==================== design 1
### Cell sizes after repair, design 1

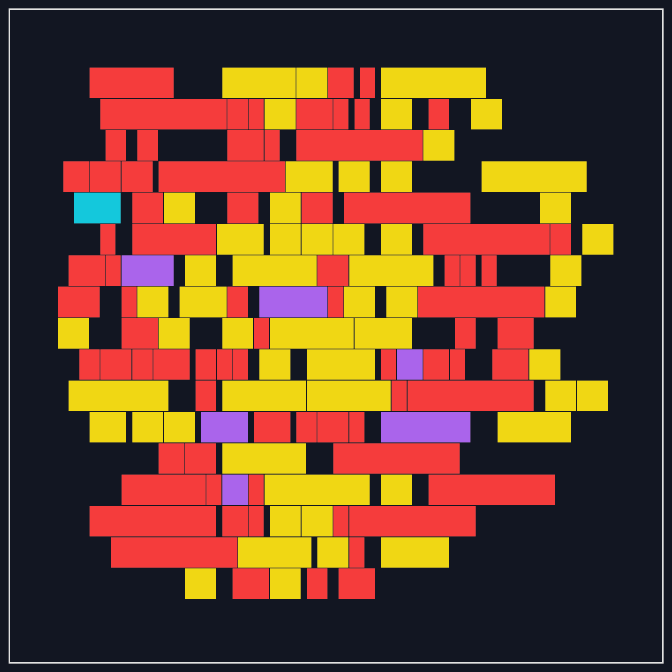

`src/rtl/plab4_net_ring_out_sched_if.sv`:
```
// Bundle between one ring output port scheduler and its three requesters plus
// the downstream credit channel. Debug taps expose the arbitration state.
interface plab4_net_ring_out_sched_if #(
    parameter int cred_nbits = 2,
    parameter int wait_nbits = 4
);
    // Handshake: grant[k] is combinational from req_val and registered state; a
    // requester seeing grant[k]=1 must hold its message valid in that same cycle,
    // and the downstream enqueue (xfer) happens on that clock edge. credit_ret is a
    // one-cycle pulse per freed downstream entry.
    logic [2:0]                 req_val;
    logic [2:0]                 grant;
    logic                       xfer;
    logic                       credit_ret;
    logic [cred_nbits-1:0]      credits;
    logic                       cr_err;
    logic [1:0]                 dbg_last_grant;
    logic [2:0][wait_nbits-1:0] dbg_wait;

    modport master (
        output req_val, credit_ret,
        input  grant, xfer, credits, cr_err, dbg_last_grant, dbg_wait
    );

    modport slave (
        input  req_val, credit_ret,
        output grant, xfer, credits, cr_err, dbg_last_grant, dbg_wait
    );
endinterface

```
`src/rtl/plab4_net_ring_out_sched.sv`:
```
// Credit-tracking, bubble-aware round-robin scheduler for one ring output port,
// with a starvation override that forces a long-waiting requester through.
module plab4_net_ring_out_sched #(
    parameter int p_num_credits  = 2,
    parameter int p_bubble       = 1,
    parameter int p_starve_limit = 15,
    parameter int p_wait_nbits   = 4,
    localparam int c_cred_nbits  = $clog2(p_num_credits + 1)
) (
    input logic clk,
    input logic reset,
    plab4_net_ring_out_sched_if.slave bus
);
    // Injection keeps one slot free so ring traffic can always drain.
    localparam int c_inj_min = (p_bubble != 0) ? 2 : 1;

    logic [c_cred_nbits-1:0] credits_q;
    logic [1:0]              last_grant_q;
    logic [p_wait_nbits-1:0] wait_q [3];
    logic                    cr_err_q;

    logic [2:0] elig;
    logic [2:0] starve;
    logic [2:0] grant_c;
    logic [2:0] grant;
    logic [1:0] grant_idx;
    logic       xfer;
    logic       credits_full;

    always_comb begin
        elig[0] = bus.req_val[0] & (credits_q != '0);
        elig[1] = bus.req_val[1] & (credits_q >= c_cred_nbits'(c_inj_min));
        elig[2] = bus.req_val[2] & (credits_q != '0);
        for (int k = 0; k < 3; k++) begin
            starve[k] = elig[k] & (wait_q[k] == p_wait_nbits'(p_starve_limit));
        end
    end

    always_comb begin
        grant_c = 3'b000;
        if (starve[0])      grant_c = 3'b001;
        else if (starve[1]) grant_c = 3'b010;
        else if (starve[2]) grant_c = 3'b100;
        else begin
            // Scan starts just after the last winner, which goes last.
            case (last_grant_q)
                2'd0: begin
                    if (elig[1])      grant_c = 3'b010;
                    else if (elig[2]) grant_c = 3'b100;
                    else if (elig[0]) grant_c = 3'b001;
                end
                2'd1: begin
                    if (elig[2])      grant_c = 3'b100;
                    else if (elig[0]) grant_c = 3'b001;
                    else if (elig[1]) grant_c = 3'b010;
                end
                default: begin
                    if (elig[0])      grant_c = 3'b001;
                    else if (elig[1]) grant_c = 3'b010;
                    else if (elig[2]) grant_c = 3'b100;
                end
            endcase
        end
    end

    always_comb begin
        grant     = reset ? grant_c : 3'b000;
        xfer      = |grant;
        grant_idx = 2'd0;
        if (grant[1]) grant_idx = 2'd1;
        if (grant[2]) grant_idx = 2'd2;
        credits_full = (credits_q == c_cred_nbits'(p_num_credits));
    end

    always_ff @(posedge clk) begin
        if (!reset) begin
            credits_q    <= c_cred_nbits'(p_num_credits);
            last_grant_q <= 2'd2;
            cr_err_q     <= 1'b0;
            for (int k = 0; k < 3; k++) wait_q[k] <= '0;
        end else begin
            if (xfer) last_grant_q <= grant_idx;
            for (int k = 0; k < 3; k++) begin
                if (grant[k] || !bus.req_val[k])
                    wait_q[k] <= '0;
                else if (wait_q[k] != p_wait_nbits'(p_starve_limit))
                    wait_q[k] <= wait_q[k] + 1'b1;
            end
            cr_err_q <= 1'b0;
            case ({xfer, bus.credit_ret})
                2'b10: credits_q <= credits_q - 1'b1;
                2'b01: begin
                    if (credits_full) cr_err_q <= 1'b1;
                    else              credits_q <= credits_q + 1'b1;
                end
                default: ;
            endcase
        end
    end

    always_comb begin
        bus.grant          = grant;
        bus.xfer           = xfer;
        bus.credits        = credits_q;
        bus.cr_err         = cr_err_q;
        bus.dbg_last_grant = last_grant_q;
        for (int k = 0; k < 3; k++) bus.dbg_wait[k] = wait_q[k];
    end
endmodule

```
`src/flat_wrapper.sv`:
```
// flat-port wrapper written by rule: the top's interface ports become plain ports
module plab4_net_ring_out_sched_flat 
#(
    parameter int p_num_credits  = 2,
    parameter int p_bubble       = 1,
    parameter int p_starve_limit = 15,
    parameter int p_wait_nbits   = 4,
    localparam int c_cred_nbits  = $clog2(p_num_credits + 1)
)
  (clk, reset, bus_req_val, bus_credit_ret, bus_grant, bus_xfer, bus_credits, bus_cr_err, bus_dbg_last_grant, bus_dbg_wait);
  plab4_net_ring_out_sched_if #(.cred_nbits(2), .wait_nbits(4)) bus_i ();
  input logic clk;
  input logic reset;
  input wire logic [$bits(bus_i.req_val)-1:0] bus_req_val;
  input wire logic [$bits(bus_i.credit_ret)-1:0] bus_credit_ret;
  output wire logic [$bits(bus_i.grant)-1:0] bus_grant;
  output wire logic [$bits(bus_i.xfer)-1:0] bus_xfer;
  output wire logic [$bits(bus_i.credits)-1:0] bus_credits;
  output wire logic [$bits(bus_i.cr_err)-1:0] bus_cr_err;
  output wire logic [$bits(bus_i.dbg_last_grant)-1:0] bus_dbg_last_grant;
  output wire logic [$bits(bus_i.dbg_wait)-1:0] bus_dbg_wait;
  assign bus_i.req_val = bus_req_val;
  assign bus_i.credit_ret = bus_credit_ret;
  assign bus_grant = bus_i.grant;
  assign bus_xfer = bus_i.xfer;
  assign bus_credits = bus_i.credits;
  assign bus_cr_err = bus_i.cr_err;
  assign bus_dbg_last_grant = bus_i.dbg_last_grant;
  assign bus_dbg_wait = bus_i.dbg_wait;
  plab4_net_ring_out_sched #(.p_num_credits(p_num_credits), .p_bubble(p_bubble), .p_starve_limit(p_starve_limit), .p_wait_nbits(p_wait_nbits)) u_core (.clk(clk), .reset(reset), .bus(bus_i));
endmodule
```
`config.mk`:
```
export PLATFORM = sky130hd
export DESIGN_NAME = plab4_net_ring_out_sched_flat
export DESIGN_NICKNAME = d
export VERILOG_FILES = /design/src/rtl/plab4_net_ring_out_sched_if.sv /design/src/rtl/plab4_net_ring_out_sched.sv /design/src/flat_wrapper.sv
export SDC_FILE = /design/constraint.sdc
export NUM_CORES = 1
export LEC_CHECK = 0
export CORE_MARGIN = 4
export CORE_UTILIZATION = 45
export CTS_CLUSTER_DIAMETER = 100
export DETAILED_ROUTE_END_ITERATION = 8
export DONT_BUFFER_PORTS = 1
export GPL_TIMING_DRIVEN = 1
export PLACE_DENSITY = 0.7
export SLEW_MARGIN = 20
export SYNTH_ARGS = -nofsm -noshare
export SYNTH_HDL_FRONTEND = slang
export SYNTH_SLANG_ARGS = --single-unit
```
`constraint.sdc`:
```
create_clock -name clk -period 1.95 [get_ports clk]
set_input_delay 0.195 -clock clk [delete_from_list [all_inputs] [get_ports clk]]
set_output_delay 0.195 -clock clk [all_outputs]
set_load 0.01 [all_outputs]
```
==================== design 2
`src/rtl/alu_pkg.sv`:
```
// ---------------------------------------------------------------------------
// alu_pkg
// Shared constants for the EX stage: the 4-bit ALU operation codes, and the
// state encoding of the sequential multiplier FSM.
// No ports (package only).
// ---------------------------------------------------------------------------
package alu_pkg;

  // EX-stage ALU operation codes
  localparam logic [3:0] ALU_MUL  = 4'd1;
  localparam logic [3:0] ALU_ADD  = 4'd2;
  localparam logic [3:0] ALU_SLL  = 4'd3;
  localparam logic [3:0] ALU_XOR  = 4'd4;
  localparam logic [3:0] ALU_BEQ  = 4'd5;
  localparam logic [3:0] ALU_SUB  = 4'd6;
  localparam logic [3:0] ALU_BGE  = 4'd7;
  localparam logic [3:0] ALU_MATR = 4'd8;

  // Multiplier FSM state encoding
  localparam logic [1:0] ST_IDLE = 2'd0;
  localparam logic [1:0] ST_RUN  = 2'd1;
  localparam logic [1:0] ST_DONE = 2'd2;

endpackage : alu_pkg

```
`src/rtl/mult_seq_if.sv`:
```
// ---------------------------------------------------------------------------
// mult_seq_if
// Groups the EX-stage request signals and the multiplier's status/result
// signals exchanged between the pipeline and mult_seq.
//   ALU_control  [3:0]      EX-stage ALU code (ALU_MUL starts a multiply)
//   ex_valid                EX stage holds a valid instruction
//   flush                   kill the EX instruction (branch taken)
//   src_A        [XLEN-1:0] multiplicand
//   src_B        [XLEN-1:0] multiplier
//   stall                   freeze PC, IF/ID and ID/EX
//   busy                    multiplier FSM not idle
//   result       [XLEN-1:0] low XLEN bits of the product
//   result_valid            one-cycle result strobe
// master: pipeline side, slave: multiplier side.
// ---------------------------------------------------------------------------
interface mult_seq_if #(
  parameter int XLEN = 32
);

  logic [3:0]      ALU_control;
  logic            ex_valid;
  logic            flush;
  logic [XLEN-1:0] src_A;
  logic [XLEN-1:0] src_B;
  logic            stall;
  logic            busy;
  logic [XLEN-1:0] result;
  logic            result_valid;

  modport master (
    output ALU_control, ex_valid, flush, src_A, src_B,
    input  stall, busy, result, result_valid
  );

  modport slave (
    input  ALU_control, ex_valid, flush, src_A, src_B,
    output stall, busy, result, result_valid
  );

endinterface : mult_seq_if

```
`src/rtl/mult_dp.sv`:
```
// ---------------------------------------------------------------------------
// mult_dp
// Shift-add datapath of the sequential multiplier: operand registers,
// accumulator, step counter and the held result register.
// Configuration macro: MULT_EARLY_TERM_EN -- when defined, o_last also
// asserts once the shifted multiplier has no set bits left, so the run ends
// early; otherwise o_last asserts only on the final of XLEN steps.
// Ports:
//   clk, reset_n          clock, asynchronous active-low reset
//   i_load                latch operands, clear accumulator and counter
//   i_step                perform one shift-add step
//   i_commit              capture the final product into the result register
//   i_src_a, i_src_b      multiplicand / multiplier
//   o_last                current step is the final one of this operation
//   o_result              held low-XLEN product
// ---------------------------------------------------------------------------
module mult_dp #(
  parameter int XLEN = 32
) (
  input  logic            clk,
  input  logic            reset_n,
  input  logic            i_load,
  input  logic            i_step,
  input  logic            i_commit,
  input  logic [XLEN-1:0] i_src_a,
  input  logic [XLEN-1:0] i_src_b,
  output logic            o_last,
  output logic [XLEN-1:0] o_result
);

  localparam int CW = (XLEN > 1) ? $clog2(XLEN) : 1;

  logic [XLEN-1:0] r_a;
  logic [XLEN-1:0] r_b;
  logic [XLEN-1:0] r_acc;
  logic [XLEN-1:0] r_result;
  logic [CW-1:0]   r_count;

  logic [XLEN-1:0] w_acc_next;
  logic [XLEN-1:0] w_b_next;

  // Accumulator is only XLEN wide: carries out of the top bit are dropped,
  // which yields the sign-agnostic low half of the product.
  assign w_acc_next = r_acc + (r_b[0] ? r_a : '0);
  assign w_b_next   = r_b >> 1;

`ifdef MULT_EARLY_TERM_EN
  // Once no multiplier bits remain, further steps cannot change the sum.
  assign o_last = (r_count == CW'(XLEN - 1)) || (w_b_next == '0);
`else
  assign o_last = (r_count == CW'(XLEN - 1));
`endif

  // NOTE: sequential state uses non-blocking assignments and every register
  // (including the operand/accumulator bank) is cleared by the async reset,
  // so an aborted operation leaves nothing behind.
  always_ff @(posedge clk or negedge reset_n) begin
    if (!reset_n) begin
      r_a     <= '0;
      r_b     <= '0;
      r_acc   <= '0;
      r_count <= '0;
    end else if (i_load) begin
      r_a     <= i_src_a;
      r_b     <= i_src_b;
      r_acc   <= '0;
      r_count <= '0;
    end else if (i_step) begin
      r_acc   <= w_acc_next;
      r_a     <= r_a << 1;
      r_b     <= w_b_next;
      r_count <= r_count + CW'(1);
    end
  end

  // Result changes only when an operation completes; a flushed run never
  // commits, so the previous product stays visible.
  always_ff @(posedge clk or negedge reset_n) begin
    if (!reset_n) begin
      r_result <= '0;
    end else if (i_commit) begin
      r_result <= w_acc_next;
    end
  end

  assign o_result = r_result;

endmodule : mult_dp

```
`src/rtl/mult_seq.sv`:
```
// ---------------------------------------------------------------------------
// mult_seq
// Sequential shift-add multiplier for the EX stage. Holds the IDLE/RUN/DONE
// FSM and the pipeline stall logic; the arithmetic lives in mult_dp.
// A start in cycle C yields result_valid in cycle C+XLEN+1 with stall high
// for cycles C..C+XLEN. With MULT_EARLY_TERM_EN defined (see mult_dp) the
// run ends after the highest set multiplier bit has been consumed.
// Ports:
//   clk      single clock, rising edge
//   reset_n  asynchronous active-low reset
//   bus      mult_seq_if.slave: ALU_control, ex_valid, flush, src_A, src_B
//            in; stall, busy, result, result_valid out
// ---------------------------------------------------------------------------
module mult_seq
  import alu_pkg::*;
#(
  parameter int XLEN = 32
) (
  input  logic       clk,
  input  logic       reset_n,
  mult_seq_if.slave  bus
);

  logic [1:0] r_state;
  logic [1:0] w_state_next;
  logic       w_start;
  logic       w_step;
  logic       w_last;
  logic       w_commit;

  // Gating with reset_n keeps stall low during reset even when the pipeline
  // presents a mult while the FSM sits in IDLE.
  assign w_start = reset_n & bus.ex_valid & ~bus.flush &
                   (bus.ALU_control == ALU_MUL) & (r_state == ST_IDLE);

  // A flush in RUN kills the step: no datapath update and no commit.
  assign w_step   = (r_state == ST_RUN) & ~bus.flush;
  assign w_commit = w_step & w_last;

  // NOTE: every output of this always_comb gets a default first, so no
  // latch is inferred for paths that leave it unassigned.
  always_comb begin
    w_state_next = r_state;
    case (r_state)
      ST_IDLE: if (w_start) w_state_next = ST_RUN;
      ST_RUN: begin
        if (bus.flush)   w_state_next = ST_IDLE;
        else if (w_last) w_state_next = ST_DONE;
      end
      // ALU_control is ignored here so the held mult is not restarted.
      ST_DONE: w_state_next = ST_IDLE;
      default: w_state_next = ST_IDLE;
    endcase
  end

  always_ff @(posedge clk or negedge reset_n) begin
    if (!reset_n) r_state <= ST_IDLE;
    else          r_state <= w_state_next;
  end

  mult_dp #(.XLEN(XLEN)) u_dp (
    .clk      (clk),
    .reset_n  (reset_n),
    .i_load   (w_start),
    .i_step   (w_step),
    .i_commit (w_commit),
    .i_src_a  (bus.src_A),
    .i_src_b  (bus.src_B),
    .o_last   (w_last),
    .o_result (bus.result)
  );

  assign bus.stall        = w_start | w_step;
  assign bus.busy         = (r_state != ST_IDLE);
  assign bus.result_valid = (r_state == ST_DONE);

endmodule : mult_seq

```
`src/flat_wrapper.sv`:
```
// flat-port wrapper written by rule: the top's interface ports become plain ports
module mult_seq_flat import alu_pkg::*;
#(
  parameter int XLEN = 32
)
  (clk, reset_n, bus_ALU_control, bus_ex_valid, bus_flush, bus_src_A, bus_src_B, bus_stall, bus_busy, bus_result, bus_result_valid);
  mult_seq_if #(.XLEN(XLEN)) bus_i ();
  input  logic clk;
  input  logic reset_n;
  input wire logic [$bits(bus_i.ALU_control)-1:0] bus_ALU_control;
  input wire logic [$bits(bus_i.ex_valid)-1:0] bus_ex_valid;
  input wire logic [$bits(bus_i.flush)-1:0] bus_flush;
  input wire logic [$bits(bus_i.src_A)-1:0] bus_src_A;
  input wire logic [$bits(bus_i.src_B)-1:0] bus_src_B;
  output wire logic [$bits(bus_i.stall)-1:0] bus_stall;
  output wire logic [$bits(bus_i.busy)-1:0] bus_busy;
  output wire logic [$bits(bus_i.result)-1:0] bus_result;
  output wire logic [$bits(bus_i.result_valid)-1:0] bus_result_valid;
  assign bus_i.ALU_control = bus_ALU_control;
  assign bus_i.ex_valid = bus_ex_valid;
  assign bus_i.flush = bus_flush;
  assign bus_i.src_A = bus_src_A;
  assign bus_i.src_B = bus_src_B;
  assign bus_stall = bus_i.stall;
  assign bus_busy = bus_i.busy;
  assign bus_result = bus_i.result;
  assign bus_result_valid = bus_i.result_valid;
  mult_seq #(.XLEN(XLEN)) u_core (.clk(clk), .reset_n(reset_n), .bus(bus_i));
endmodule
```
`config.mk`:
```
export PLATFORM = sky130hd
export DESIGN_NAME = mult_seq_flat
export DESIGN_NICKNAME = d
export VERILOG_FILES = /design/src/rtl/alu_pkg.sv /design/src/rtl/mult_seq_if.sv /design/src/rtl/mult_dp.sv /design/src/rtl/mult_seq.sv /design/src/flat_wrapper.sv
export SDC_FILE = /design/constraint.sdc
export NUM_CORES = 1
export LEC_CHECK = 0
export ABC_AREA = 1
export CORE_MARGIN = 2
export CORE_UTILIZATION = 45
export CTS_CLUSTER_DIAMETER = 120
export CTS_CLUSTER_SIZE = 12
export DETAILED_ROUTE_END_ITERATION = 10
export PLACE_DENSITY = 0.73
export SYNTH_ARGS = -nofsm -noshare
export SYNTH_HDL_FRONTEND = slang
export SYNTH_HIERARCHICAL = 1
export SYNTH_SLANG_ARGS = --single-unit
```
`constraint.sdc`:
```
create_clock -name clk -period 3.68 [get_ports clk]
set_input_delay 0.736 -clock clk [delete_from_list [all_inputs] [get_ports clk]]
set_output_delay 0.736 -clock clk [all_outputs]
set_load 0.01 [all_outputs]
```
==================== design 3
$ cat src/rtl/serializador_10b.sv
// serializador_10b: 10-bit code-group serializer, MSB-first, idle insertion when no word is pending
// Ports: clk, rst (async active-low), enb (0 freezes), entradas/valido/listo (input handshake),
//        serie (serial bit), inicio (first-bit strobe), conteo_idle (idle count, SERIALIZADOR_CONTADOR_EN only)
module serializador_10b #(
   parameter int                 ANCHO        = 10,
   parameter logic [ANCHO-1:0]   PALABRA_IDLE = 10'b0011111010
) (
   input  logic             clk,
   input  logic             rst,
   input  logic             enb,
   input  logic [ANCHO-1:0] entradas,
   input  logic             valido,
   output logic             listo,
   output logic             serie,
   output logic             inicio
`ifdef SERIALIZADOR_CONTADOR_EN
   ,output logic [15:0]     conteo_idle
`endif
);
   localparam int             CW  = $clog2(ANCHO);
   localparam logic [CW-1:0]  ULT = CW'(ANCHO - 1);
   logic [ANCHO-1:0] desp, desp_n, bufer, bufer_n;
   logic [CW-1:0]    cont, cont_n;
   logic             lleno, lleno_n, inicio_n, fin, xfer;
   assign serie = desp[ANCHO-1];
   always_comb begin
      fin      = cont == ULT;
      listo    = enb & (!lleno | fin);
      xfer     = valido & listo;
      desp_n   = desp;
      cont_n   = cont;
      bufer_n  = bufer;
      lleno_n  = lleno;
      inicio_n = inicio;
      if (enb) begin
         if (!fin) begin
            desp_n   = desp << 1;
            cont_n   = cont + 1'b1;
            inicio_n = 1'b0;
            if (xfer) begin
               bufer_n = entradas;
               lleno_n = 1'b1;
            end
         end else begin
            cont_n   = '0;
            inicio_n = 1'b1;
            // buffered word has priority; an empty buffer lets a fresh word bypass straight into desp
            if (lleno) begin
               desp_n = bufer;
               if (xfer) bufer_n = entradas;
               else      lleno_n = 1'b0;
            end else begin
               desp_n = xfer ? entradas : PALABRA_IDLE;
            end
         end
      end
   end
   always_ff @(posedge clk or negedge rst) begin
      if (!rst) begin
         desp   <= '0;
         cont   <= ULT;
         bufer  <= '0;
         lleno  <= 1'b0;
         inicio <= 1'b0;
      end else begin
         desp   <= desp_n;
         cont   <= cont_n;
         bufer  <= bufer_n;
         lleno  <= lleno_n;
         inicio <= inicio_n;
      end
   end
`ifdef SERIALIZADOR_CONTADOR_EN
   // counts load edges that fall back to the idle group, saturating at all-ones
   always_ff @(posedge clk or negedge rst) begin
      if (!rst)
         conteo_idle <= '0;
      else if (enb && fin && !lleno && !xfer && conteo_idle != 16'hFFFF)
         conteo_idle <= conteo_idle + 16'd1;
   end
`endif
endmodule

$ cat config.mk
export PLATFORM = sky130hd
export DESIGN_NAME = serializador_10b
export DESIGN_NICKNAME = d
export VERILOG_FILES = /design/src/rtl/serializador_10b.sv
export SDC_FILE = /design/constraint.sdc
export NUM_CORES = 1
export LEC_CHECK = 0
export ABC_CLOCK_PERIOD_IN_PS = 5100
export CAP_MARGIN = 20
export CORE_MARGIN = 2
export CORE_UTILIZATION = 49
export CTS_CLUSTER_DIAMETER = 200
export DETAILED_ROUTE_END_ITERATION = 12
export PLACE_DENSITY = 0.84
export SYNTH_ARGS = -nofsm -noshare
export SYNTH_HDL_FRONTEND = slang
export SYNTH_SLANG_ARGS = --single-unit
$ cat constraint.sdc
create_clock -name clk -period 5.1 [get_ports clk]
set_clock_uncertainty 0.1 [all_clocks]
set_input_delay 1.275 -clock clk [delete_from_list [all_inputs] [get_ports clk]]
set_output_delay 1.275 -clock clk [all_outputs]
set_load 0.005 [all_outputs]
==================== design 4
<file path="config.mk">
export PLATFORM = sky130hd
export DESIGN_NAME = message_stream_scheduler
export DESIGN_NICKNAME = d
export VERILOG_FILES = /design/src/rtl/message_stream_scheduler.sv
export SDC_FILE = /design/constraint.sdc
export NUM_CORES = 1
export LEC_CHECK = 0
export ABC_CLOCK_PERIOD_IN_PS = 2700
export CAP_MARGIN = 30
export CORE_ASPECT_RATIO = 1.25
export CORE_MARGIN = 4
export CORE_UTILIZATION = 38
export DETAILED_ROUTE_END_ITERATION = 7
export PLACE_DENSITY = 0.82
export SETUP_SLACK_MARGIN = 0.4
export SYNTH_ARGS = -nofsm -noshare
export SYNTH_HDL_FRONTEND = slang
export SYNTH_HIERARCHICAL = 1
export SYNTH_SLANG_ARGS = --single-unit
</file>
<file path="constraint.sdc">
create_clock -name clk -period 2.7 [get_ports clk]
set_input_delay 0.54 -clock clk [delete_from_list [all_inputs] [get_ports clk]]
set_output_delay 0.54 -clock clk [all_outputs]
set_load 0.05 [all_outputs]
</file>
<file path="src/rtl/message_stream_scheduler.sv">
// Round-robin packet scheduler: grants one show-ahead input stream at a time and
// forwards a whole packet (header plus announced payload) before re-arbitrating.

module message_stream_lane #(
  parameter int LOG_N = 2,
  parameter int IDX   = 0
) (
  input  logic             valid,
  input  logic [LOG_N-1:0] sel,
  input  logic             active,
  output logic             read
);
  // Only the granted lane may pop, and only while its buffer has data.
  assign read = active && valid && (sel == LOG_N'(IDX));
endmodule

module message_stream_scheduler #(
  parameter int N_STREAMS             = 4,
  parameter int LOG_N_STREAMS         = 2,
  parameter int WIDTH                 = 32,
  parameter int MAX_PACKET_LENGTH     = 16,
  parameter int LOG_MAX_PACKET_LENGTH = 4
) (
  input  logic                         clk,
  input  logic                         rst_n,
  input  logic [WIDTH*N_STREAMS-1:0]   in_data,
  input  logic [N_STREAMS-1:0]         in_valid,
  output logic [N_STREAMS-1:0]         in_read,
  output logic [WIDTH-1:0]             out_data,
  output logic                         out_nd,
  output logic                         out_header,
  output logic [LOG_N_STREAMS-1:0]     out_stream,
  output logic                         error
);
  localparam int STAGES = 1;

  typedef enum logic [1:0] {IDLE, HEADER, BODY, ERROR} state_t;

  typedef struct packed {
    logic [WIDTH-1:0]         data;
    logic                     header;
    logic [LOG_N_STREAMS-1:0] stream;
  } out_word_t;

  state_t                           state, state_nxt;
  logic [LOG_N_STREAMS-1:0]         rr_ptr, rr_ptr_nxt;
  logic [LOG_N_STREAMS-1:0]         sel, sel_nxt, sel_inc;
  logic [LOG_MAX_PACKET_LENGTH-1:0] count, count_nxt;
  logic                             err_nxt;
  logic                             active, fwd, fwd_hdr;
  logic [N_STREAMS-1:0][WIDTH-1:0]  lane_data;
  logic [WIDTH-1:0]                 cur_word;
  logic                             cur_valid, cur_flag;
  logic [LOG_MAX_PACKET_LENGTH-1:0] cur_len;
  logic                             arb_hit;
  logic [LOG_N_STREAMS-1:0]         arb_idx;
  logic [LOG_N_STREAMS:0]           arb_sum;
  logic [STAGES:0]                  vld_pipe;
  out_word_t                        out_q;

  assign lane_data = in_data;
  assign cur_word  = lane_data[sel];
  assign cur_valid = in_valid[sel];
  assign cur_flag  = cur_word[WIDTH-1];
  assign cur_len   = cur_word[LOG_MAX_PACKET_LENGTH-1:0];
  assign sel_inc   = (sel == LOG_N_STREAMS'(N_STREAMS-1)) ? '0 : sel + 1'b1;

  for (genvar i = 0; i < N_STREAMS; i++) begin : g_lane
    message_stream_lane #(
      .LOG_N (LOG_N_STREAMS),
      .IDX   (i)
    ) u_lane (
      .valid  (in_valid[i]),
      .sel    (sel),
      .active (active),
      .read   (in_read[i])
    );
  end

  // Scan from rr_ptr upward; iterating high-to-low lets the nearest hit win.
  always_comb begin
    arb_hit = 1'b0;
    arb_idx = rr_ptr;
    arb_sum = '0;
    for (int k = N_STREAMS - 1; k >= 0; k--) begin
      arb_sum = {1'b0, rr_ptr} + (LOG_N_STREAMS+1)'(k);
      if (arb_sum >= (LOG_N_STREAMS+1)'(N_STREAMS))
        arb_sum = arb_sum - (LOG_N_STREAMS+1)'(N_STREAMS);
      if (in_valid[arb_sum[LOG_N_STREAMS-1:0]]) begin
        arb_hit = 1'b1;
        arb_idx = arb_sum[LOG_N_STREAMS-1:0];
      end
    end
  end

  always_comb begin
    state_nxt  = state;
    sel_nxt    = sel;
    rr_ptr_nxt = rr_ptr;
    count_nxt  = count;
    err_nxt    = error;
    active     = 1'b0;
    fwd        = 1'b0;
    fwd_hdr    = 1'b0;
    case (state)
      IDLE: begin
        if (arb_hit) begin
          sel_nxt   = arb_idx;
          state_nxt = HEADER;
        end
      end
      HEADER: begin
        active = 1'b1;
        if (cur_valid) begin
          // A non-header word here means the stream lost framing; drop it and lock up.
          if (!cur_flag) begin
            err_nxt   = 1'b1;
            state_nxt = ERROR;
          end else begin
            fwd     = 1'b1;
            fwd_hdr = 1'b1;
            if (cur_len == '0) begin
              rr_ptr_nxt = sel_inc;
              state_nxt  = IDLE;
            end else begin
              count_nxt = cur_len;
              state_nxt = BODY;
            end
          end
        end
      end
      BODY: begin
        active = 1'b1;
        if (cur_valid) begin
          fwd       = 1'b1;
          count_nxt = count - 1'b1;
          if (count == LOG_MAX_PACKET_LENGTH'(1)) begin
            rr_ptr_nxt = sel_inc;
            state_nxt  = IDLE;
          end
        end
      end
      ERROR: ;
      default: state_nxt = IDLE;
    endcase
  end

  always_ff @(posedge clk or negedge rst_n) begin
    if (!rst_n) begin
      state  <= IDLE;
      rr_ptr <= '0;
      sel    <= '0;
      count  <= '0;
      error  <= 1'b0;
    end else begin
      state  <= state_nxt;
      rr_ptr <= rr_ptr_nxt;
      sel    <= sel_nxt;
      count  <= count_nxt;
      error  <= err_nxt;
    end
  end

  assign vld_pipe[0] = fwd;

  // Data and stream hold across idle cycles; header flag only meaningful with out_nd.
  always_ff @(posedge clk or negedge rst_n) begin
    if (!rst_n) begin
      vld_pipe[STAGES:1] <= '0;
      out_q              <= '0;
    end else begin
      vld_pipe[STAGES:1] <= vld_pipe[STAGES-1:0];
      out_q.header       <= fwd_hdr;
      if (fwd) begin
        out_q.data   <= cur_word;
        out_q.stream <= sel;
      end
    end
  end

  assign out_nd     = vld_pipe[STAGES];
  assign out_data   = out_q.data;
  assign out_header = out_q.header;
  assign out_stream = out_q.stream;

endmodule
</file>
### Selected gate families, design 4

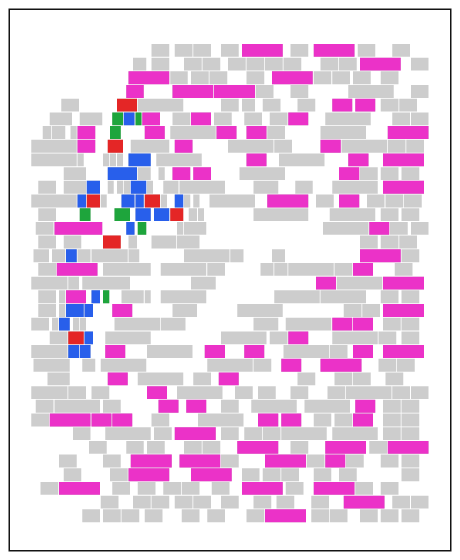
green -> nand cells  # cells 7, most used nand2b_1
blue -> aoi and oai cells  # cells 20, most used o22ai_1
magenta -> mux cells  # cells 77, most used mux2_1, where spread over the die
red -> non-inverting ao/oa cells  # cells 7, most used a21o_1

==> changes_impl.md, design 4 <==
### Metrics

- R2r worst-path depth: 5
- Routed via count: 2545
- RSZ-0062 raised after global routing: false
- 1st-iter DRT viols: 73
- Fin cells: 482
- Root Buffer: clkbuf_8
- Top cell excl fill/tap: clkdlybuf4s50_1
- Die ar.: 9383 um2
- CP startpoint: in_data[35]
- Max reg flops: 32
- Worst VDD drop: 0.2627 mV
- CP startpoint kind: input pin
- GR Util met1: between 20% and 30%
- Cell taking the most area after synthesis: dfrtp_1
- Critical path type: in2reg
- Routed wl met2: 5211 um
- Core Area: approximately 7500 um2
- Vias in the first global route: 2812
- Crit. path cell count: 6
- Post-synth seq share: 39.23%
- Initial antenna violation count: 0
- Minimum clock period: 2218 ps
- Dominant cell area share: 39.23%
- Share of layout cells above drive strength 1: around 17%
- Met3 routed WL: 570 um
- Status: finished, final reports clean
- Sequential share of power: approximately 46%
- GP Congestion: 0.8305
- Sw Pwr: between 300 and 400 uW
- Buf/Inv on CP: 2
- First-pass GRT wire length: 14010 um
- Pwr dens: 305.0 nW/um2
- Setup violators final: 0
- Syn Area/Cell: approximately 14 um2
- Worst path slowest cell: mux4_1
- Crit path cell chain: clkdlybuf4s50_1 -> mux4_1 -> buf_4 -> nor4_4 -> a211oi_2 -> mux2i_1
- Power, Total: between 1500 and 2000 uW
- Distinct lib cells: around 43
- Gr usage total: between 10% and 20%
- Crit path capture: count[1]$_DFFE_PN0P_
- Worst slew margin: about three fifths
## design 4: cell type report
type	instances	area, um2
clock buffer	6	82.58
sequential	47	1179
fill	573	2500
inverter	13	48.80
clock inverter	2	38.79
tap	92	115.1
multi-input combinational	136	1692
timing repair buffer	186	1877
## design 4: cells by family after synthesis
family                   after synthesis  synth area share [%]
multiplexers                          77                 41.15
flip-flops                            47                 39.23
AND-OR/OR-AND                         27                 6.970
buffers and inverters                 26                 4.340
AND/OR/NAND/NOR                       25                 5.384
adder cells (fa/ha/maj)                7                 2.921
## design 4: Yosys cell counts, types with 2 or more instances
library cell / n
o22ai_1: 5
nor2_1: 9
mux4_2: 32
mux2i_1: 7
dfrtp_1: 47
inv_1: 12
nand2_1: 2
buf_6: 4
ha_1: 7
a21oi_1: 4
buf_1: 5
mux2_1: 36
a21o_1: 2
buf_2: 2
clkbuf_1: 2
nand2b_1: 3
o21ai_0: 3
and4b_1: 2
## design 4: metrics by stage
step                      area, um2  setup WS (ps)
final                          5032          482.0
after CTS                      5012          448.4
after global routing           5032          416.9
after detailed placement       4891          162.6
after global placement         4891          205.4
after floorplan                2998          621.3
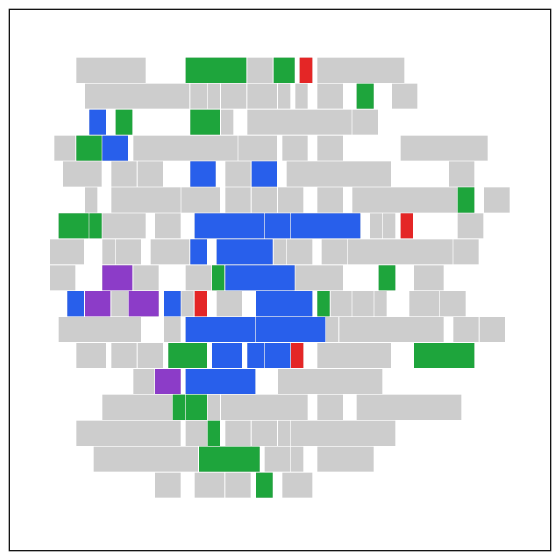
*Selected gate families, design 1*
green -> nand cells  # cells 19
blue -> aoi and oai cells  # cells 19, most used a211oi_4
red -> inv cells  # cells 4, most used inv_1, where middle
purple -> non-inverting ao/oa cells  # cells 4, most used o21a_1, where left middle

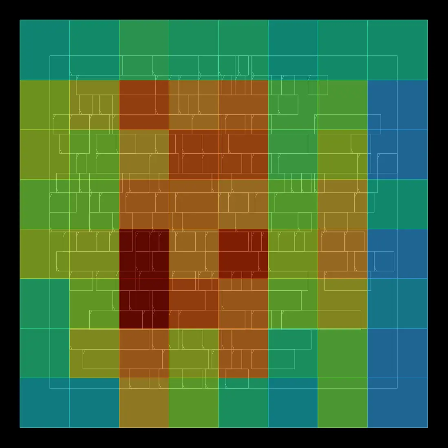
*Congestion heat map, design 1*
Top Usage Layer GRT: met2
gr usage total: 18.59%

About 'Cell sizes after repair' of design 1:
purple -> x2  # cells 6, share 4.3%
cyan -> x6 and larger  # cells 1, share 0.71%
yellow -> x3 and x4  # cells 56, share 40%
red -> x1 and smaller  # cells 77, share 55%

==> changes_impl.md, design 1 <==
### Metrics

- Status: finished, violations left
- Violations in the final reports: setup timing
- Clock-cell share of area: 1.726%
- Vias in the first global route: 980
- Pwr dens: 609.0 nW/um2
- Setup violators final: 6
- Top Consumer: sequential cells
- Power, Total: 927.3 uW
- CP startpoint kind: register
- CP max FO: 4
- Setup crit end kind: primary output
- Seq_cells: 17
- Routed via count: approximately 970
- Final worst slack: -39.64 ps
- Combinational fraction of design power: 31.4%
- ANT cells: 0
- Minimum clock period: 1990 ps
- FF+latch area: 465.4 um2
- FP Rows: 17
- WL/cell: 17.21 um
- Non-clk bufs: 35
- Vias per cell: 5.786
- Required time worst endpoint: 1750 ps
- Ys Warns: 0
- Sw Pwr: 297.7 uW
- Crit path cell chain: ha_4 -> and3_4 -> nor3_4 -> a211oi_4 -> a211o_1
- Final setup skew: 3.863 ps
- M2 GR Usage: 28.71%
- CP peak stage delay: 450 ps
- Switch share: 32.10%
- Tapcell count: 28
- TritonCTS clock tree: yes
- RSZ-0062 raised after global routing: true
- Core Density at Floorplan: 47.68%
- Post-synth seq share: 43.24%
- Synthesized netlist cell count: ~110
- Buffering overhead: 17.67%
- Drt first pass iters: 4
- Combinational power: roughly 290 uW
- Clk_buf instances: 4
- OpenROAD warning count: 28
- Total internal power: 629.7 uW
- Clock share of power: 20.9%
- Power Clock: 193 uW
- Post-Route WL: 2891 um
- Fin area: 1523 um2
- Initial antenna violation count: 0
- Worst slew margin: 77.12%
- Post-placement cell count: about 150
- M1 WL: about 1200 um
- Largest cell class: combinational gates
- Seq/total area: 30.57%
- Grt total ovfl: 0
- First-pass GRT wire length: 4623 um
- Buf/Inv on CP: 0
- R2r worst-path depth: 8
- Worst path slowest cell: edfxtp_1
- Buffers on Ports: 0
## design 1: cells by family after synthesis
| family | synth area share, % |
|---|---|
| XOR/XNOR | 4.113 |
| AND/OR/NAND/NOR | 24.33 |
| AND-OR/OR-AND | 20.56 |
| adder cells (fa/ha/maj) | 3.526 |
| flip-flops | 43.24 |
| buffers and inverters | 4.229 |
## design 1: path summary, 6_finish.rpt
path | endpoint | slack [ps] | startpoint
max reg2reg | u_core.wait_q[2][0]$_SDFFCE_PN0P_ | -30 | u_core.wait_q[0][1]$_SDFFCE_PN0P_
min reg2reg | u_core.bus.dbg_last_grant[1]$_SDFFE_PN1P_ | 610 | u_core.bus.dbg_last_grant[1]$_SDFFE_PN1P_
min | u_core.bus.cr_err$_SDFF_PN0_ | 40 | reset
max | bus_xfer | -40 | u_core.wait_q[1][0]$_SDFFCE_PN0P_
## design 1: registers in the layout (all words and copies together), names as in the netlist
name	flops
u_core.bus.cr_err	1
u_core.bus.credits	2
u_core.bus.dbg_last_grant	2
u_core.wait_q	12
## design 1: what timing repair did
action	4_1_cts	5_1_grt
pin swaps	7	9
buffers inserted	10	5
resized	15	14
cloned	0	0
hold buffers	1	0
hold endpoints to repair	1	0
setup endpoints to repair	14	17
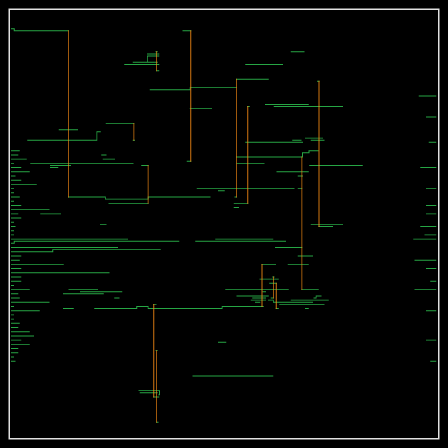
*Wiring by layer, design 2*
Only two layers are drawn.
orange -> M4  # wire length 360 um
green -> M3  # wire length 1200 um

==> changes_impl.md, design 2 <==
### Metrics

- Status: finished, final reports clean
- TritonCTS clock tree: yes
- Cell area leaders: dfrtp_1 42%, nand2_1 21%, inv_1 8.4%
- Power, Total: 4608 uW
- Synthesized netlist cell count: 1146
- Post-DP HPWL: between 15000 and 20000 um
- CP peak stage delay: 1020 ps
- Top cell excl fill/tap: nand2_1
- Final setup skew: 9.977 ps
- Min Hold Slack: 149.6 ps
- Yosys Chip Area: 8115 um2
- Clock share of power: between 40% and 50%
- Die ar.: about 19000 um2
- Main flop type: dfrtp_1
- Clock Sinks: 135
## design 2: final cells by class
type,count,area (um2)
well taps,229,286.5
fillers,1692,7802
clock inverters,13,192.7
clock buffers,19,442.9
flip-flops and latches,135,3378
multi-input cells,786,3886
repair buffers,116,1150
inverters,187,701.9
## design 2: cells in the mapped netlist (11+ instances only)
| library cell | number |
|---|---|
| inv_1 | 182 |
| xnor2_1 | 11 |
| a21oi_1 | 25 |
| buf_2 | 12 |
| ha_1 | 33 |
| o21ai_1 | 11 |
| nand2_1 | 458 |
| o21ai_0 | 16 |
| nor2_1 | 44 |
| nand3_1 | 95 |
| dfrtp_1 | 135 |
| clkbuf_1 | 19 |
| o221ai_1 | 20 |
| o211ai_1 | 21 |
## design 2: how the worst min path moves through the flow
stage	endpoint	slack, ps
2_1_floorplan	u_core/r_state[0]$_DFFE_PN0P_	440
3_3_place_gp	u_core/u_dp/o_result[0]$_DFFE_PN0P_	460
3_5_place_dp	u_core/u_dp/o_result[19]$_DFFE_PN0P_	470
4_1_cts	u_core/u_dp/r_acc[19]$_DFFE_PN0P_	150
5_1_grt	u_core/u_dp/r_acc[19]$_DFFE_PN0P_	150
6_report	u_core/u_dp/r_acc[19]$_DFFE_PN0P_	150
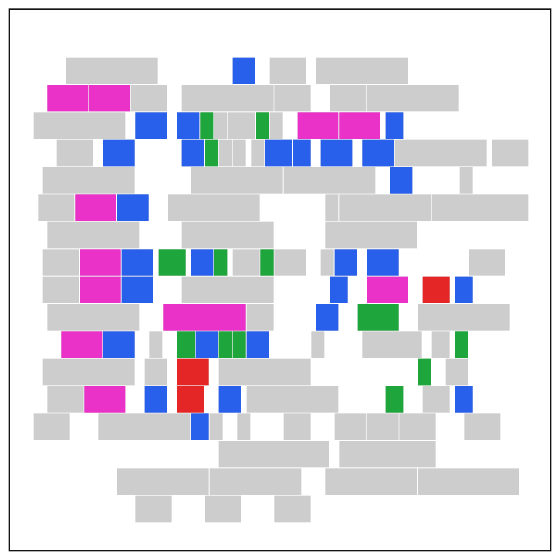
*Selected gate families, design 3*
magenta -> mux cells  # cells 11, most used mux2_2
green -> nand cells  # cells 13, most used nand2_1
blue -> aoi and oai cells  # cells 27, most used a31oi_1
red -> non-inverting ao/oa cells  # cells 3, most used a21o_1

==> changes_impl.md, design 3 <==
### Metrics

- Fmax: 0.2571 GHz
- Buffers on Ports: 16
- Switch share: between 20 and 30%
- Inverters: 6
- CP peak stage delay: 540 ps
- Crit path cell chain: clkdlybuf4s50_1 -> a21boi_0 -> clkdlybuf4s50_1
- Status: finished, final reports clean
- Power, Total: 686.7 uW
- CTS Buf Count: 3
- Routed wl met2: 1192 um
- Top Consumer: sequential cells
- Core Area: 2276 um2
- Routed via count: 881
- Crit path capture: listo
- Die Ht: between 50 and 60 um
- GP Congestion: 0.7659
- Tapcell count: 28
- Syn Area/Cell: about 11 um2
- Largest cell class: flip-flops and latches
- DRT antenna net count: 0
- First-pass GRT wire length: 3946 um
- Placed cell areas: 1413 um2
- Die ar.: 2877 um2
- HP Class: reg2reg
- Setup crit end kind: primary output
- Pins over their slew limit: 0
- Worst reg-to-reg setup slack: 3090 ps
- M1 WL: about 1000 um
- Post-placement cell count: 147
- Fin crit share: 76.27%
- R2r worst-path depth: 3
- FF+latch area: 653.1 um2
- Met3 routed WL: 50 um
- CP startpoint kind: input pin
- Most frequent CP cell: clkdlybuf4s50_1
- Crit. path cell count: 3
- Critical path type: in2out
## design 3: state kept, by name (all words and copies together), names as in the netlist
| name | cells |
|---|---|
| cont | 4 |
| desp | 10 |
| bufer | 10 |
| inicio | 1 |
| lleno | 1 |
## design 3: cells in the mapped netlist
cell / count
nor2_1: 6
a31oi_1: 7
xnor2_1: 1
xor2_1: 1
buf_2: 2
nand2_1: 9
and4b_1: 1
mux2i_4: 1
a221oi_1: 3
a22o_1: 1
nand4bb_1: 1
nor3_1: 1
and3b_1: 1
and2b_1: 1
a21o_1: 2
mux2_2: 10
nor2b_1: 1
buf_1: 1
inv_1: 6
o21ai_0: 6
and4bb_4: 1
nand3b_1: 1
a21boi_0: 1
nand3_1: 2
o22ai_1: 4
clkbuf_1: 3
dfstp_2: 2
dfrtp_1: 24
o221ai_1: 6
and2_1: 1
## design 3: cells by family (layout without fill, tap and decap cells)
| family | Yosys count | in the layout | synth area share [%] |
|---|---|---|---|
| xor gates and xnor gates | 2 | 2 | 1.451 |
| DFF | 26 | 26 | 54.09 |
| muxes | 11 | 11 | 11.19 |
| AOI/OAI and AO/OA | 30 | 30 | 17.31 |
| and+or+nand+nor | 26 | 26 | 12.02 |
| buffers and inverters | 12 | 28 | 3.937 |

## Gallery

Sequential cells coloured by netlist name.
(a)
Bar = 50 um. Other sequential cells in the stronger grey, the rest of the logic in the fainter grey.
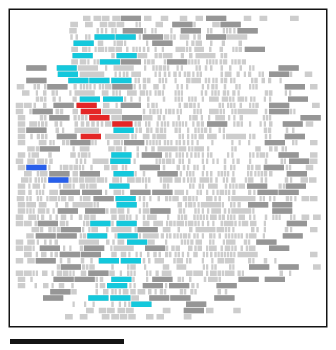
(b)
Bar = 20 um. Other sequential cells in the stronger grey, the rest of the logic in the fainter grey.
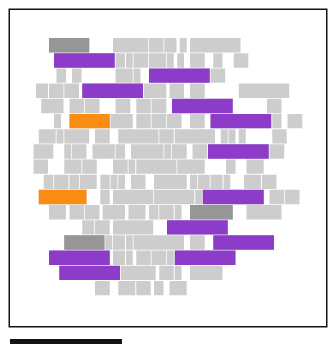
(c)
Bar = 20 um. Other sequential cells in the stronger grey, the rest of the logic in the fainter grey.
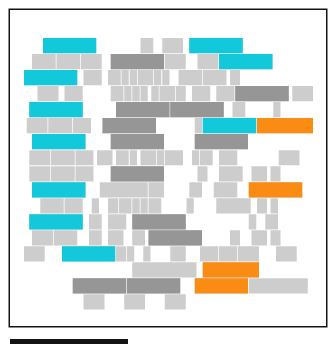
(d)
Bar = 20 um. Other sequential cells in the stronger grey, the rest of the logic in the fainter grey.
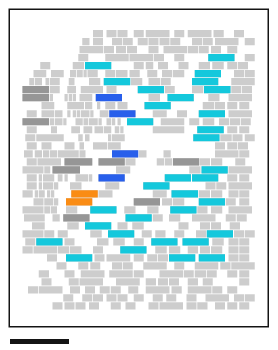
For design 2, see (a).
For design 4, see (d).
For design 1, see (b).
For design 3, see (c).
- largest die: (a)
- most cells: (a)

Key to (a):
cyan -> u_core/u_dp/r_a  # placed flops 32
red -> u_core/u_dp/r_count  # placed flops 5
blue -> u_core/r_state  # placed flops 2


==================== design 5
**src/rtl/upct_if.sv**
```systemverilog
// Upper PC table bus: fetch read port and
// branch-resolution update port with response.
interface upct_if #(
  parameter int LOG_UPCT_ENTRIES = 3,
  parameter int UPPER_WIDTH = 26,
  parameter int LANE_WIDTH = 3
);
  localparam int UPC_WIDTH = UPPER_WIDTH + LANE_WIDTH;

  logic                        read_valid_in;
  logic [LOG_UPCT_ENTRIES-1:0] read_index_in;
  logic [UPC_WIDTH-1:0]        read_upc_out;
  logic                        update0_valid_in;
  logic [37:0]                 update0_target_in;
  logic                        update1_valid_out;
  logic [LOG_UPCT_ENTRIES-1:0] update1_upct_index_out;
  logic                        update1_hit_out;

  modport master (
    output read_valid_in, read_index_in,
    output update0_valid_in, update0_target_in,
    input  read_upc_out,
    input  update1_valid_out, update1_upct_index_out,
    input  update1_hit_out
  );

  modport slave (
    input  read_valid_in, read_index_in,
    input  update0_valid_in, update0_target_in,
    output read_upc_out,
    output update1_valid_out, update1_upct_index_out,
    output update1_hit_out
  );
endinterface

```
**src/rtl/upct.sv**
```systemverilog
// Upper PC table: 8 UPC entries, 1-cycle read,
// match-or-allocate update with tree-PLRU victim.
module upct #(
  parameter int UPCT_ENTRIES = 8,
  parameter int LOG_UPCT_ENTRIES = 3,
  parameter int UPPER_WIDTH = 26,
  parameter int LANE_WIDTH = 3
) (
  input logic CLK,
  input logic nRST,
  upct_if.slave bus
);
  localparam int UW = UPPER_WIDTH + LANE_WIDTH;
  localparam int IW = LOG_UPCT_ENTRIES;

  logic [UW-1:0] upct_array [UPCT_ENTRIES];
  logic [6:0]    plru;
  logic [6:0]    plru_next;
  logic [UW-1:0] upc;
  logic          hit;
  logic [IW-1:0] hit_idx;
  logic [IW-1:0] victim;
  logic [IW-1:0] idx;
  logic [2:0]    leaf;
  logic          alloc;

  // Bits [11:3] live in the BTB small target
  assign upc = {bus.update0_target_in[37:38-UPPER_WIDTH],
                bus.update0_target_in[LANE_WIDTH-1:0]};

  // Lowest matching entry wins on duplicates
  always_comb begin
    hit = 1'b0;
    hit_idx = '0;
    for (int i = UPCT_ENTRIES - 1; i >= 0; i--) begin
      if (upct_array[i] == upc) begin
        hit = 1'b1;
        hit_idx = IW'(i);
      end
    end
  end

  // Walk the tree: 0 = lower side, 1 = upper side
  always_comb begin
    victim[2] = plru[0];
    victim[1] = victim[2] ? plru[2] : plru[1];
    victim[0] = plru[3'd3 + {1'b0, victim[2:1]}];
  end

  assign idx = hit ? hit_idx : victim;
  assign alloc = bus.update0_valid_in && !hit;
  assign leaf = 3'd3 + {1'b0, idx[2:1]};

  // Touch: point every node on the path away from idx
  always_comb begin
    plru_next = plru;
    plru_next[0] = ~idx[2];
    if (idx[2]) plru_next[2] = ~idx[1];
    else        plru_next[1] = ~idx[1];
    plru_next[leaf] = ~idx[0];
  end

  // Array write on allocation and PLRU update
  always_ff @(posedge CLK or negedge nRST) begin
    if (!nRST) begin
      for (int i = 0; i < UPCT_ENTRIES; i++)
        upct_array[i] <= '0;
      plru <= '0;
    end else if (bus.update0_valid_in) begin
      if (!hit) upct_array[victim] <= upc;
      plru <= plru_next;
    end
  end

  // Read port, write-first against a same-cycle allocation
  always_ff @(posedge CLK or negedge nRST) begin
    if (!nRST) begin
      bus.read_upc_out <= '0;
    end else if (bus.read_valid_in) begin
      if (alloc && victim == bus.read_index_in)
        bus.read_upc_out <= upc;
      else
        bus.read_upc_out <= upct_array[bus.read_index_in];
    end
  end

  // Update response, one cycle after the request
  always_ff @(posedge CLK or negedge nRST) begin
    if (!nRST) begin
      bus.update1_valid_out <= 1'b0;
      bus.update1_upct_index_out <= '0;
      bus.update1_hit_out <= 1'b0;
    end else begin
      bus.update1_valid_out <= bus.update0_valid_in;
      if (bus.update0_valid_in) begin
        bus.update1_upct_index_out <= idx;
        bus.update1_hit_out <= hit;
      end
    end
  end
endmodule
```
**src/flat_wrapper.sv**
```systemverilog
// flat-port wrapper written by rule: the top's interface ports become plain ports
module upct_flat 
#(
  parameter int UPCT_ENTRIES = 8,
  parameter int LOG_UPCT_ENTRIES = 3,
  parameter int UPPER_WIDTH = 26,
  parameter int LANE_WIDTH = 3
)
  (CLK, nRST, bus_read_valid_in, bus_read_index_in, bus_update0_valid_in, bus_update0_target_in, bus_read_upc_out, bus_update1_valid_out, bus_update1_upct_index_out, bus_update1_hit_out);
  upct_if #(.LOG_UPCT_ENTRIES(LOG_UPCT_ENTRIES), .UPPER_WIDTH(UPPER_WIDTH), .LANE_WIDTH(LANE_WIDTH)) bus_i ();
  input logic CLK;
  input logic nRST;
  input wire logic [$bits(bus_i.read_valid_in)-1:0] bus_read_valid_in;
  input wire logic [$bits(bus_i.read_index_in)-1:0] bus_read_index_in;
  input wire logic [$bits(bus_i.update0_valid_in)-1:0] bus_update0_valid_in;
  input wire logic [$bits(bus_i.update0_target_in)-1:0] bus_update0_target_in;
  output wire logic [$bits(bus_i.read_upc_out)-1:0] bus_read_upc_out;
  output wire logic [$bits(bus_i.update1_valid_out)-1:0] bus_update1_valid_out;
  output wire logic [$bits(bus_i.update1_upct_index_out)-1:0] bus_update1_upct_index_out;
  output wire logic [$bits(bus_i.update1_hit_out)-1:0] bus_update1_hit_out;
  assign bus_i.read_valid_in = bus_read_valid_in;
  assign bus_i.read_index_in = bus_read_index_in;
  assign bus_i.update0_valid_in = bus_update0_valid_in;
  assign bus_i.update0_target_in = bus_update0_target_in;
  assign bus_read_upc_out = bus_i.read_upc_out;
  assign bus_update1_valid_out = bus_i.update1_valid_out;
  assign bus_update1_upct_index_out = bus_i.update1_upct_index_out;
  assign bus_update1_hit_out = bus_i.update1_hit_out;
  upct #(.UPCT_ENTRIES(UPCT_ENTRIES), .LOG_UPCT_ENTRIES(LOG_UPCT_ENTRIES), .UPPER_WIDTH(UPPER_WIDTH), .LANE_WIDTH(LANE_WIDTH)) u_core (.CLK(CLK), .nRST(nRST), .bus(bus_i));
endmodule
```
**config.mk**
```make
export PLATFORM = sky130hd
export DESIGN_NAME = upct_flat
export DESIGN_NICKNAME = d
export VERILOG_FILES = /design/src/rtl/upct_if.sv /design/src/rtl/upct.sv /design/src/flat_wrapper.sv
export SDC_FILE = /design/constraint.sdc
export NUM_CORES = 1
export LEC_CHECK = 0
export ABC_AREA = 0
export CAP_MARGIN = 20
export CORE_MARGIN = 2
export CORE_UTILIZATION = 65
export CTS_CLUSTER_SIZE = 24
export DETAILED_ROUTE_END_ITERATION = 8
export GPL_ROUTABILITY_DRIVEN = 1
export GPL_TIMING_DRIVEN = 0
export HOLD_SLACK_MARGIN = 0.1
export PLACE_DENSITY = 0.85
export SETUP_SLACK_MARGIN = 0.15
export SYNTH_ARGS = -nofsm -noshare
export SYNTH_HDL_FRONTEND = slang
export SYNTH_SLANG_ARGS = --single-unit
```
**constraint.sdc**
```tcl
create_clock -name CLK -period 6.25 [get_ports CLK]
set_input_delay 1.25 -clock CLK [delete_from_list [all_inputs] [get_ports CLK]]
set_output_delay 1.25 -clock CLK [all_outputs]
set_load 0.005 [all_outputs]
```
==================== design 6
[src/rtl/id_ex_stage.sv]
// -----------------------------------------------------------------------------
// id_ex_stage
//
// Decode-to-Execute pipeline register with load-use hazard detection, branch
// flush and saturating stall/flush event counters.
//
// Parameters
//   XLEN   datapath width of operands, immediate and PC values
//   CNT_W  width of each saturating event counter
//
// Ports
//   clk, rst                    clock (rising edge), async active-high reset
//   Valid_D                     Decode holds a real instruction
//   RS1_D/RS2_D/RD_D            register indices from Decode
//   Uses_RS1_D/Uses_RS2_D       instruction really reads rs1/rs2
//   RD1_D/RD2_D/Imm_D/PC_D/PCPlus4_D  operands, immediate, PC values
//   RegWrite_D..Jump_D, ALUControl_D  decoded control
//   PCSrc_E                     branch/jump taken, resolved in Execute
//   *_E                         registered Execute copies of the _D inputs
//   Stall_F/Stall_D             hold PC and IF/ID registers (load-use)
//   Flush_D                     clear IF/ID register (taken branch)
//   StallCount/FlushCount       saturating event counters
// -----------------------------------------------------------------------------
module id_ex_stage #(
  parameter int XLEN  = 32,
  parameter int CNT_W = 16
) (
  input  logic             clk,
  input  logic             rst,
  input  logic             Valid_D,
  input  logic [4:0]       RS1_D,
  input  logic [4:0]       RS2_D,
  input  logic [4:0]       RD_D,
  input  logic             Uses_RS1_D,
  input  logic             Uses_RS2_D,
  input  logic [XLEN-1:0]  RD1_D,
  input  logic [XLEN-1:0]  RD2_D,
  input  logic [XLEN-1:0]  Imm_D,
  input  logic [XLEN-1:0]  PC_D,
  input  logic [XLEN-1:0]  PCPlus4_D,
  input  logic             RegWrite_D,
  input  logic             MemRead_D,
  input  logic             MemWrite_D,
  input  logic             ALUSrc_D,
  input  logic             Branch_D,
  input  logic             Jump_D,
  input  logic [2:0]       ALUControl_D,
  input  logic             PCSrc_E,
  output logic             Valid_E,
  output logic [4:0]       RS1_E,
  output logic [4:0]       RS2_E,
  output logic [4:0]       RD_E,
  output logic [XLEN-1:0]  RD1_E,
  output logic [XLEN-1:0]  RD2_E,
  output logic [XLEN-1:0]  Imm_E,
  output logic [XLEN-1:0]  PC_E,
  output logic [XLEN-1:0]  PCPlus4_E,
  output logic             RegWrite_E,
  output logic             MemRead_E,
  output logic             MemWrite_E,
  output logic             ALUSrc_E,
  output logic             Branch_E,
  output logic             Jump_E,
  output logic [2:0]       ALUControl_E,
  output logic             Stall_F,
  output logic             Stall_D,
  output logic             Flush_D,
  output logic [CNT_W-1:0] StallCount,
  output logic [CNT_W-1:0] FlushCount
);

  // An all-zero value of this struct is a bubble.
  typedef struct packed {
    logic            valid;
    logic [4:0]      rs1;
    logic [4:0]      rs2;
    logic [4:0]      rd;
    logic [XLEN-1:0] rd1;
    logic [XLEN-1:0] rd2;
    logic [XLEN-1:0] imm;
    logic [XLEN-1:0] pc;
    logic [XLEN-1:0] pcplus4;
    logic            regwrite;
    logic            memread;
    logic            memwrite;
    logic            alusrc;
    logic            branch;
    logic            jump;
    logic [2:0]      aluctl;
  } ex_t;

  ex_t              ex_d, ex_q;
  logic [CNT_W-1:0] stall_cnt_d, stall_cnt_q;
  logic [CNT_W-1:0] flush_cnt_d, flush_cnt_q;
  logic             load_use;
  logic             rs1_hit, rs2_hit;

  function automatic logic [CNT_W-1:0] sat_inc(input logic [CNT_W-1:0] v);
    return (&v) ? v : v + CNT_W'(1);
  endfunction

  // Load-use hazard: a load in Execute whose destination (never x0) is read by
  // the real instruction sitting in Decode.
  always_comb begin
    rs1_hit  = Uses_RS1_D && (RS1_D == ex_q.rd);
    rs2_hit  = Uses_RS2_D && (RS2_D == ex_q.rd);
    load_use = ex_q.valid && ex_q.memread && (ex_q.rd != 5'd0) &&
               Valid_D && (rs1_hit || rs2_hit);
  end

  // A taken branch squashes Decode anyway, so it overrides the stall.
  assign Stall_F = load_use && !PCSrc_E;
  assign Stall_D = load_use && !PCSrc_E;
  assign Flush_D = PCSrc_E;

  always_comb begin
    ex_d        = '0;
    stall_cnt_d = stall_cnt_q;
    flush_cnt_d = flush_cnt_q;
    if (PCSrc_E) begin
      flush_cnt_d = sat_inc(flush_cnt_q);
    end else if (load_use) begin
      stall_cnt_d = sat_inc(stall_cnt_q);
    end else begin
      ex_d.valid   = Valid_D;
      ex_d.rs1     = RS1_D;
      ex_d.rs2     = RS2_D;
      ex_d.rd      = RD_D;
      ex_d.rd1     = RD1_D;
      ex_d.rd2     = RD2_D;
      ex_d.imm     = Imm_D;
      ex_d.pc      = PC_D;
      ex_d.pcplus4 = PCPlus4_D;
      // An invalid slot still carries its data, but must never act.
      if (Valid_D) begin
        ex_d.regwrite = RegWrite_D;
        ex_d.memread  = MemRead_D;
        ex_d.memwrite = MemWrite_D;
        ex_d.alusrc   = ALUSrc_D;
        ex_d.branch   = Branch_D;
        ex_d.jump     = Jump_D;
        ex_d.aluctl   = ALUControl_D;
      end
    end
  end

  always_ff @(posedge clk or posedge rst) begin
    if (rst) begin
      ex_q        <= '0;
      stall_cnt_q <= '0;
      flush_cnt_q <= '0;
    end else begin
      ex_q        <= ex_d;
      stall_cnt_q <= stall_cnt_d;
      flush_cnt_q <= flush_cnt_d;
    end
  end

  assign Valid_E      = ex_q.valid;
  assign RS1_E        = ex_q.rs1;
  assign RS2_E        = ex_q.rs2;
  assign RD_E         = ex_q.rd;
  assign RD1_E        = ex_q.rd1;
  assign RD2_E        = ex_q.rd2;
  assign Imm_E        = ex_q.imm;
  assign PC_E         = ex_q.pc;
  assign PCPlus4_E    = ex_q.pcplus4;
  assign RegWrite_E   = ex_q.regwrite;
  assign MemRead_E    = ex_q.memread;
  assign MemWrite_E   = ex_q.memwrite;
  assign ALUSrc_E     = ex_q.alusrc;
  assign Branch_E     = ex_q.branch;
  assign Jump_E       = ex_q.jump;
  assign ALUControl_E = ex_q.aluctl;
  assign StallCount   = stall_cnt_q;
  assign FlushCount   = flush_cnt_q;

endmodule

[config.mk]
export PLATFORM = sky130hd
export DESIGN_NAME = id_ex_stage
export DESIGN_NICKNAME = d
export VERILOG_FILES = /design/src/rtl/id_ex_stage.sv
export SDC_FILE = /design/constraint.sdc
export NUM_CORES = 1
export LEC_CHECK = 0
export ABC_CLOCK_PERIOD_IN_PS = 10500
export CAP_MARGIN = 20
export CORE_AREA = 2 2 159 161
export CTS_BUF_LIST = sky130_fd_sc_hd__clkbuf_4 sky130_fd_sc_hd__clkbuf_8
export DETAILED_ROUTE_END_ITERATION = 8
export DIE_AREA = 0 0 161 163
export GPL_ROUTABILITY_DRIVEN = 0
export GPL_TIMING_DRIVEN = 0
export PLACE_DENSITY_LB_ADDON = 0.25
export SLEW_MARGIN = 5
export SYNTH_ARGS = -nofsm -noshare
export SYNTH_HDL_FRONTEND = slang
export SYNTH_SLANG_ARGS = --single-unit
[constraint.sdc]
create_clock -name clk -period 10.5 [get_ports clk]
set_input_delay 3.15 -clock clk [delete_from_list [all_inputs] [get_ports clk]]
set_output_delay 3.15 -clock clk [all_outputs]
set_load 0.02 [all_outputs]
==================== design 7
**config.mk**
```make
export PLATFORM = sky130hd
export DESIGN_NAME = dma_read_fetch
export DESIGN_NICKNAME = d
export VERILOG_FILES = /design/src/rtl/dma_read_fetch.sv
export SDC_FILE = /design/constraint.sdc
export NUM_CORES = 2
export LEC_CHECK = 0
export CAP_MARGIN = 10
export CORE_AREA = 2 2 409 411
export CTS_BUF_LIST = sky130_fd_sc_hd__clkbuf_16
export CTS_CLUSTER_DIAMETER = 30
export DETAILED_ROUTE_END_ITERATION = 10
export DIE_AREA = 0 0 411 413
export GPL_TIMING_DRIVEN = 1
export PLACE_DENSITY = 0.57
export SYNTH_ARGS = -nofsm -noshare
export SYNTH_HDL_FRONTEND = slang
export SYNTH_SLANG_ARGS = --single-unit
```
**constraint.sdc**
```tcl
create_clock -name hbm_clk -period 72.7 [get_ports hbm_clk]
set_input_delay 10.905 -clock hbm_clk [delete_from_list [all_inputs] [get_ports hbm_clk]]
set_output_delay 10.905 -clock hbm_clk [all_outputs]
set_load 0.02 [all_outputs]
```
**src/rtl/dma_read_fetch.sv**
```systemverilog
// Purpose: issue one DMA read command per transfer and convert the 512-bit read beats into 256-bit fetch words.
// Latency: start to command is 3 cycles (two start registers plus IDLE); a data beat to its first fetch word is 1 cycle.
// Backpressure: fetch_almost_full stops emission, and DMA ready drops while the holding register still has unsent data.
//
// Ports:
//   hbm_clk, hbm_areset               - clock and asynchronous active-high reset
//   m_axis_dma_read_cmd_*             - read command (valid/ready, address[63:0], length[31:0])
//   s_axis_dma_read_data_*            - read data stream (data[511:0]; keep and last are not used)
//   start, addr_x, data_length        - transfer request; the request is taken from IDLE on the delayed start
//   fetch_data, fetch_valid           - 256-bit words toward the HBM side, with no ready signal
//   fetch_almost_full                 - downstream programmable-full flag
//   busy, done                        - busy outside IDLE; done is a one-cycle completion pulse
module dma_read_fetch (
  input  logic         hbm_clk,
  input  logic         hbm_areset,

  output logic         m_axis_dma_read_cmd_valid,
  input  logic         m_axis_dma_read_cmd_ready,
  output logic [63:0]  m_axis_dma_read_cmd_address,
  output logic [31:0]  m_axis_dma_read_cmd_length,

  input  logic [511:0] s_axis_dma_read_data_data,
  input  logic [63:0]  s_axis_dma_read_data_keep,
  input  logic         s_axis_dma_read_data_valid,
  output logic         s_axis_dma_read_data_ready,
  input  logic         s_axis_dma_read_data_last,

  input  logic         start,
  input  logic [63:0]  addr_x,
  input  logic [31:0]  data_length,

  output logic [255:0] fetch_data,
  output logic         fetch_valid,
  input  logic         fetch_almost_full,
  output logic         busy,
  output logic         done
);

  localparam logic [3:0] ST_IDLE     = 4'b0001;
  localparam logic [3:0] ST_SEND_CMD = 4'b0010;
  localparam logic [3:0] ST_RECV     = 4'b0100;
  localparam logic [3:0] ST_DONE     = 4'b1000;

  logic [3:0]   state;
  logic         start_q0;
  logic         start_d1;
  logic [63:0]  addr_q;
  logic [31:0]  len_q;
  logic [31:0]  cmd_len_q;
  logic [31:0]  bytes_acc;
  logic [31:0]  bytes_emit;
  logic [511:0] hold_dat;
  logic         hold_vld;
  logic         half;

  logic         st_idle;
  logic         st_recv;
  logic         go;
  logic [31:0]  cmd_len_calc;
  logic         emit;
  logic         lower_last;
  logic         final_emit;
  logic         dma_hs;

  // keep and last are not needed: the length fully defines the beat count.
  logic         unused_sigs;
  assign unused_sigs = ^{s_axis_dma_read_data_keep, s_axis_dma_read_data_last};

  assign st_idle = (state == ST_IDLE);
  assign st_recv = (state == ST_RECV);
  assign go      = st_idle & start_d1;

  // The DMA engine moves whole 64-byte beats, so round the request up to one.
  assign cmd_len_calc = (data_length + 32'd63) & ~32'd63;

  assign emit = hold_vld & ~fetch_almost_full;
  // The upper half of the final beat is padding when the length is an odd number of 32-byte words.
  // bytes_emit stays at or below len_q - 32 here, so adding 32 cannot wrap.
  assign lower_last = (bytes_emit + 32'd32) >= len_q;
  assign final_emit = emit & (half | lower_last);

  // A new beat may land in the same cycle that the last half of the previous beat leaves.
  assign s_axis_dma_read_data_ready = st_recv & (bytes_acc < cmd_len_q) & (~hold_vld | final_emit);
  assign dma_hs = s_axis_dma_read_data_ready & s_axis_dma_read_data_valid;

  assign m_axis_dma_read_cmd_valid   = (state == ST_SEND_CMD);
  assign m_axis_dma_read_cmd_address = addr_q;
  assign m_axis_dma_read_cmd_length  = cmd_len_q;
  assign busy = ~st_idle;
  assign done = (state == ST_DONE);

  always_ff @(posedge hbm_clk or posedge hbm_areset) begin
    if (hbm_areset) begin
      state     <= ST_IDLE;
      start_q0  <= 1'b0;
      start_d1  <= 1'b0;
      addr_q    <= '0;
      len_q     <= '0;
      cmd_len_q <= '0;
    end else begin
      start_q0 <= start;
      start_d1 <= start_q0;
      case (state)
        ST_IDLE: begin
          if (start_d1) begin
            addr_q    <= addr_x;
            len_q     <= data_length;
            cmd_len_q <= cmd_len_calc;
            state     <= (data_length == 32'd0) ? ST_DONE : ST_SEND_CMD;
          end
        end
        ST_SEND_CMD: begin
          if (m_axis_dma_read_cmd_ready) state <= ST_RECV;
        end
        ST_RECV: begin
          if ((bytes_emit >= len_q) && !hold_vld) state <= ST_DONE;
        end
        ST_DONE: state <= ST_IDLE;
        default: state <= ST_IDLE;
      endcase
    end
  end

  always_ff @(posedge hbm_clk or posedge hbm_areset) begin
    if (hbm_areset) begin
      bytes_acc   <= '0;
      bytes_emit  <= '0;
      hold_dat    <= '0;
      hold_vld    <= 1'b0;
      half        <= 1'b0;
      fetch_data  <= '0;
      fetch_valid <= 1'b0;
    end else begin
      fetch_valid <= emit;
      if (go) begin
        bytes_acc  <= '0;
        bytes_emit <= '0;
      end else begin
        if (emit) begin
          fetch_data <= half ? hold_dat[511:256] : hold_dat[255:0];
          bytes_emit <= bytes_emit + 32'd32;
          if (half | lower_last) hold_vld <= 1'b0;
          else                   half     <= 1'b1;
        end
        // A new beat is loaded after the emission above so that it takes priority.
        if (dma_hs) begin
          hold_dat  <= s_axis_dma_read_data_data;
          hold_vld  <= 1'b1;
          half      <= 1'b0;
          bytes_acc <= bytes_acc + 32'd64;
        end
      end
    end
  end

endmodule

```
==================== design 8
--- config.mk ---
export PLATFORM = sky130hd
export DESIGN_NAME = fetch_decode_unit
export DESIGN_NICKNAME = d
export VERILOG_FILES = /design/src/rtl/fetch_decode_unit_pkg.sv /design/src/rtl/reg_file_2r1w.sv /design/src/rtl/fetch_decode_unit.sv
export SDC_FILE = /design/constraint.sdc
export NUM_CORES = 1
export LEC_CHECK = 0
export CORE_UTILIZATION = 35
export CTS_CLUSTER_DIAMETER = 40
export DETAILED_ROUTE_END_ITERATION = 10
export GPL_TIMING_DRIVEN = 1
export PLACE_DENSITY = 0.48
export SETUP_SLACK_MARGIN = 0.5
export SYNTH_ARGS = -nofsm -noshare
export SYNTH_HDL_FRONTEND = slang
export SYNTH_SLANG_ARGS = --single-unit
export TNS_END_PERCENT = 10
--- constraint.sdc ---
create_clock -name clk -period 3.05 [get_ports clk]
set_input_delay 0.7625 -clock clk [delete_from_list [all_inputs] [get_ports clk]]
set_output_delay 0.7625 -clock clk [all_outputs]
set_load 0.005 [all_outputs]
--- src/rtl/fetch_decode_unit_pkg.sv ---
// Shared constants for the multi-cycle core front end: phase codes, opcodes,
// function codes and instruction field positions.
package fetch_decode_unit_pkg;

  localparam logic [2:0] STATE_IF  = 3'd0;
  localparam logic [2:0] STATE_ID  = 3'd1;
  localparam logic [2:0] STATE_EX  = 3'd2;
  localparam logic [2:0] STATE_MEM = 3'd3;
  localparam logic [2:0] STATE_WB  = 3'd4;

  localparam logic [5:0] OP_RTYPE = 6'h00;
  localparam logic [5:0] OP_ADDU  = OP_RTYPE;
  localparam logic [5:0] OP_SLT   = OP_RTYPE;
  localparam logic [5:0] OP_ADDIU = 6'h09;
  localparam logic [5:0] OP_LW    = 6'h23;
  localparam logic [5:0] OP_BEQ   = 6'h04;
  localparam logic [5:0] OP_BNE   = 6'h05;

  localparam logic [5:0] FUNC_ADDU = 6'h21;
  localparam logic [5:0] FUNC_SLT  = 6'h2A;

  localparam int REG_AW    = 5;
  localparam int OPCODE_HI = 31;
  localparam int OPCODE_LO = 26;
  localparam int RS_HI     = 25;
  localparam int RS_LO     = 21;
  localparam int RT_HI     = 20;
  localparam int RT_LO     = 16;
  localparam int RD_HI     = 15;
  localparam int RD_LO     = 11;
  localparam int IMM_HI    = 15;
  localparam int IMM_LO    = 0;
  localparam int FUNC_HI   = 5;
  localparam int FUNC_LO   = 0;

  // R-type writes rd, ADDIU/LW write rt; branches and unknown opcodes write nothing.
  function automatic logic [REG_AW-1:0] dest_of(input logic [31:0] instr);
    logic [5:0] op;
    op = instr[OPCODE_HI:OPCODE_LO];
    if (op == OP_ADDU || op == OP_SLT)
      return instr[RD_HI:RD_LO];
    else if (op == OP_ADDIU || op == OP_LW)
      return instr[RT_HI:RT_LO];
    else if (op == OP_BEQ || op == OP_BNE)
      return '0;
    else
      return '0;
  endfunction

endpackage

--- src/rtl/reg_file_2r1w.sv ---
// Register file: two asynchronous read ports, one synchronous write port,
// index 0 hardwired to zero, synchronous clear.
module reg_file_2r1w #(
  parameter int DATA_W = 8,
  parameter int NREGS  = 32,
  parameter int AW     = 5
) (
  input  logic              clk,
  input  logic              rst_n,
  input  logic              we,
  input  logic [AW-1:0]     waddr,
  input  logic [DATA_W-1:0] wdata,
  input  logic [AW-1:0]     raddr_a,
  input  logic [AW-1:0]     raddr_b,
  output logic [DATA_W-1:0] rdata_a,
  output logic [DATA_W-1:0] rdata_b
);

  logic [DATA_W-1:0] mem [NREGS];

  // NOTE: the array is cleared in reset on purpose (architectural state must be 0),
  // which builds it from flops; an array without that requirement should skip the reset.
  always_ff @(posedge clk) begin
    if (!rst_n) begin
      for (int i = 0; i < NREGS; i++) mem[i] <= '0;
    end else if (we && waddr != '0) begin
      mem[waddr] <= wdata;
    end
  end

  assign rdata_a = (raddr_a == '0) ? '0 : mem[raddr_a];
  assign rdata_b = (raddr_b == '0) ? '0 : mem[raddr_b];

endmodule

--- src/rtl/fetch_decode_unit.sv ---
// Fetch/decode front end of the multi-cycle core: fetch handshake, field decode,
// operand read with writeback bypass, and the IF->ID->EX->MEM->WB phase sequence.
module fetch_decode_unit
  import fetch_decode_unit_pkg::*;
#(
  parameter int DATA_W  = 8,
  parameter int NREGS   = 32,
  parameter int IMEM_AW = 8
) (
  input  logic               clk,
  input  logic               rst_n,
  input  logic               run,
  input  logic [IMEM_AW-1:0] pc,
  output logic               imem_req,
  output logic [IMEM_AW-1:0] imem_addr,
  input  logic               imem_rvalid,
  input  logic [31:0]        imem_rdata,
  input  logic               wb_en,
  input  logic [4:0]         wb_addr,
  input  logic [DATA_W-1:0]  wb_data,
  output logic [2:0]         state,
  output logic [5:0]         opcode,
  output logic [5:0]         value_function,
  output logic [15:0]        immediate_value,
  output logic [DATA_W-1:0]  rsourcev,
  output logic [DATA_W-1:0]  rtempv,
  output logic [4:0]         dest_reg,
  output logic               instr_valid
);

  logic [2:0]         state_next;
  logic [31:0]        instr_q;
  logic               req_active;
  logic [IMEM_AW-1:0] addr_q;
  logic               fetch_done;
  logic [4:0]         rs_idx;
  logic [4:0]         rt_idx;
  logic [DATA_W-1:0]  rf_a;
  logic [DATA_W-1:0]  rf_b;
  logic [DATA_W-1:0]  rs_val;
  logic [DATA_W-1:0]  rt_val;

  // Once a request has been seen for a cycle, its address is frozen until data returns.
  assign imem_req   = (state == STATE_IF) && (req_active || run);
  assign imem_addr  = req_active ? addr_q : (imem_req ? pc : '0);
  assign fetch_done = imem_req && imem_rvalid;

  assign rs_idx = instr_q[RS_HI:RS_LO];
  assign rt_idx = instr_q[RT_HI:RT_LO];

  reg_file_2r1w #(
    .DATA_W (DATA_W),
    .NREGS  (NREGS),
    .AW     (REG_AW)
  ) u_reg_file (
    .clk     (clk),
    .rst_n   (rst_n),
    .we      (wb_en),
    .waddr   (wb_addr),
    .wdata   (wb_data),
    .raddr_a (rs_idx),
    .raddr_b (rt_idx),
    .rdata_a (rf_a),
    .rdata_b (rf_b)
  );

  // A same-cycle writeback to a source register wins over the stored value.
  assign rs_val = (wb_en && rs_idx != '0 && wb_addr == rs_idx) ? wb_data : rf_a;
  assign rt_val = (wb_en && rt_idx != '0 && wb_addr == rt_idx) ? wb_data : rf_b;

  // NOTE: every output of this block gets its default first, so no path can infer a latch.
  always_comb begin
    state_next = state;
    case (state)
      STATE_IF:  if (fetch_done) state_next = STATE_ID;
      STATE_ID:  state_next = STATE_EX;
      STATE_EX:  state_next = STATE_MEM;
      STATE_MEM: state_next = STATE_WB;
      STATE_WB:  state_next = STATE_IF;
      default:   state_next = STATE_IF;
    endcase
  end

  // NOTE: non-blocking assignments so every register samples pre-edge values.
  always_ff @(posedge clk) begin
    if (!rst_n) begin
      state           <= STATE_IF;
      req_active      <= 1'b0;
      addr_q          <= '0;
      instr_q         <= '0;
      opcode          <= '0;
      value_function  <= '0;
      immediate_value <= '0;
      rsourcev        <= '0;
      rtempv          <= '0;
      dest_reg        <= '0;
      instr_valid     <= 1'b0;
    end else begin
      state <= state_next;

      if (fetch_done) begin
        req_active <= 1'b0;
        instr_q    <= imem_rdata;
      end else if (imem_req) begin
        req_active <= 1'b1;
        addr_q     <= imem_addr;
      end

      if (state == STATE_ID) begin
        opcode          <= instr_q[OPCODE_HI:OPCODE_LO];
        value_function  <= instr_q[FUNC_HI:FUNC_LO];
        immediate_value <= instr_q[IMM_HI:IMM_LO];
        rsourcev        <= rs_val;
        rtempv          <= rt_val;
        dest_reg        <= dest_of(instr_q);
        instr_valid     <= 1'b1;
      end else if (state >= STATE_WB) begin
        instr_valid <= 1'b0;
      end
    end
  end

endmodule


## Gallery

Selected gate families.
panel A
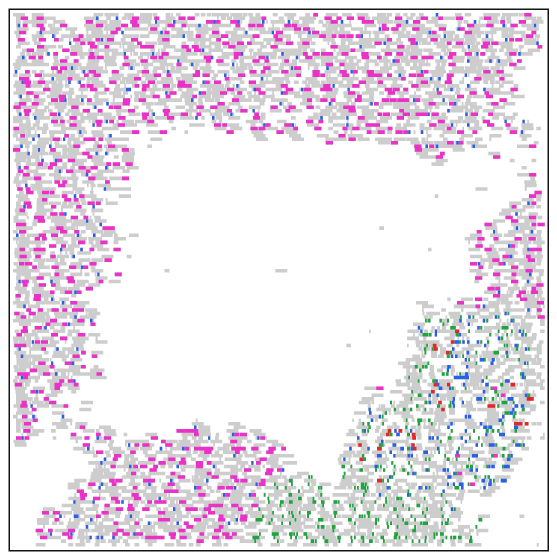
panel B
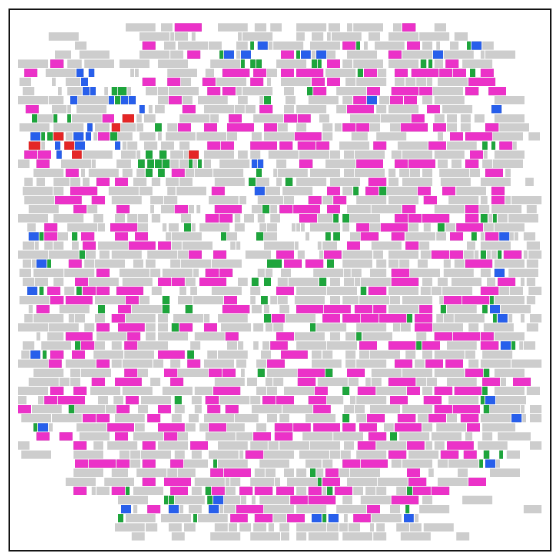
panel C
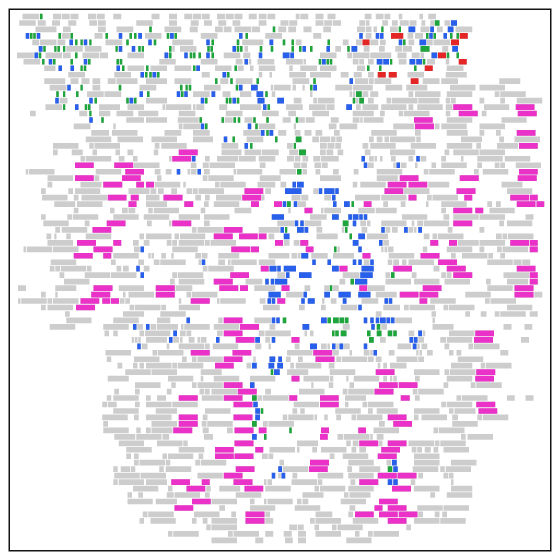
panel D
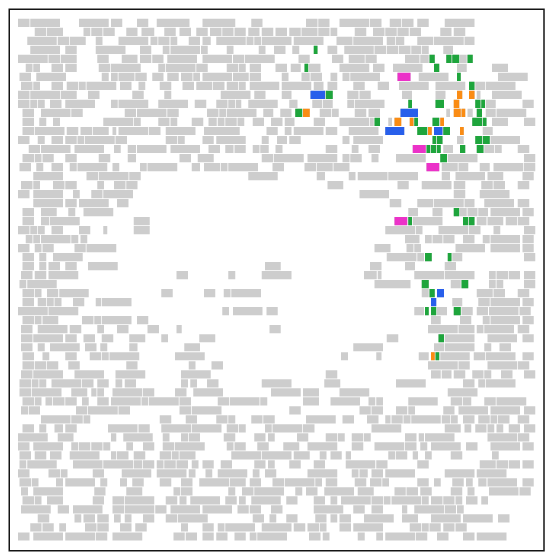
The one with the most cells is panel A.
For design 5, see panel B.
For design 7, see panel A.
For design 8, see panel C.
For design 6, see panel D.

Key to panel A:
blue -> aoi and oai cells  # cells 410, most used a21oi_1, where spread over the die
magenta -> mux cells  # cells 774, most used mux2_4, where spread over the die
red -> non-inverting ao/oa cells  # cells 29, most used a21o_1, where bottom right
green -> nand cells  # cells 394, most used nand2_1

### Sequential cells coloured by netlist name, design 6

Bar = 50 um. Other sequential cells in the stronger grey, the rest of the logic in the fainter grey.
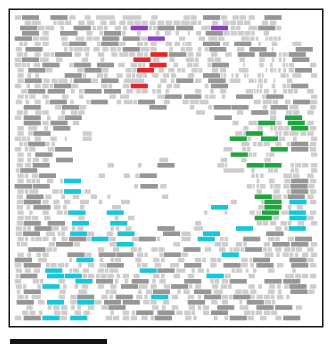
green -> FlushCount  # placed flops 16, where right middle
cyan -> PC_E  # placed flops 32
purple -> ALUControl_E  # placed flops 3
red -> RD_E  # placed flops 5, where top middle

==> changes_impl.md, design 6 <==
### Metrics

- Crit path cell chain: clkdlybuf4s50_1 -> xnor2_1 -> nand4_1 -> o22ai_2 -> clkbuf_1 -> nand2_1 -> nor2_1 -> buf_4 -> clkdlybuf4s50_1
- WL/cell: between 15 and 20 um
- Crit path capture: Stall_F
- Drt first pass iters: 4
- Fmax: between 0.1 and 0.15 GHz
- RSZ-0062 raised after global routing: false
- HP Start: StallCount[11]$_DFFE_PP0P_
- Critical path arrival: 5720 ps
- HP Class: reg2reg
- GR Util met1: 18.45%
- CTS Buf Count: approximately 40
- CTS H-tree lvls: 2
- R2r endpoint: Imm_E[12]$_DFF_PP0_
- Gr usage total: 17.19%
- Worst Hold Path EP: StallCount[11]$_DFFE_PP0P_
- Worst-Margin Slew: 586.7 ps
- Pwr dens: 161.2 nW/um2
- Yosys Chip Area: 7621 um2
- CP max FO: 10
- FF+latch area: ~5400 um2
- Main flop type: dfrtp_1
- Buf/Inv on CP: 4
- Worst reg-to-reg setup slack: between 8000 and 9000 ps
- Clock share of power: 41.1%
- ANT cells: 0
- Status: finished, final reports clean
- Grt total ovfl: 0
- Top Consumer: sequential cells
- Final setup skew: 26.99 ps
- Critical path type: in2out
- Synthesized netlist cell count: 555
- Worst path slowest cell: clkdlybuf4s50_1
- Combinational share of cell area: between 10% and 20%
- Post-CTS Hold Buffers: 0
- Most frequent CP cell: clkdlybuf4s50_1
- FP Rows: 58
- Setup crit end kind: primary output
- TritonCTS clock tree: yes
- Total of max-cap violations: 0
- 1st-iter DRT viols: 181
-- design 6: cell families after synthesis --
kind of cell	count (synthesis)	synth area share, %
AND/OR/NAND/NOR	260	20.59
flip-flops	217	71.25
XOR/XNOR	38	4.367
buffers and inverters	28	2.052
AND-OR/OR-AND	6	0.8209
multiplexers	4	0.5910
adder cells (fa/ha/maj)	2	0.3283
-- design 6: cell usage in the layout (no fill, tap or decap), drive strengths merged, types with 3 or more instances in the layout --
cell type	count
nand2	14
mux2	4
buf	12
clkbuf	80
and4	4
nand4	12
nand3	17
xnor2	33
nor3	3
dfrtp	217
xor2	5
and3	20
and2	176
nor2	8
clkdlybuf4s50	409
-- design 6: flip-flops by register name, indices dropped and copies added, names as in the netlist, 3 cells and up --
signal        flops
RS2_E             5
RD2_E            32
RS1_E             5
RD1_E            32
PC_E             32
StallCount       16
RD_E              5
FlushCount       16
ALUControl_E      3
PCPlus4_E        32
Imm_E            32
-- design 6: per-stage QoR --
step / std cells / instance area [um2] / setup TNS, ps
after floorplan: 555 / 7621 / 0
after global placement: 1294 / 12130 / -333320
after detailed placement: 1296 / 12190 / 0
after CTS: 1364 / 13050 / 0
after global routing: 1364 / 13050 / 0
final: 1364 / 13050 / 0
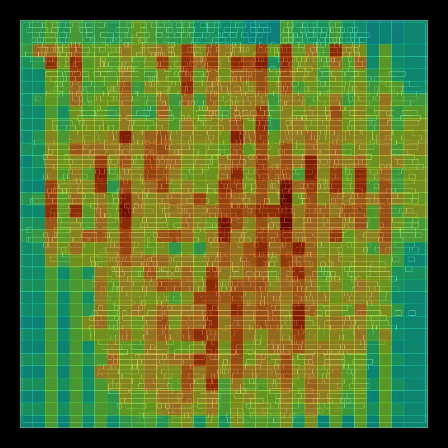
*Congestion heat map, design 8*
Post-Route Utilization: 45.24%
GR Util met1: 31.19%
WL/cell: 24.14 um
global-route met3 utilization: 3.227%

==> changes_impl.md, design 8 <==
### Metrics

- Yosys adder share: 0%
- Critical path type: reg2out
- Total internal power: ~11000 uW
- Vias per cell: 5.323
- Sequential share of power: a little under two fifths
- HP Class: reg2reg
- Comb gates: 909
- HP Start: instr_q[1]$_SDFFE_PN0P_
- Post-synthesis sequential element count: about 350
- Final Hold Viols: 0
- RSZ-0062 raised after global routing: true
- Syn Area/Cell: 12.91 um2
- # fillers: 4606
- Clk Latency, worst-skew pair: 590 ps
- Xor and xnor area share after synthesis: 0.5431%
- Seq/total area: 42.71%
- Core Area: 50070 um2
- Most frequent CP cell: buf_6
- Buf/Inv on CP: 3
- Vias in the first global route: between 10000 and 15000
- Minimum clock period: approximately 2600 ps
- Setup violators final: 0
- Simple Share, Synth: 15.21%
- Yosys Chip Area: 17740 um2
- Worst-Margin Slew: 975.7 ps
- Final worst slack: roughly 430 ps
- Ao+oa area frac: around 7.5%
- Area delta synth->final: 27.67%
- Chip width: approximately 230 um
- FP Rows: 82
- Max reg flops: 256
- Setup tns final: 0 ps
- Post-synth seq share: a little over half
- Top cell excl fill/tap: edfxtp_1
- Largest net degree at the start of global routing: 44
- Die ar.: between 50000 and 60000 um2
- Ys cells: 1374
- Mux share: 18.97%
- Clock-cell share of area: a little under 10%
- Fin cells: between 2000 and 2500
- Pins over their slew limit: 0
- Switch share: 26.84%
- CTS Buf Count: 67
- Cts repair resizes: 20
- Post-Route WL: 56030 um
- Crit path max-delay family: flip-flops
- Post-placement cell count: 2185
- Status: finished, final reports clean
- Routed via count: 12350
- Worst VDD drop: approximately 0.31 mV
-- design 8: synthesized netlist by cell type (all sizes together), types with 10 or more instances --
cell type  count  area share [%]
a21oi         79             2.2
a221oi        21             1.4
and2         251             8.9
buf           53             1.9
clkbuf        62             1.3
dfxtp         98              11
edfxtp       256              43
mux2i         46             2.6
mux4         128              16
nand2        139             2.9
nand3         10            0.28
nor2          59             1.3
nor3          14            0.39
o211ai        16            0.68
o21ai         63             1.8
o22ai         11            0.39
-- design 8: power by group through the flow --
stage          logic [uW]  clock network (uW)  registers [uW]
3_5_place_dp         2060                   0            5850
3_3_place_gp         2050                   0            5840
6_report             2130                7170            5760
2_1_floorplan        1250                   0            5680
5_1_grt              2280                7500            5800
4_1_cts              2110                7300            5760
-- design 8: routing by layer --
layer	track usage (%)	part of all wire [%]
met5	0	0
met4	6.841	2.0
met3	3.227	4.7
met2	34.87	48
met1	31.19	46
-- design 8: tightest hold or removal path, cell delays in order (launching register included) --
cell and delay, ps:
dfxtp_1 300, nand2_1 50, a21oi_1 50
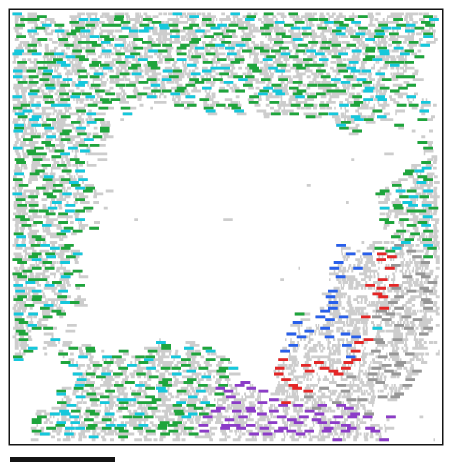
*Sequential cells coloured by netlist name, design 7*
Bar = 100 um. Other sequential cells in the stronger grey, the rest of the logic in the fainter grey.
cyan -> fetch_data  # placed flops 256, where spread over the die
green -> hold_dat  # placed flops 512, where spread over the die
blue -> bytes_emit  # placed flops 27
red -> len_q  # placed flops 32, where bottom right
purple -> m_axis_dma_read_cmd_address  # placed flops 64

==> changes_impl.md, design 7 <==
### Metrics

- Clock Sinks: around 950
- Worst-Margin Slew: 1096 ps
- WL/cell: 19.47 um
- Global-route met3 utilization: around 6.2%
- CP startpoint kind: input pin
- Share of layout cells above drive strength 1: about 20%
- # nets final: between 5000 and 6000
- Synth Cell Area: 42850 um2
- Drt first pass iters: 5
- Status: finished, final reports clean
- Initial antenna violation count: 40
- Reg-to-reg startpoint: bytes_emit[5]$_DFFE_PP0P_
- Switch share: about a third
- Chip width: a little over 400 um
- Met3 routed WL: 10560 um
- Clock slew at reported path FFs: 40 ps
- Top Layout Cells: 964 x clkdlybuf4s50_1, 950 x dfrtp_1, 468 x mux2_4
- Comb. cell area: 17620 um2
- Crit path max-delay family: buffers and inverters
- Post-synthesis sequential element count: 952
- Required time worst endpoint: about 60000 ps
- Sw Pwr: roughly 970 uW
- Post-synth EDFFs: 0
- Area delta synth->final: 46.98%
- Core Area: 165900 um2
- Die Ht: between 400 and 500 um
- Clock share of power: 36.3%
- Fin crit share: 32.92%
- Distinct lib cells: about 54
- Setup violators final: 0
- Vias per cell: 4.356
- Setup crit end kind: primary output
- DRT antenna net count: 0
- Syn Area/Cell: 12.67 um2
- Leak Pwr: 0.02834 uW
- CP startpoint: fetch_almost_full
- Setup tns final: 0 ps
- First-pass GRT wire length: 197900 um
- Power, Total: 3008 uW
- Gr usage total: about 15%
- Largest register by flop count: hold_dat
- Top Usage Layer GRT: met2
- Crit path capture: s_axis_dma_read_data_ready
- Routed wl met2: 64260 um
- Root Buffer: clkbuf_16
- CTS H-tree lvls: 5
- Pwr dens: 47.77 nW/um2
- Routed via count: 30010
-- design 7: cell type report --
type / count / area share, %
clock buffer: 280 / 11.13
clock inverter: 190 / 2.269
antenna: 26 / 0.1033
sequential: 952 / 37.84
tap: 2204 / 4.379
inverter: 73 / 0.4470
multi-input combinational: 2161 / 27.97
timing repair buffer: 1003 / 15.87
-- design 7: power groups by stage --
stage               Clock (uW)  Combinational, uW  Sequential [uW]
finish                    1090                984              931
global route              1150               1060              963
CTS                       1120                999              933
detailed placement           0                992              934
global placement             0                981              928
floorplan                    0                501             1010
-- design 7: cell families after synthesis --
logic type	count (synthesis)	synth area share, %
fa+ha+maj	81	2.365
mux	774	23.68
simple gates	790	7.943
compound gates	439	5.548
buf+inv	273	3.402
other cells	1	0.008752
flops	952	55.60
xor+xnor	71	1.451
-- design 7: metrics by stage --
step	utilization [%]	hold slack, ps	worst slack [ps]	cell area [um2]	instances
floorplan	-	331.2	35020	42860	3386
global placement	32.83	362.6	48810	54480	6393
global route	37.95	380.5	48660	62960	6883
CTS	37.92	362.1	48780	62910	6863
finish	37.96	355.0	48770	62980	6889
detailed placement	32.83	341.8	48790	54480	6393
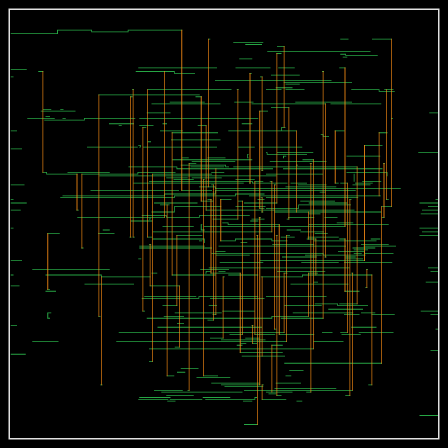
*Wiring by layer, design 5*
Only two layers are drawn.
green -> M3  # wire length 4480 um
orange -> M4  # wire length 3160 um

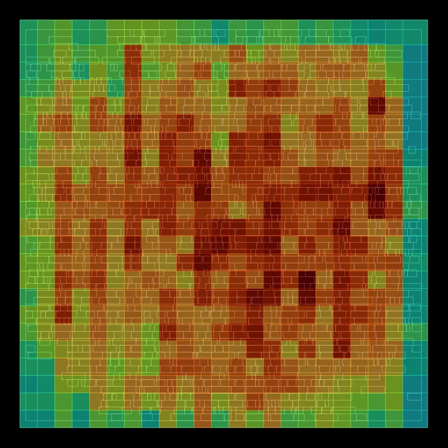
*Congestion heat map, design 5*
M2 GR Usage: 56.24%
global-route met3 utilization: 9.168%

==> changes_impl.md, design 5 <==
### Metrics

- Critical path type: in2reg
- Status: finished, final reports clean
- Ports: 79
- Ys Warns: 0
- Crit path capture: u_core.bus.read_upc_out[7]$_DFFE_PN0P_
- Syn Area/Cell: ~13 um2
- Power, Total: 9644 uW
- Ys cells: 1227
- Fmax: between 0.2 and 0.25 GHz
- Buffers on Ports: 37
- RSZ-0062 raised after global routing: false
- R2r endpoint: u_core.bus.read_upc_out[7]$_DFFE_PN0P_
- Simple Share, Synth: 6.362%
- OpenROAD warning count: 46
- FP Rows: 57
- Setup crit end kind: register
- Post-synth seq share: 42.31%
- Post-placement cell count: 1590
- Worst slew margin: 30.34%
- Setup violators final: 0
- Fin cells: 1641
- DRC viols: 0
- Initial antenna violation count: 0
- Worst-Margin Slew: 1045 ps
- # nets final: 1354
[design 5: cell usage in the layout (no fill, tap or decap), types with 31 or more instances in the layout]
cell type	synthesis	layout
dfrtp_1	273	273
mux2_2	184	184
xor2_1	125	125
xnor2_1	109	109
mux2_4	80	80
mux4_2	58	58
nand3_1	42	42
clkdlybuf4s50_1	0	36
inv_1	34	34
nand2_1	34	34
buf_4	33	33
clkbuf_1	28	33
buf_6	30	31
[design 5: power breakdown]
part	leakage [uW]	internal [uW]	total [uW]	switching [uW]
sequential	0.00329	2670	3520	855
clock	0.000463	974	1700	723
combinational	0.00400	2410	4420	2010
[design 5: final cells by class]
cell class,instances,area (um2),share of cell area [%]
flip-flops and latches,273,6832,38.13
well taps,324,405.4,2.262
clock inverters,5,28.78,0.1606
plain buffers,118,922.1,5.146
multi-input cells,800,8258,46.09
repair buffers,40,441.7,2.465
inverters,36,135.1,0.7541
clock buffers,45,895.9,5.000
[design 5: sequential cells by signal, summed over array words and instances, names as in the netlist]
signal,flops
u_core.bus.update1_hit_out,1
u_core.bus.update1_upct_index_out,3
u_core.bus.read_upc_out,29
u_core.bus.update1_valid_out,1
u_core.plru,7
u_core.upct_array,232


==> screenshots <==
Signal wires on met4.
shot_01.png
Bar = 100 um.
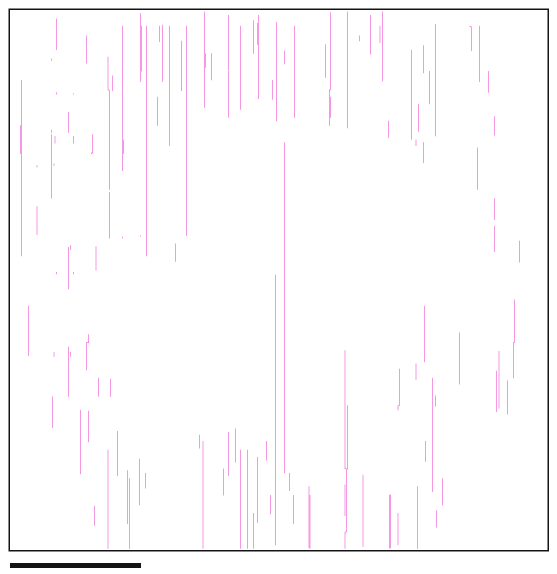
shot_02.png
Bar = 50 um.
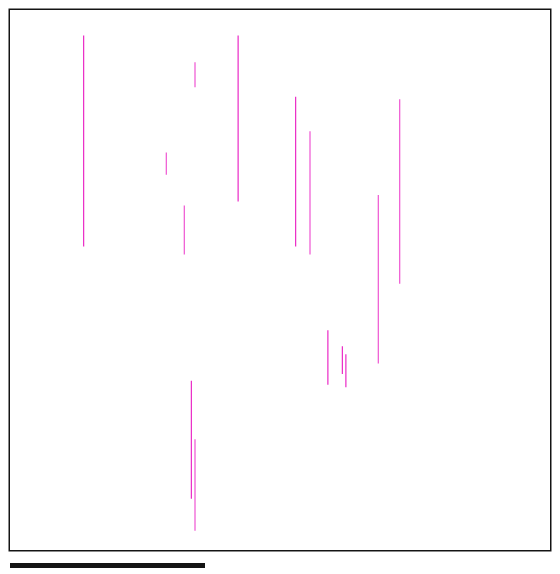
shot_03.png
Bar = 50 um.
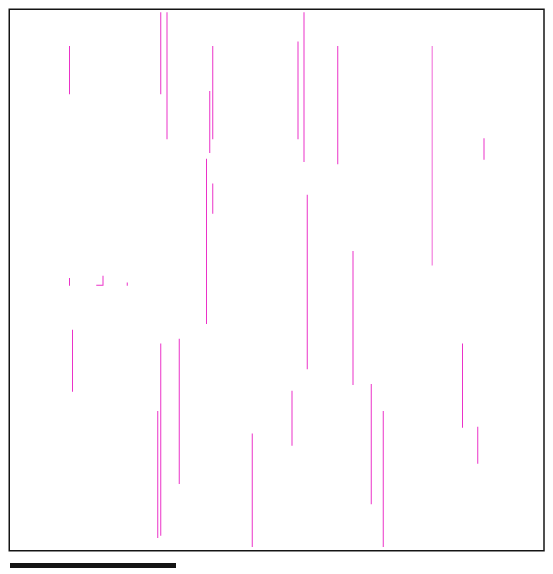
shot_04.png
Bar = 50 um.
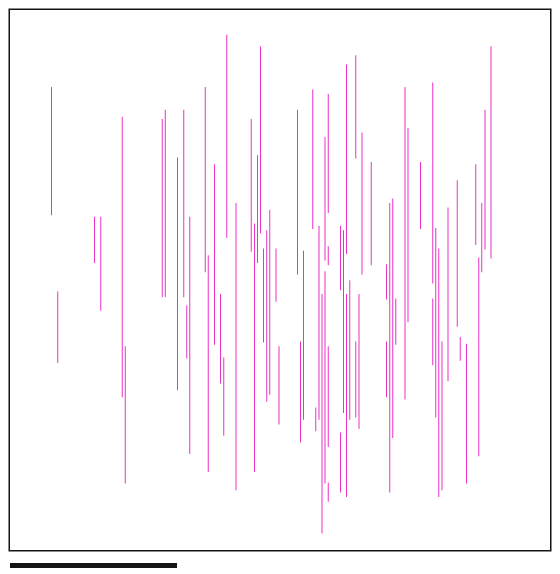
shot_05.png
Bar = 50 um.
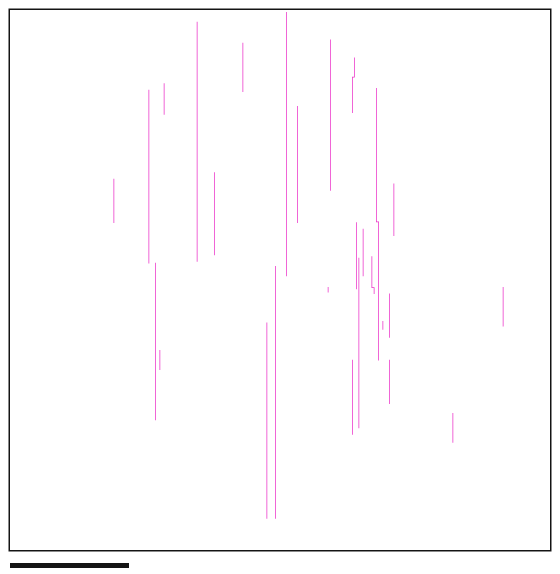
Design 6 is shot_03.png.
Design 2 is shot_02.png.
Design 5 is shot_04.png.
Design 7 is shot_01.png.
Design 8 is shot_05.png.
The one with the largest die is shot_01.png.


## Gallery

Wiring by layer.
Only two layers are drawn.
Plate I
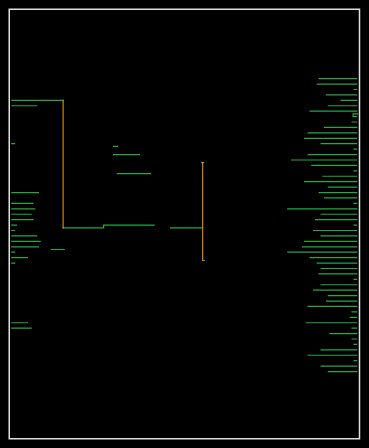
Plate II
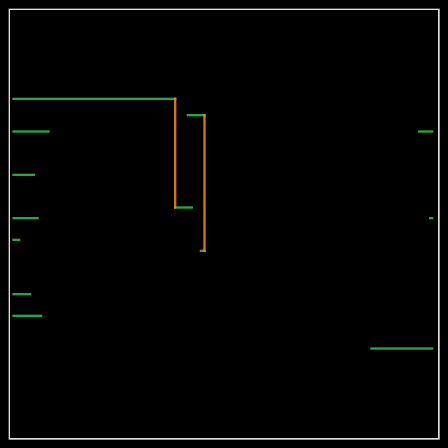
Plate III
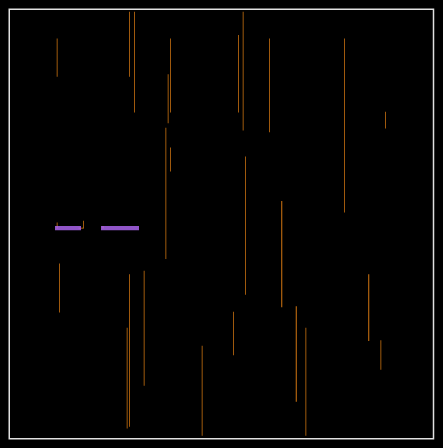
Plate IV
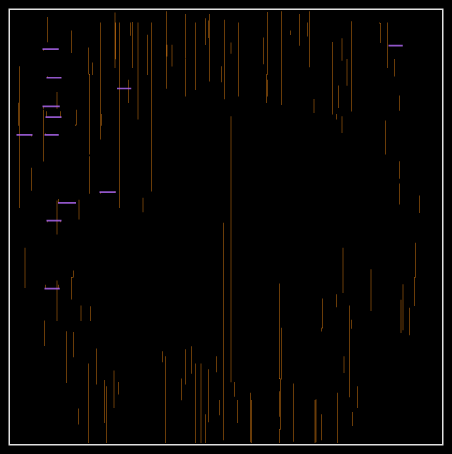
Plate V
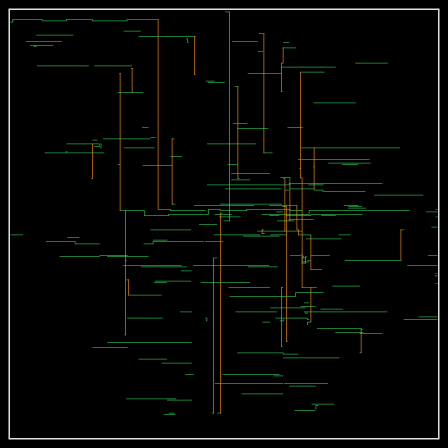
Plate VI
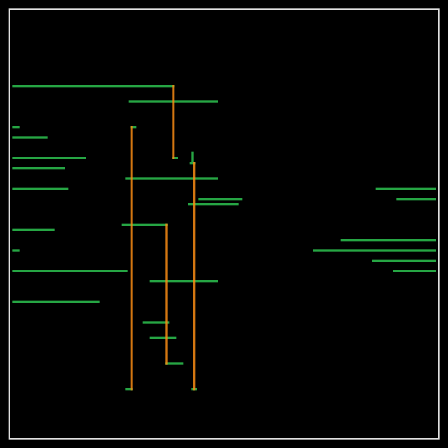
Plate II: design 3
Plate III: design 6
Plate I: design 4
Plate VI: design 1
Plate IV: design 7
Plate V: design 8
The one with the most wire is Plate IV.
The one with the least wire is Plate II.

Power is estimated from default activity; no workload was simulated.
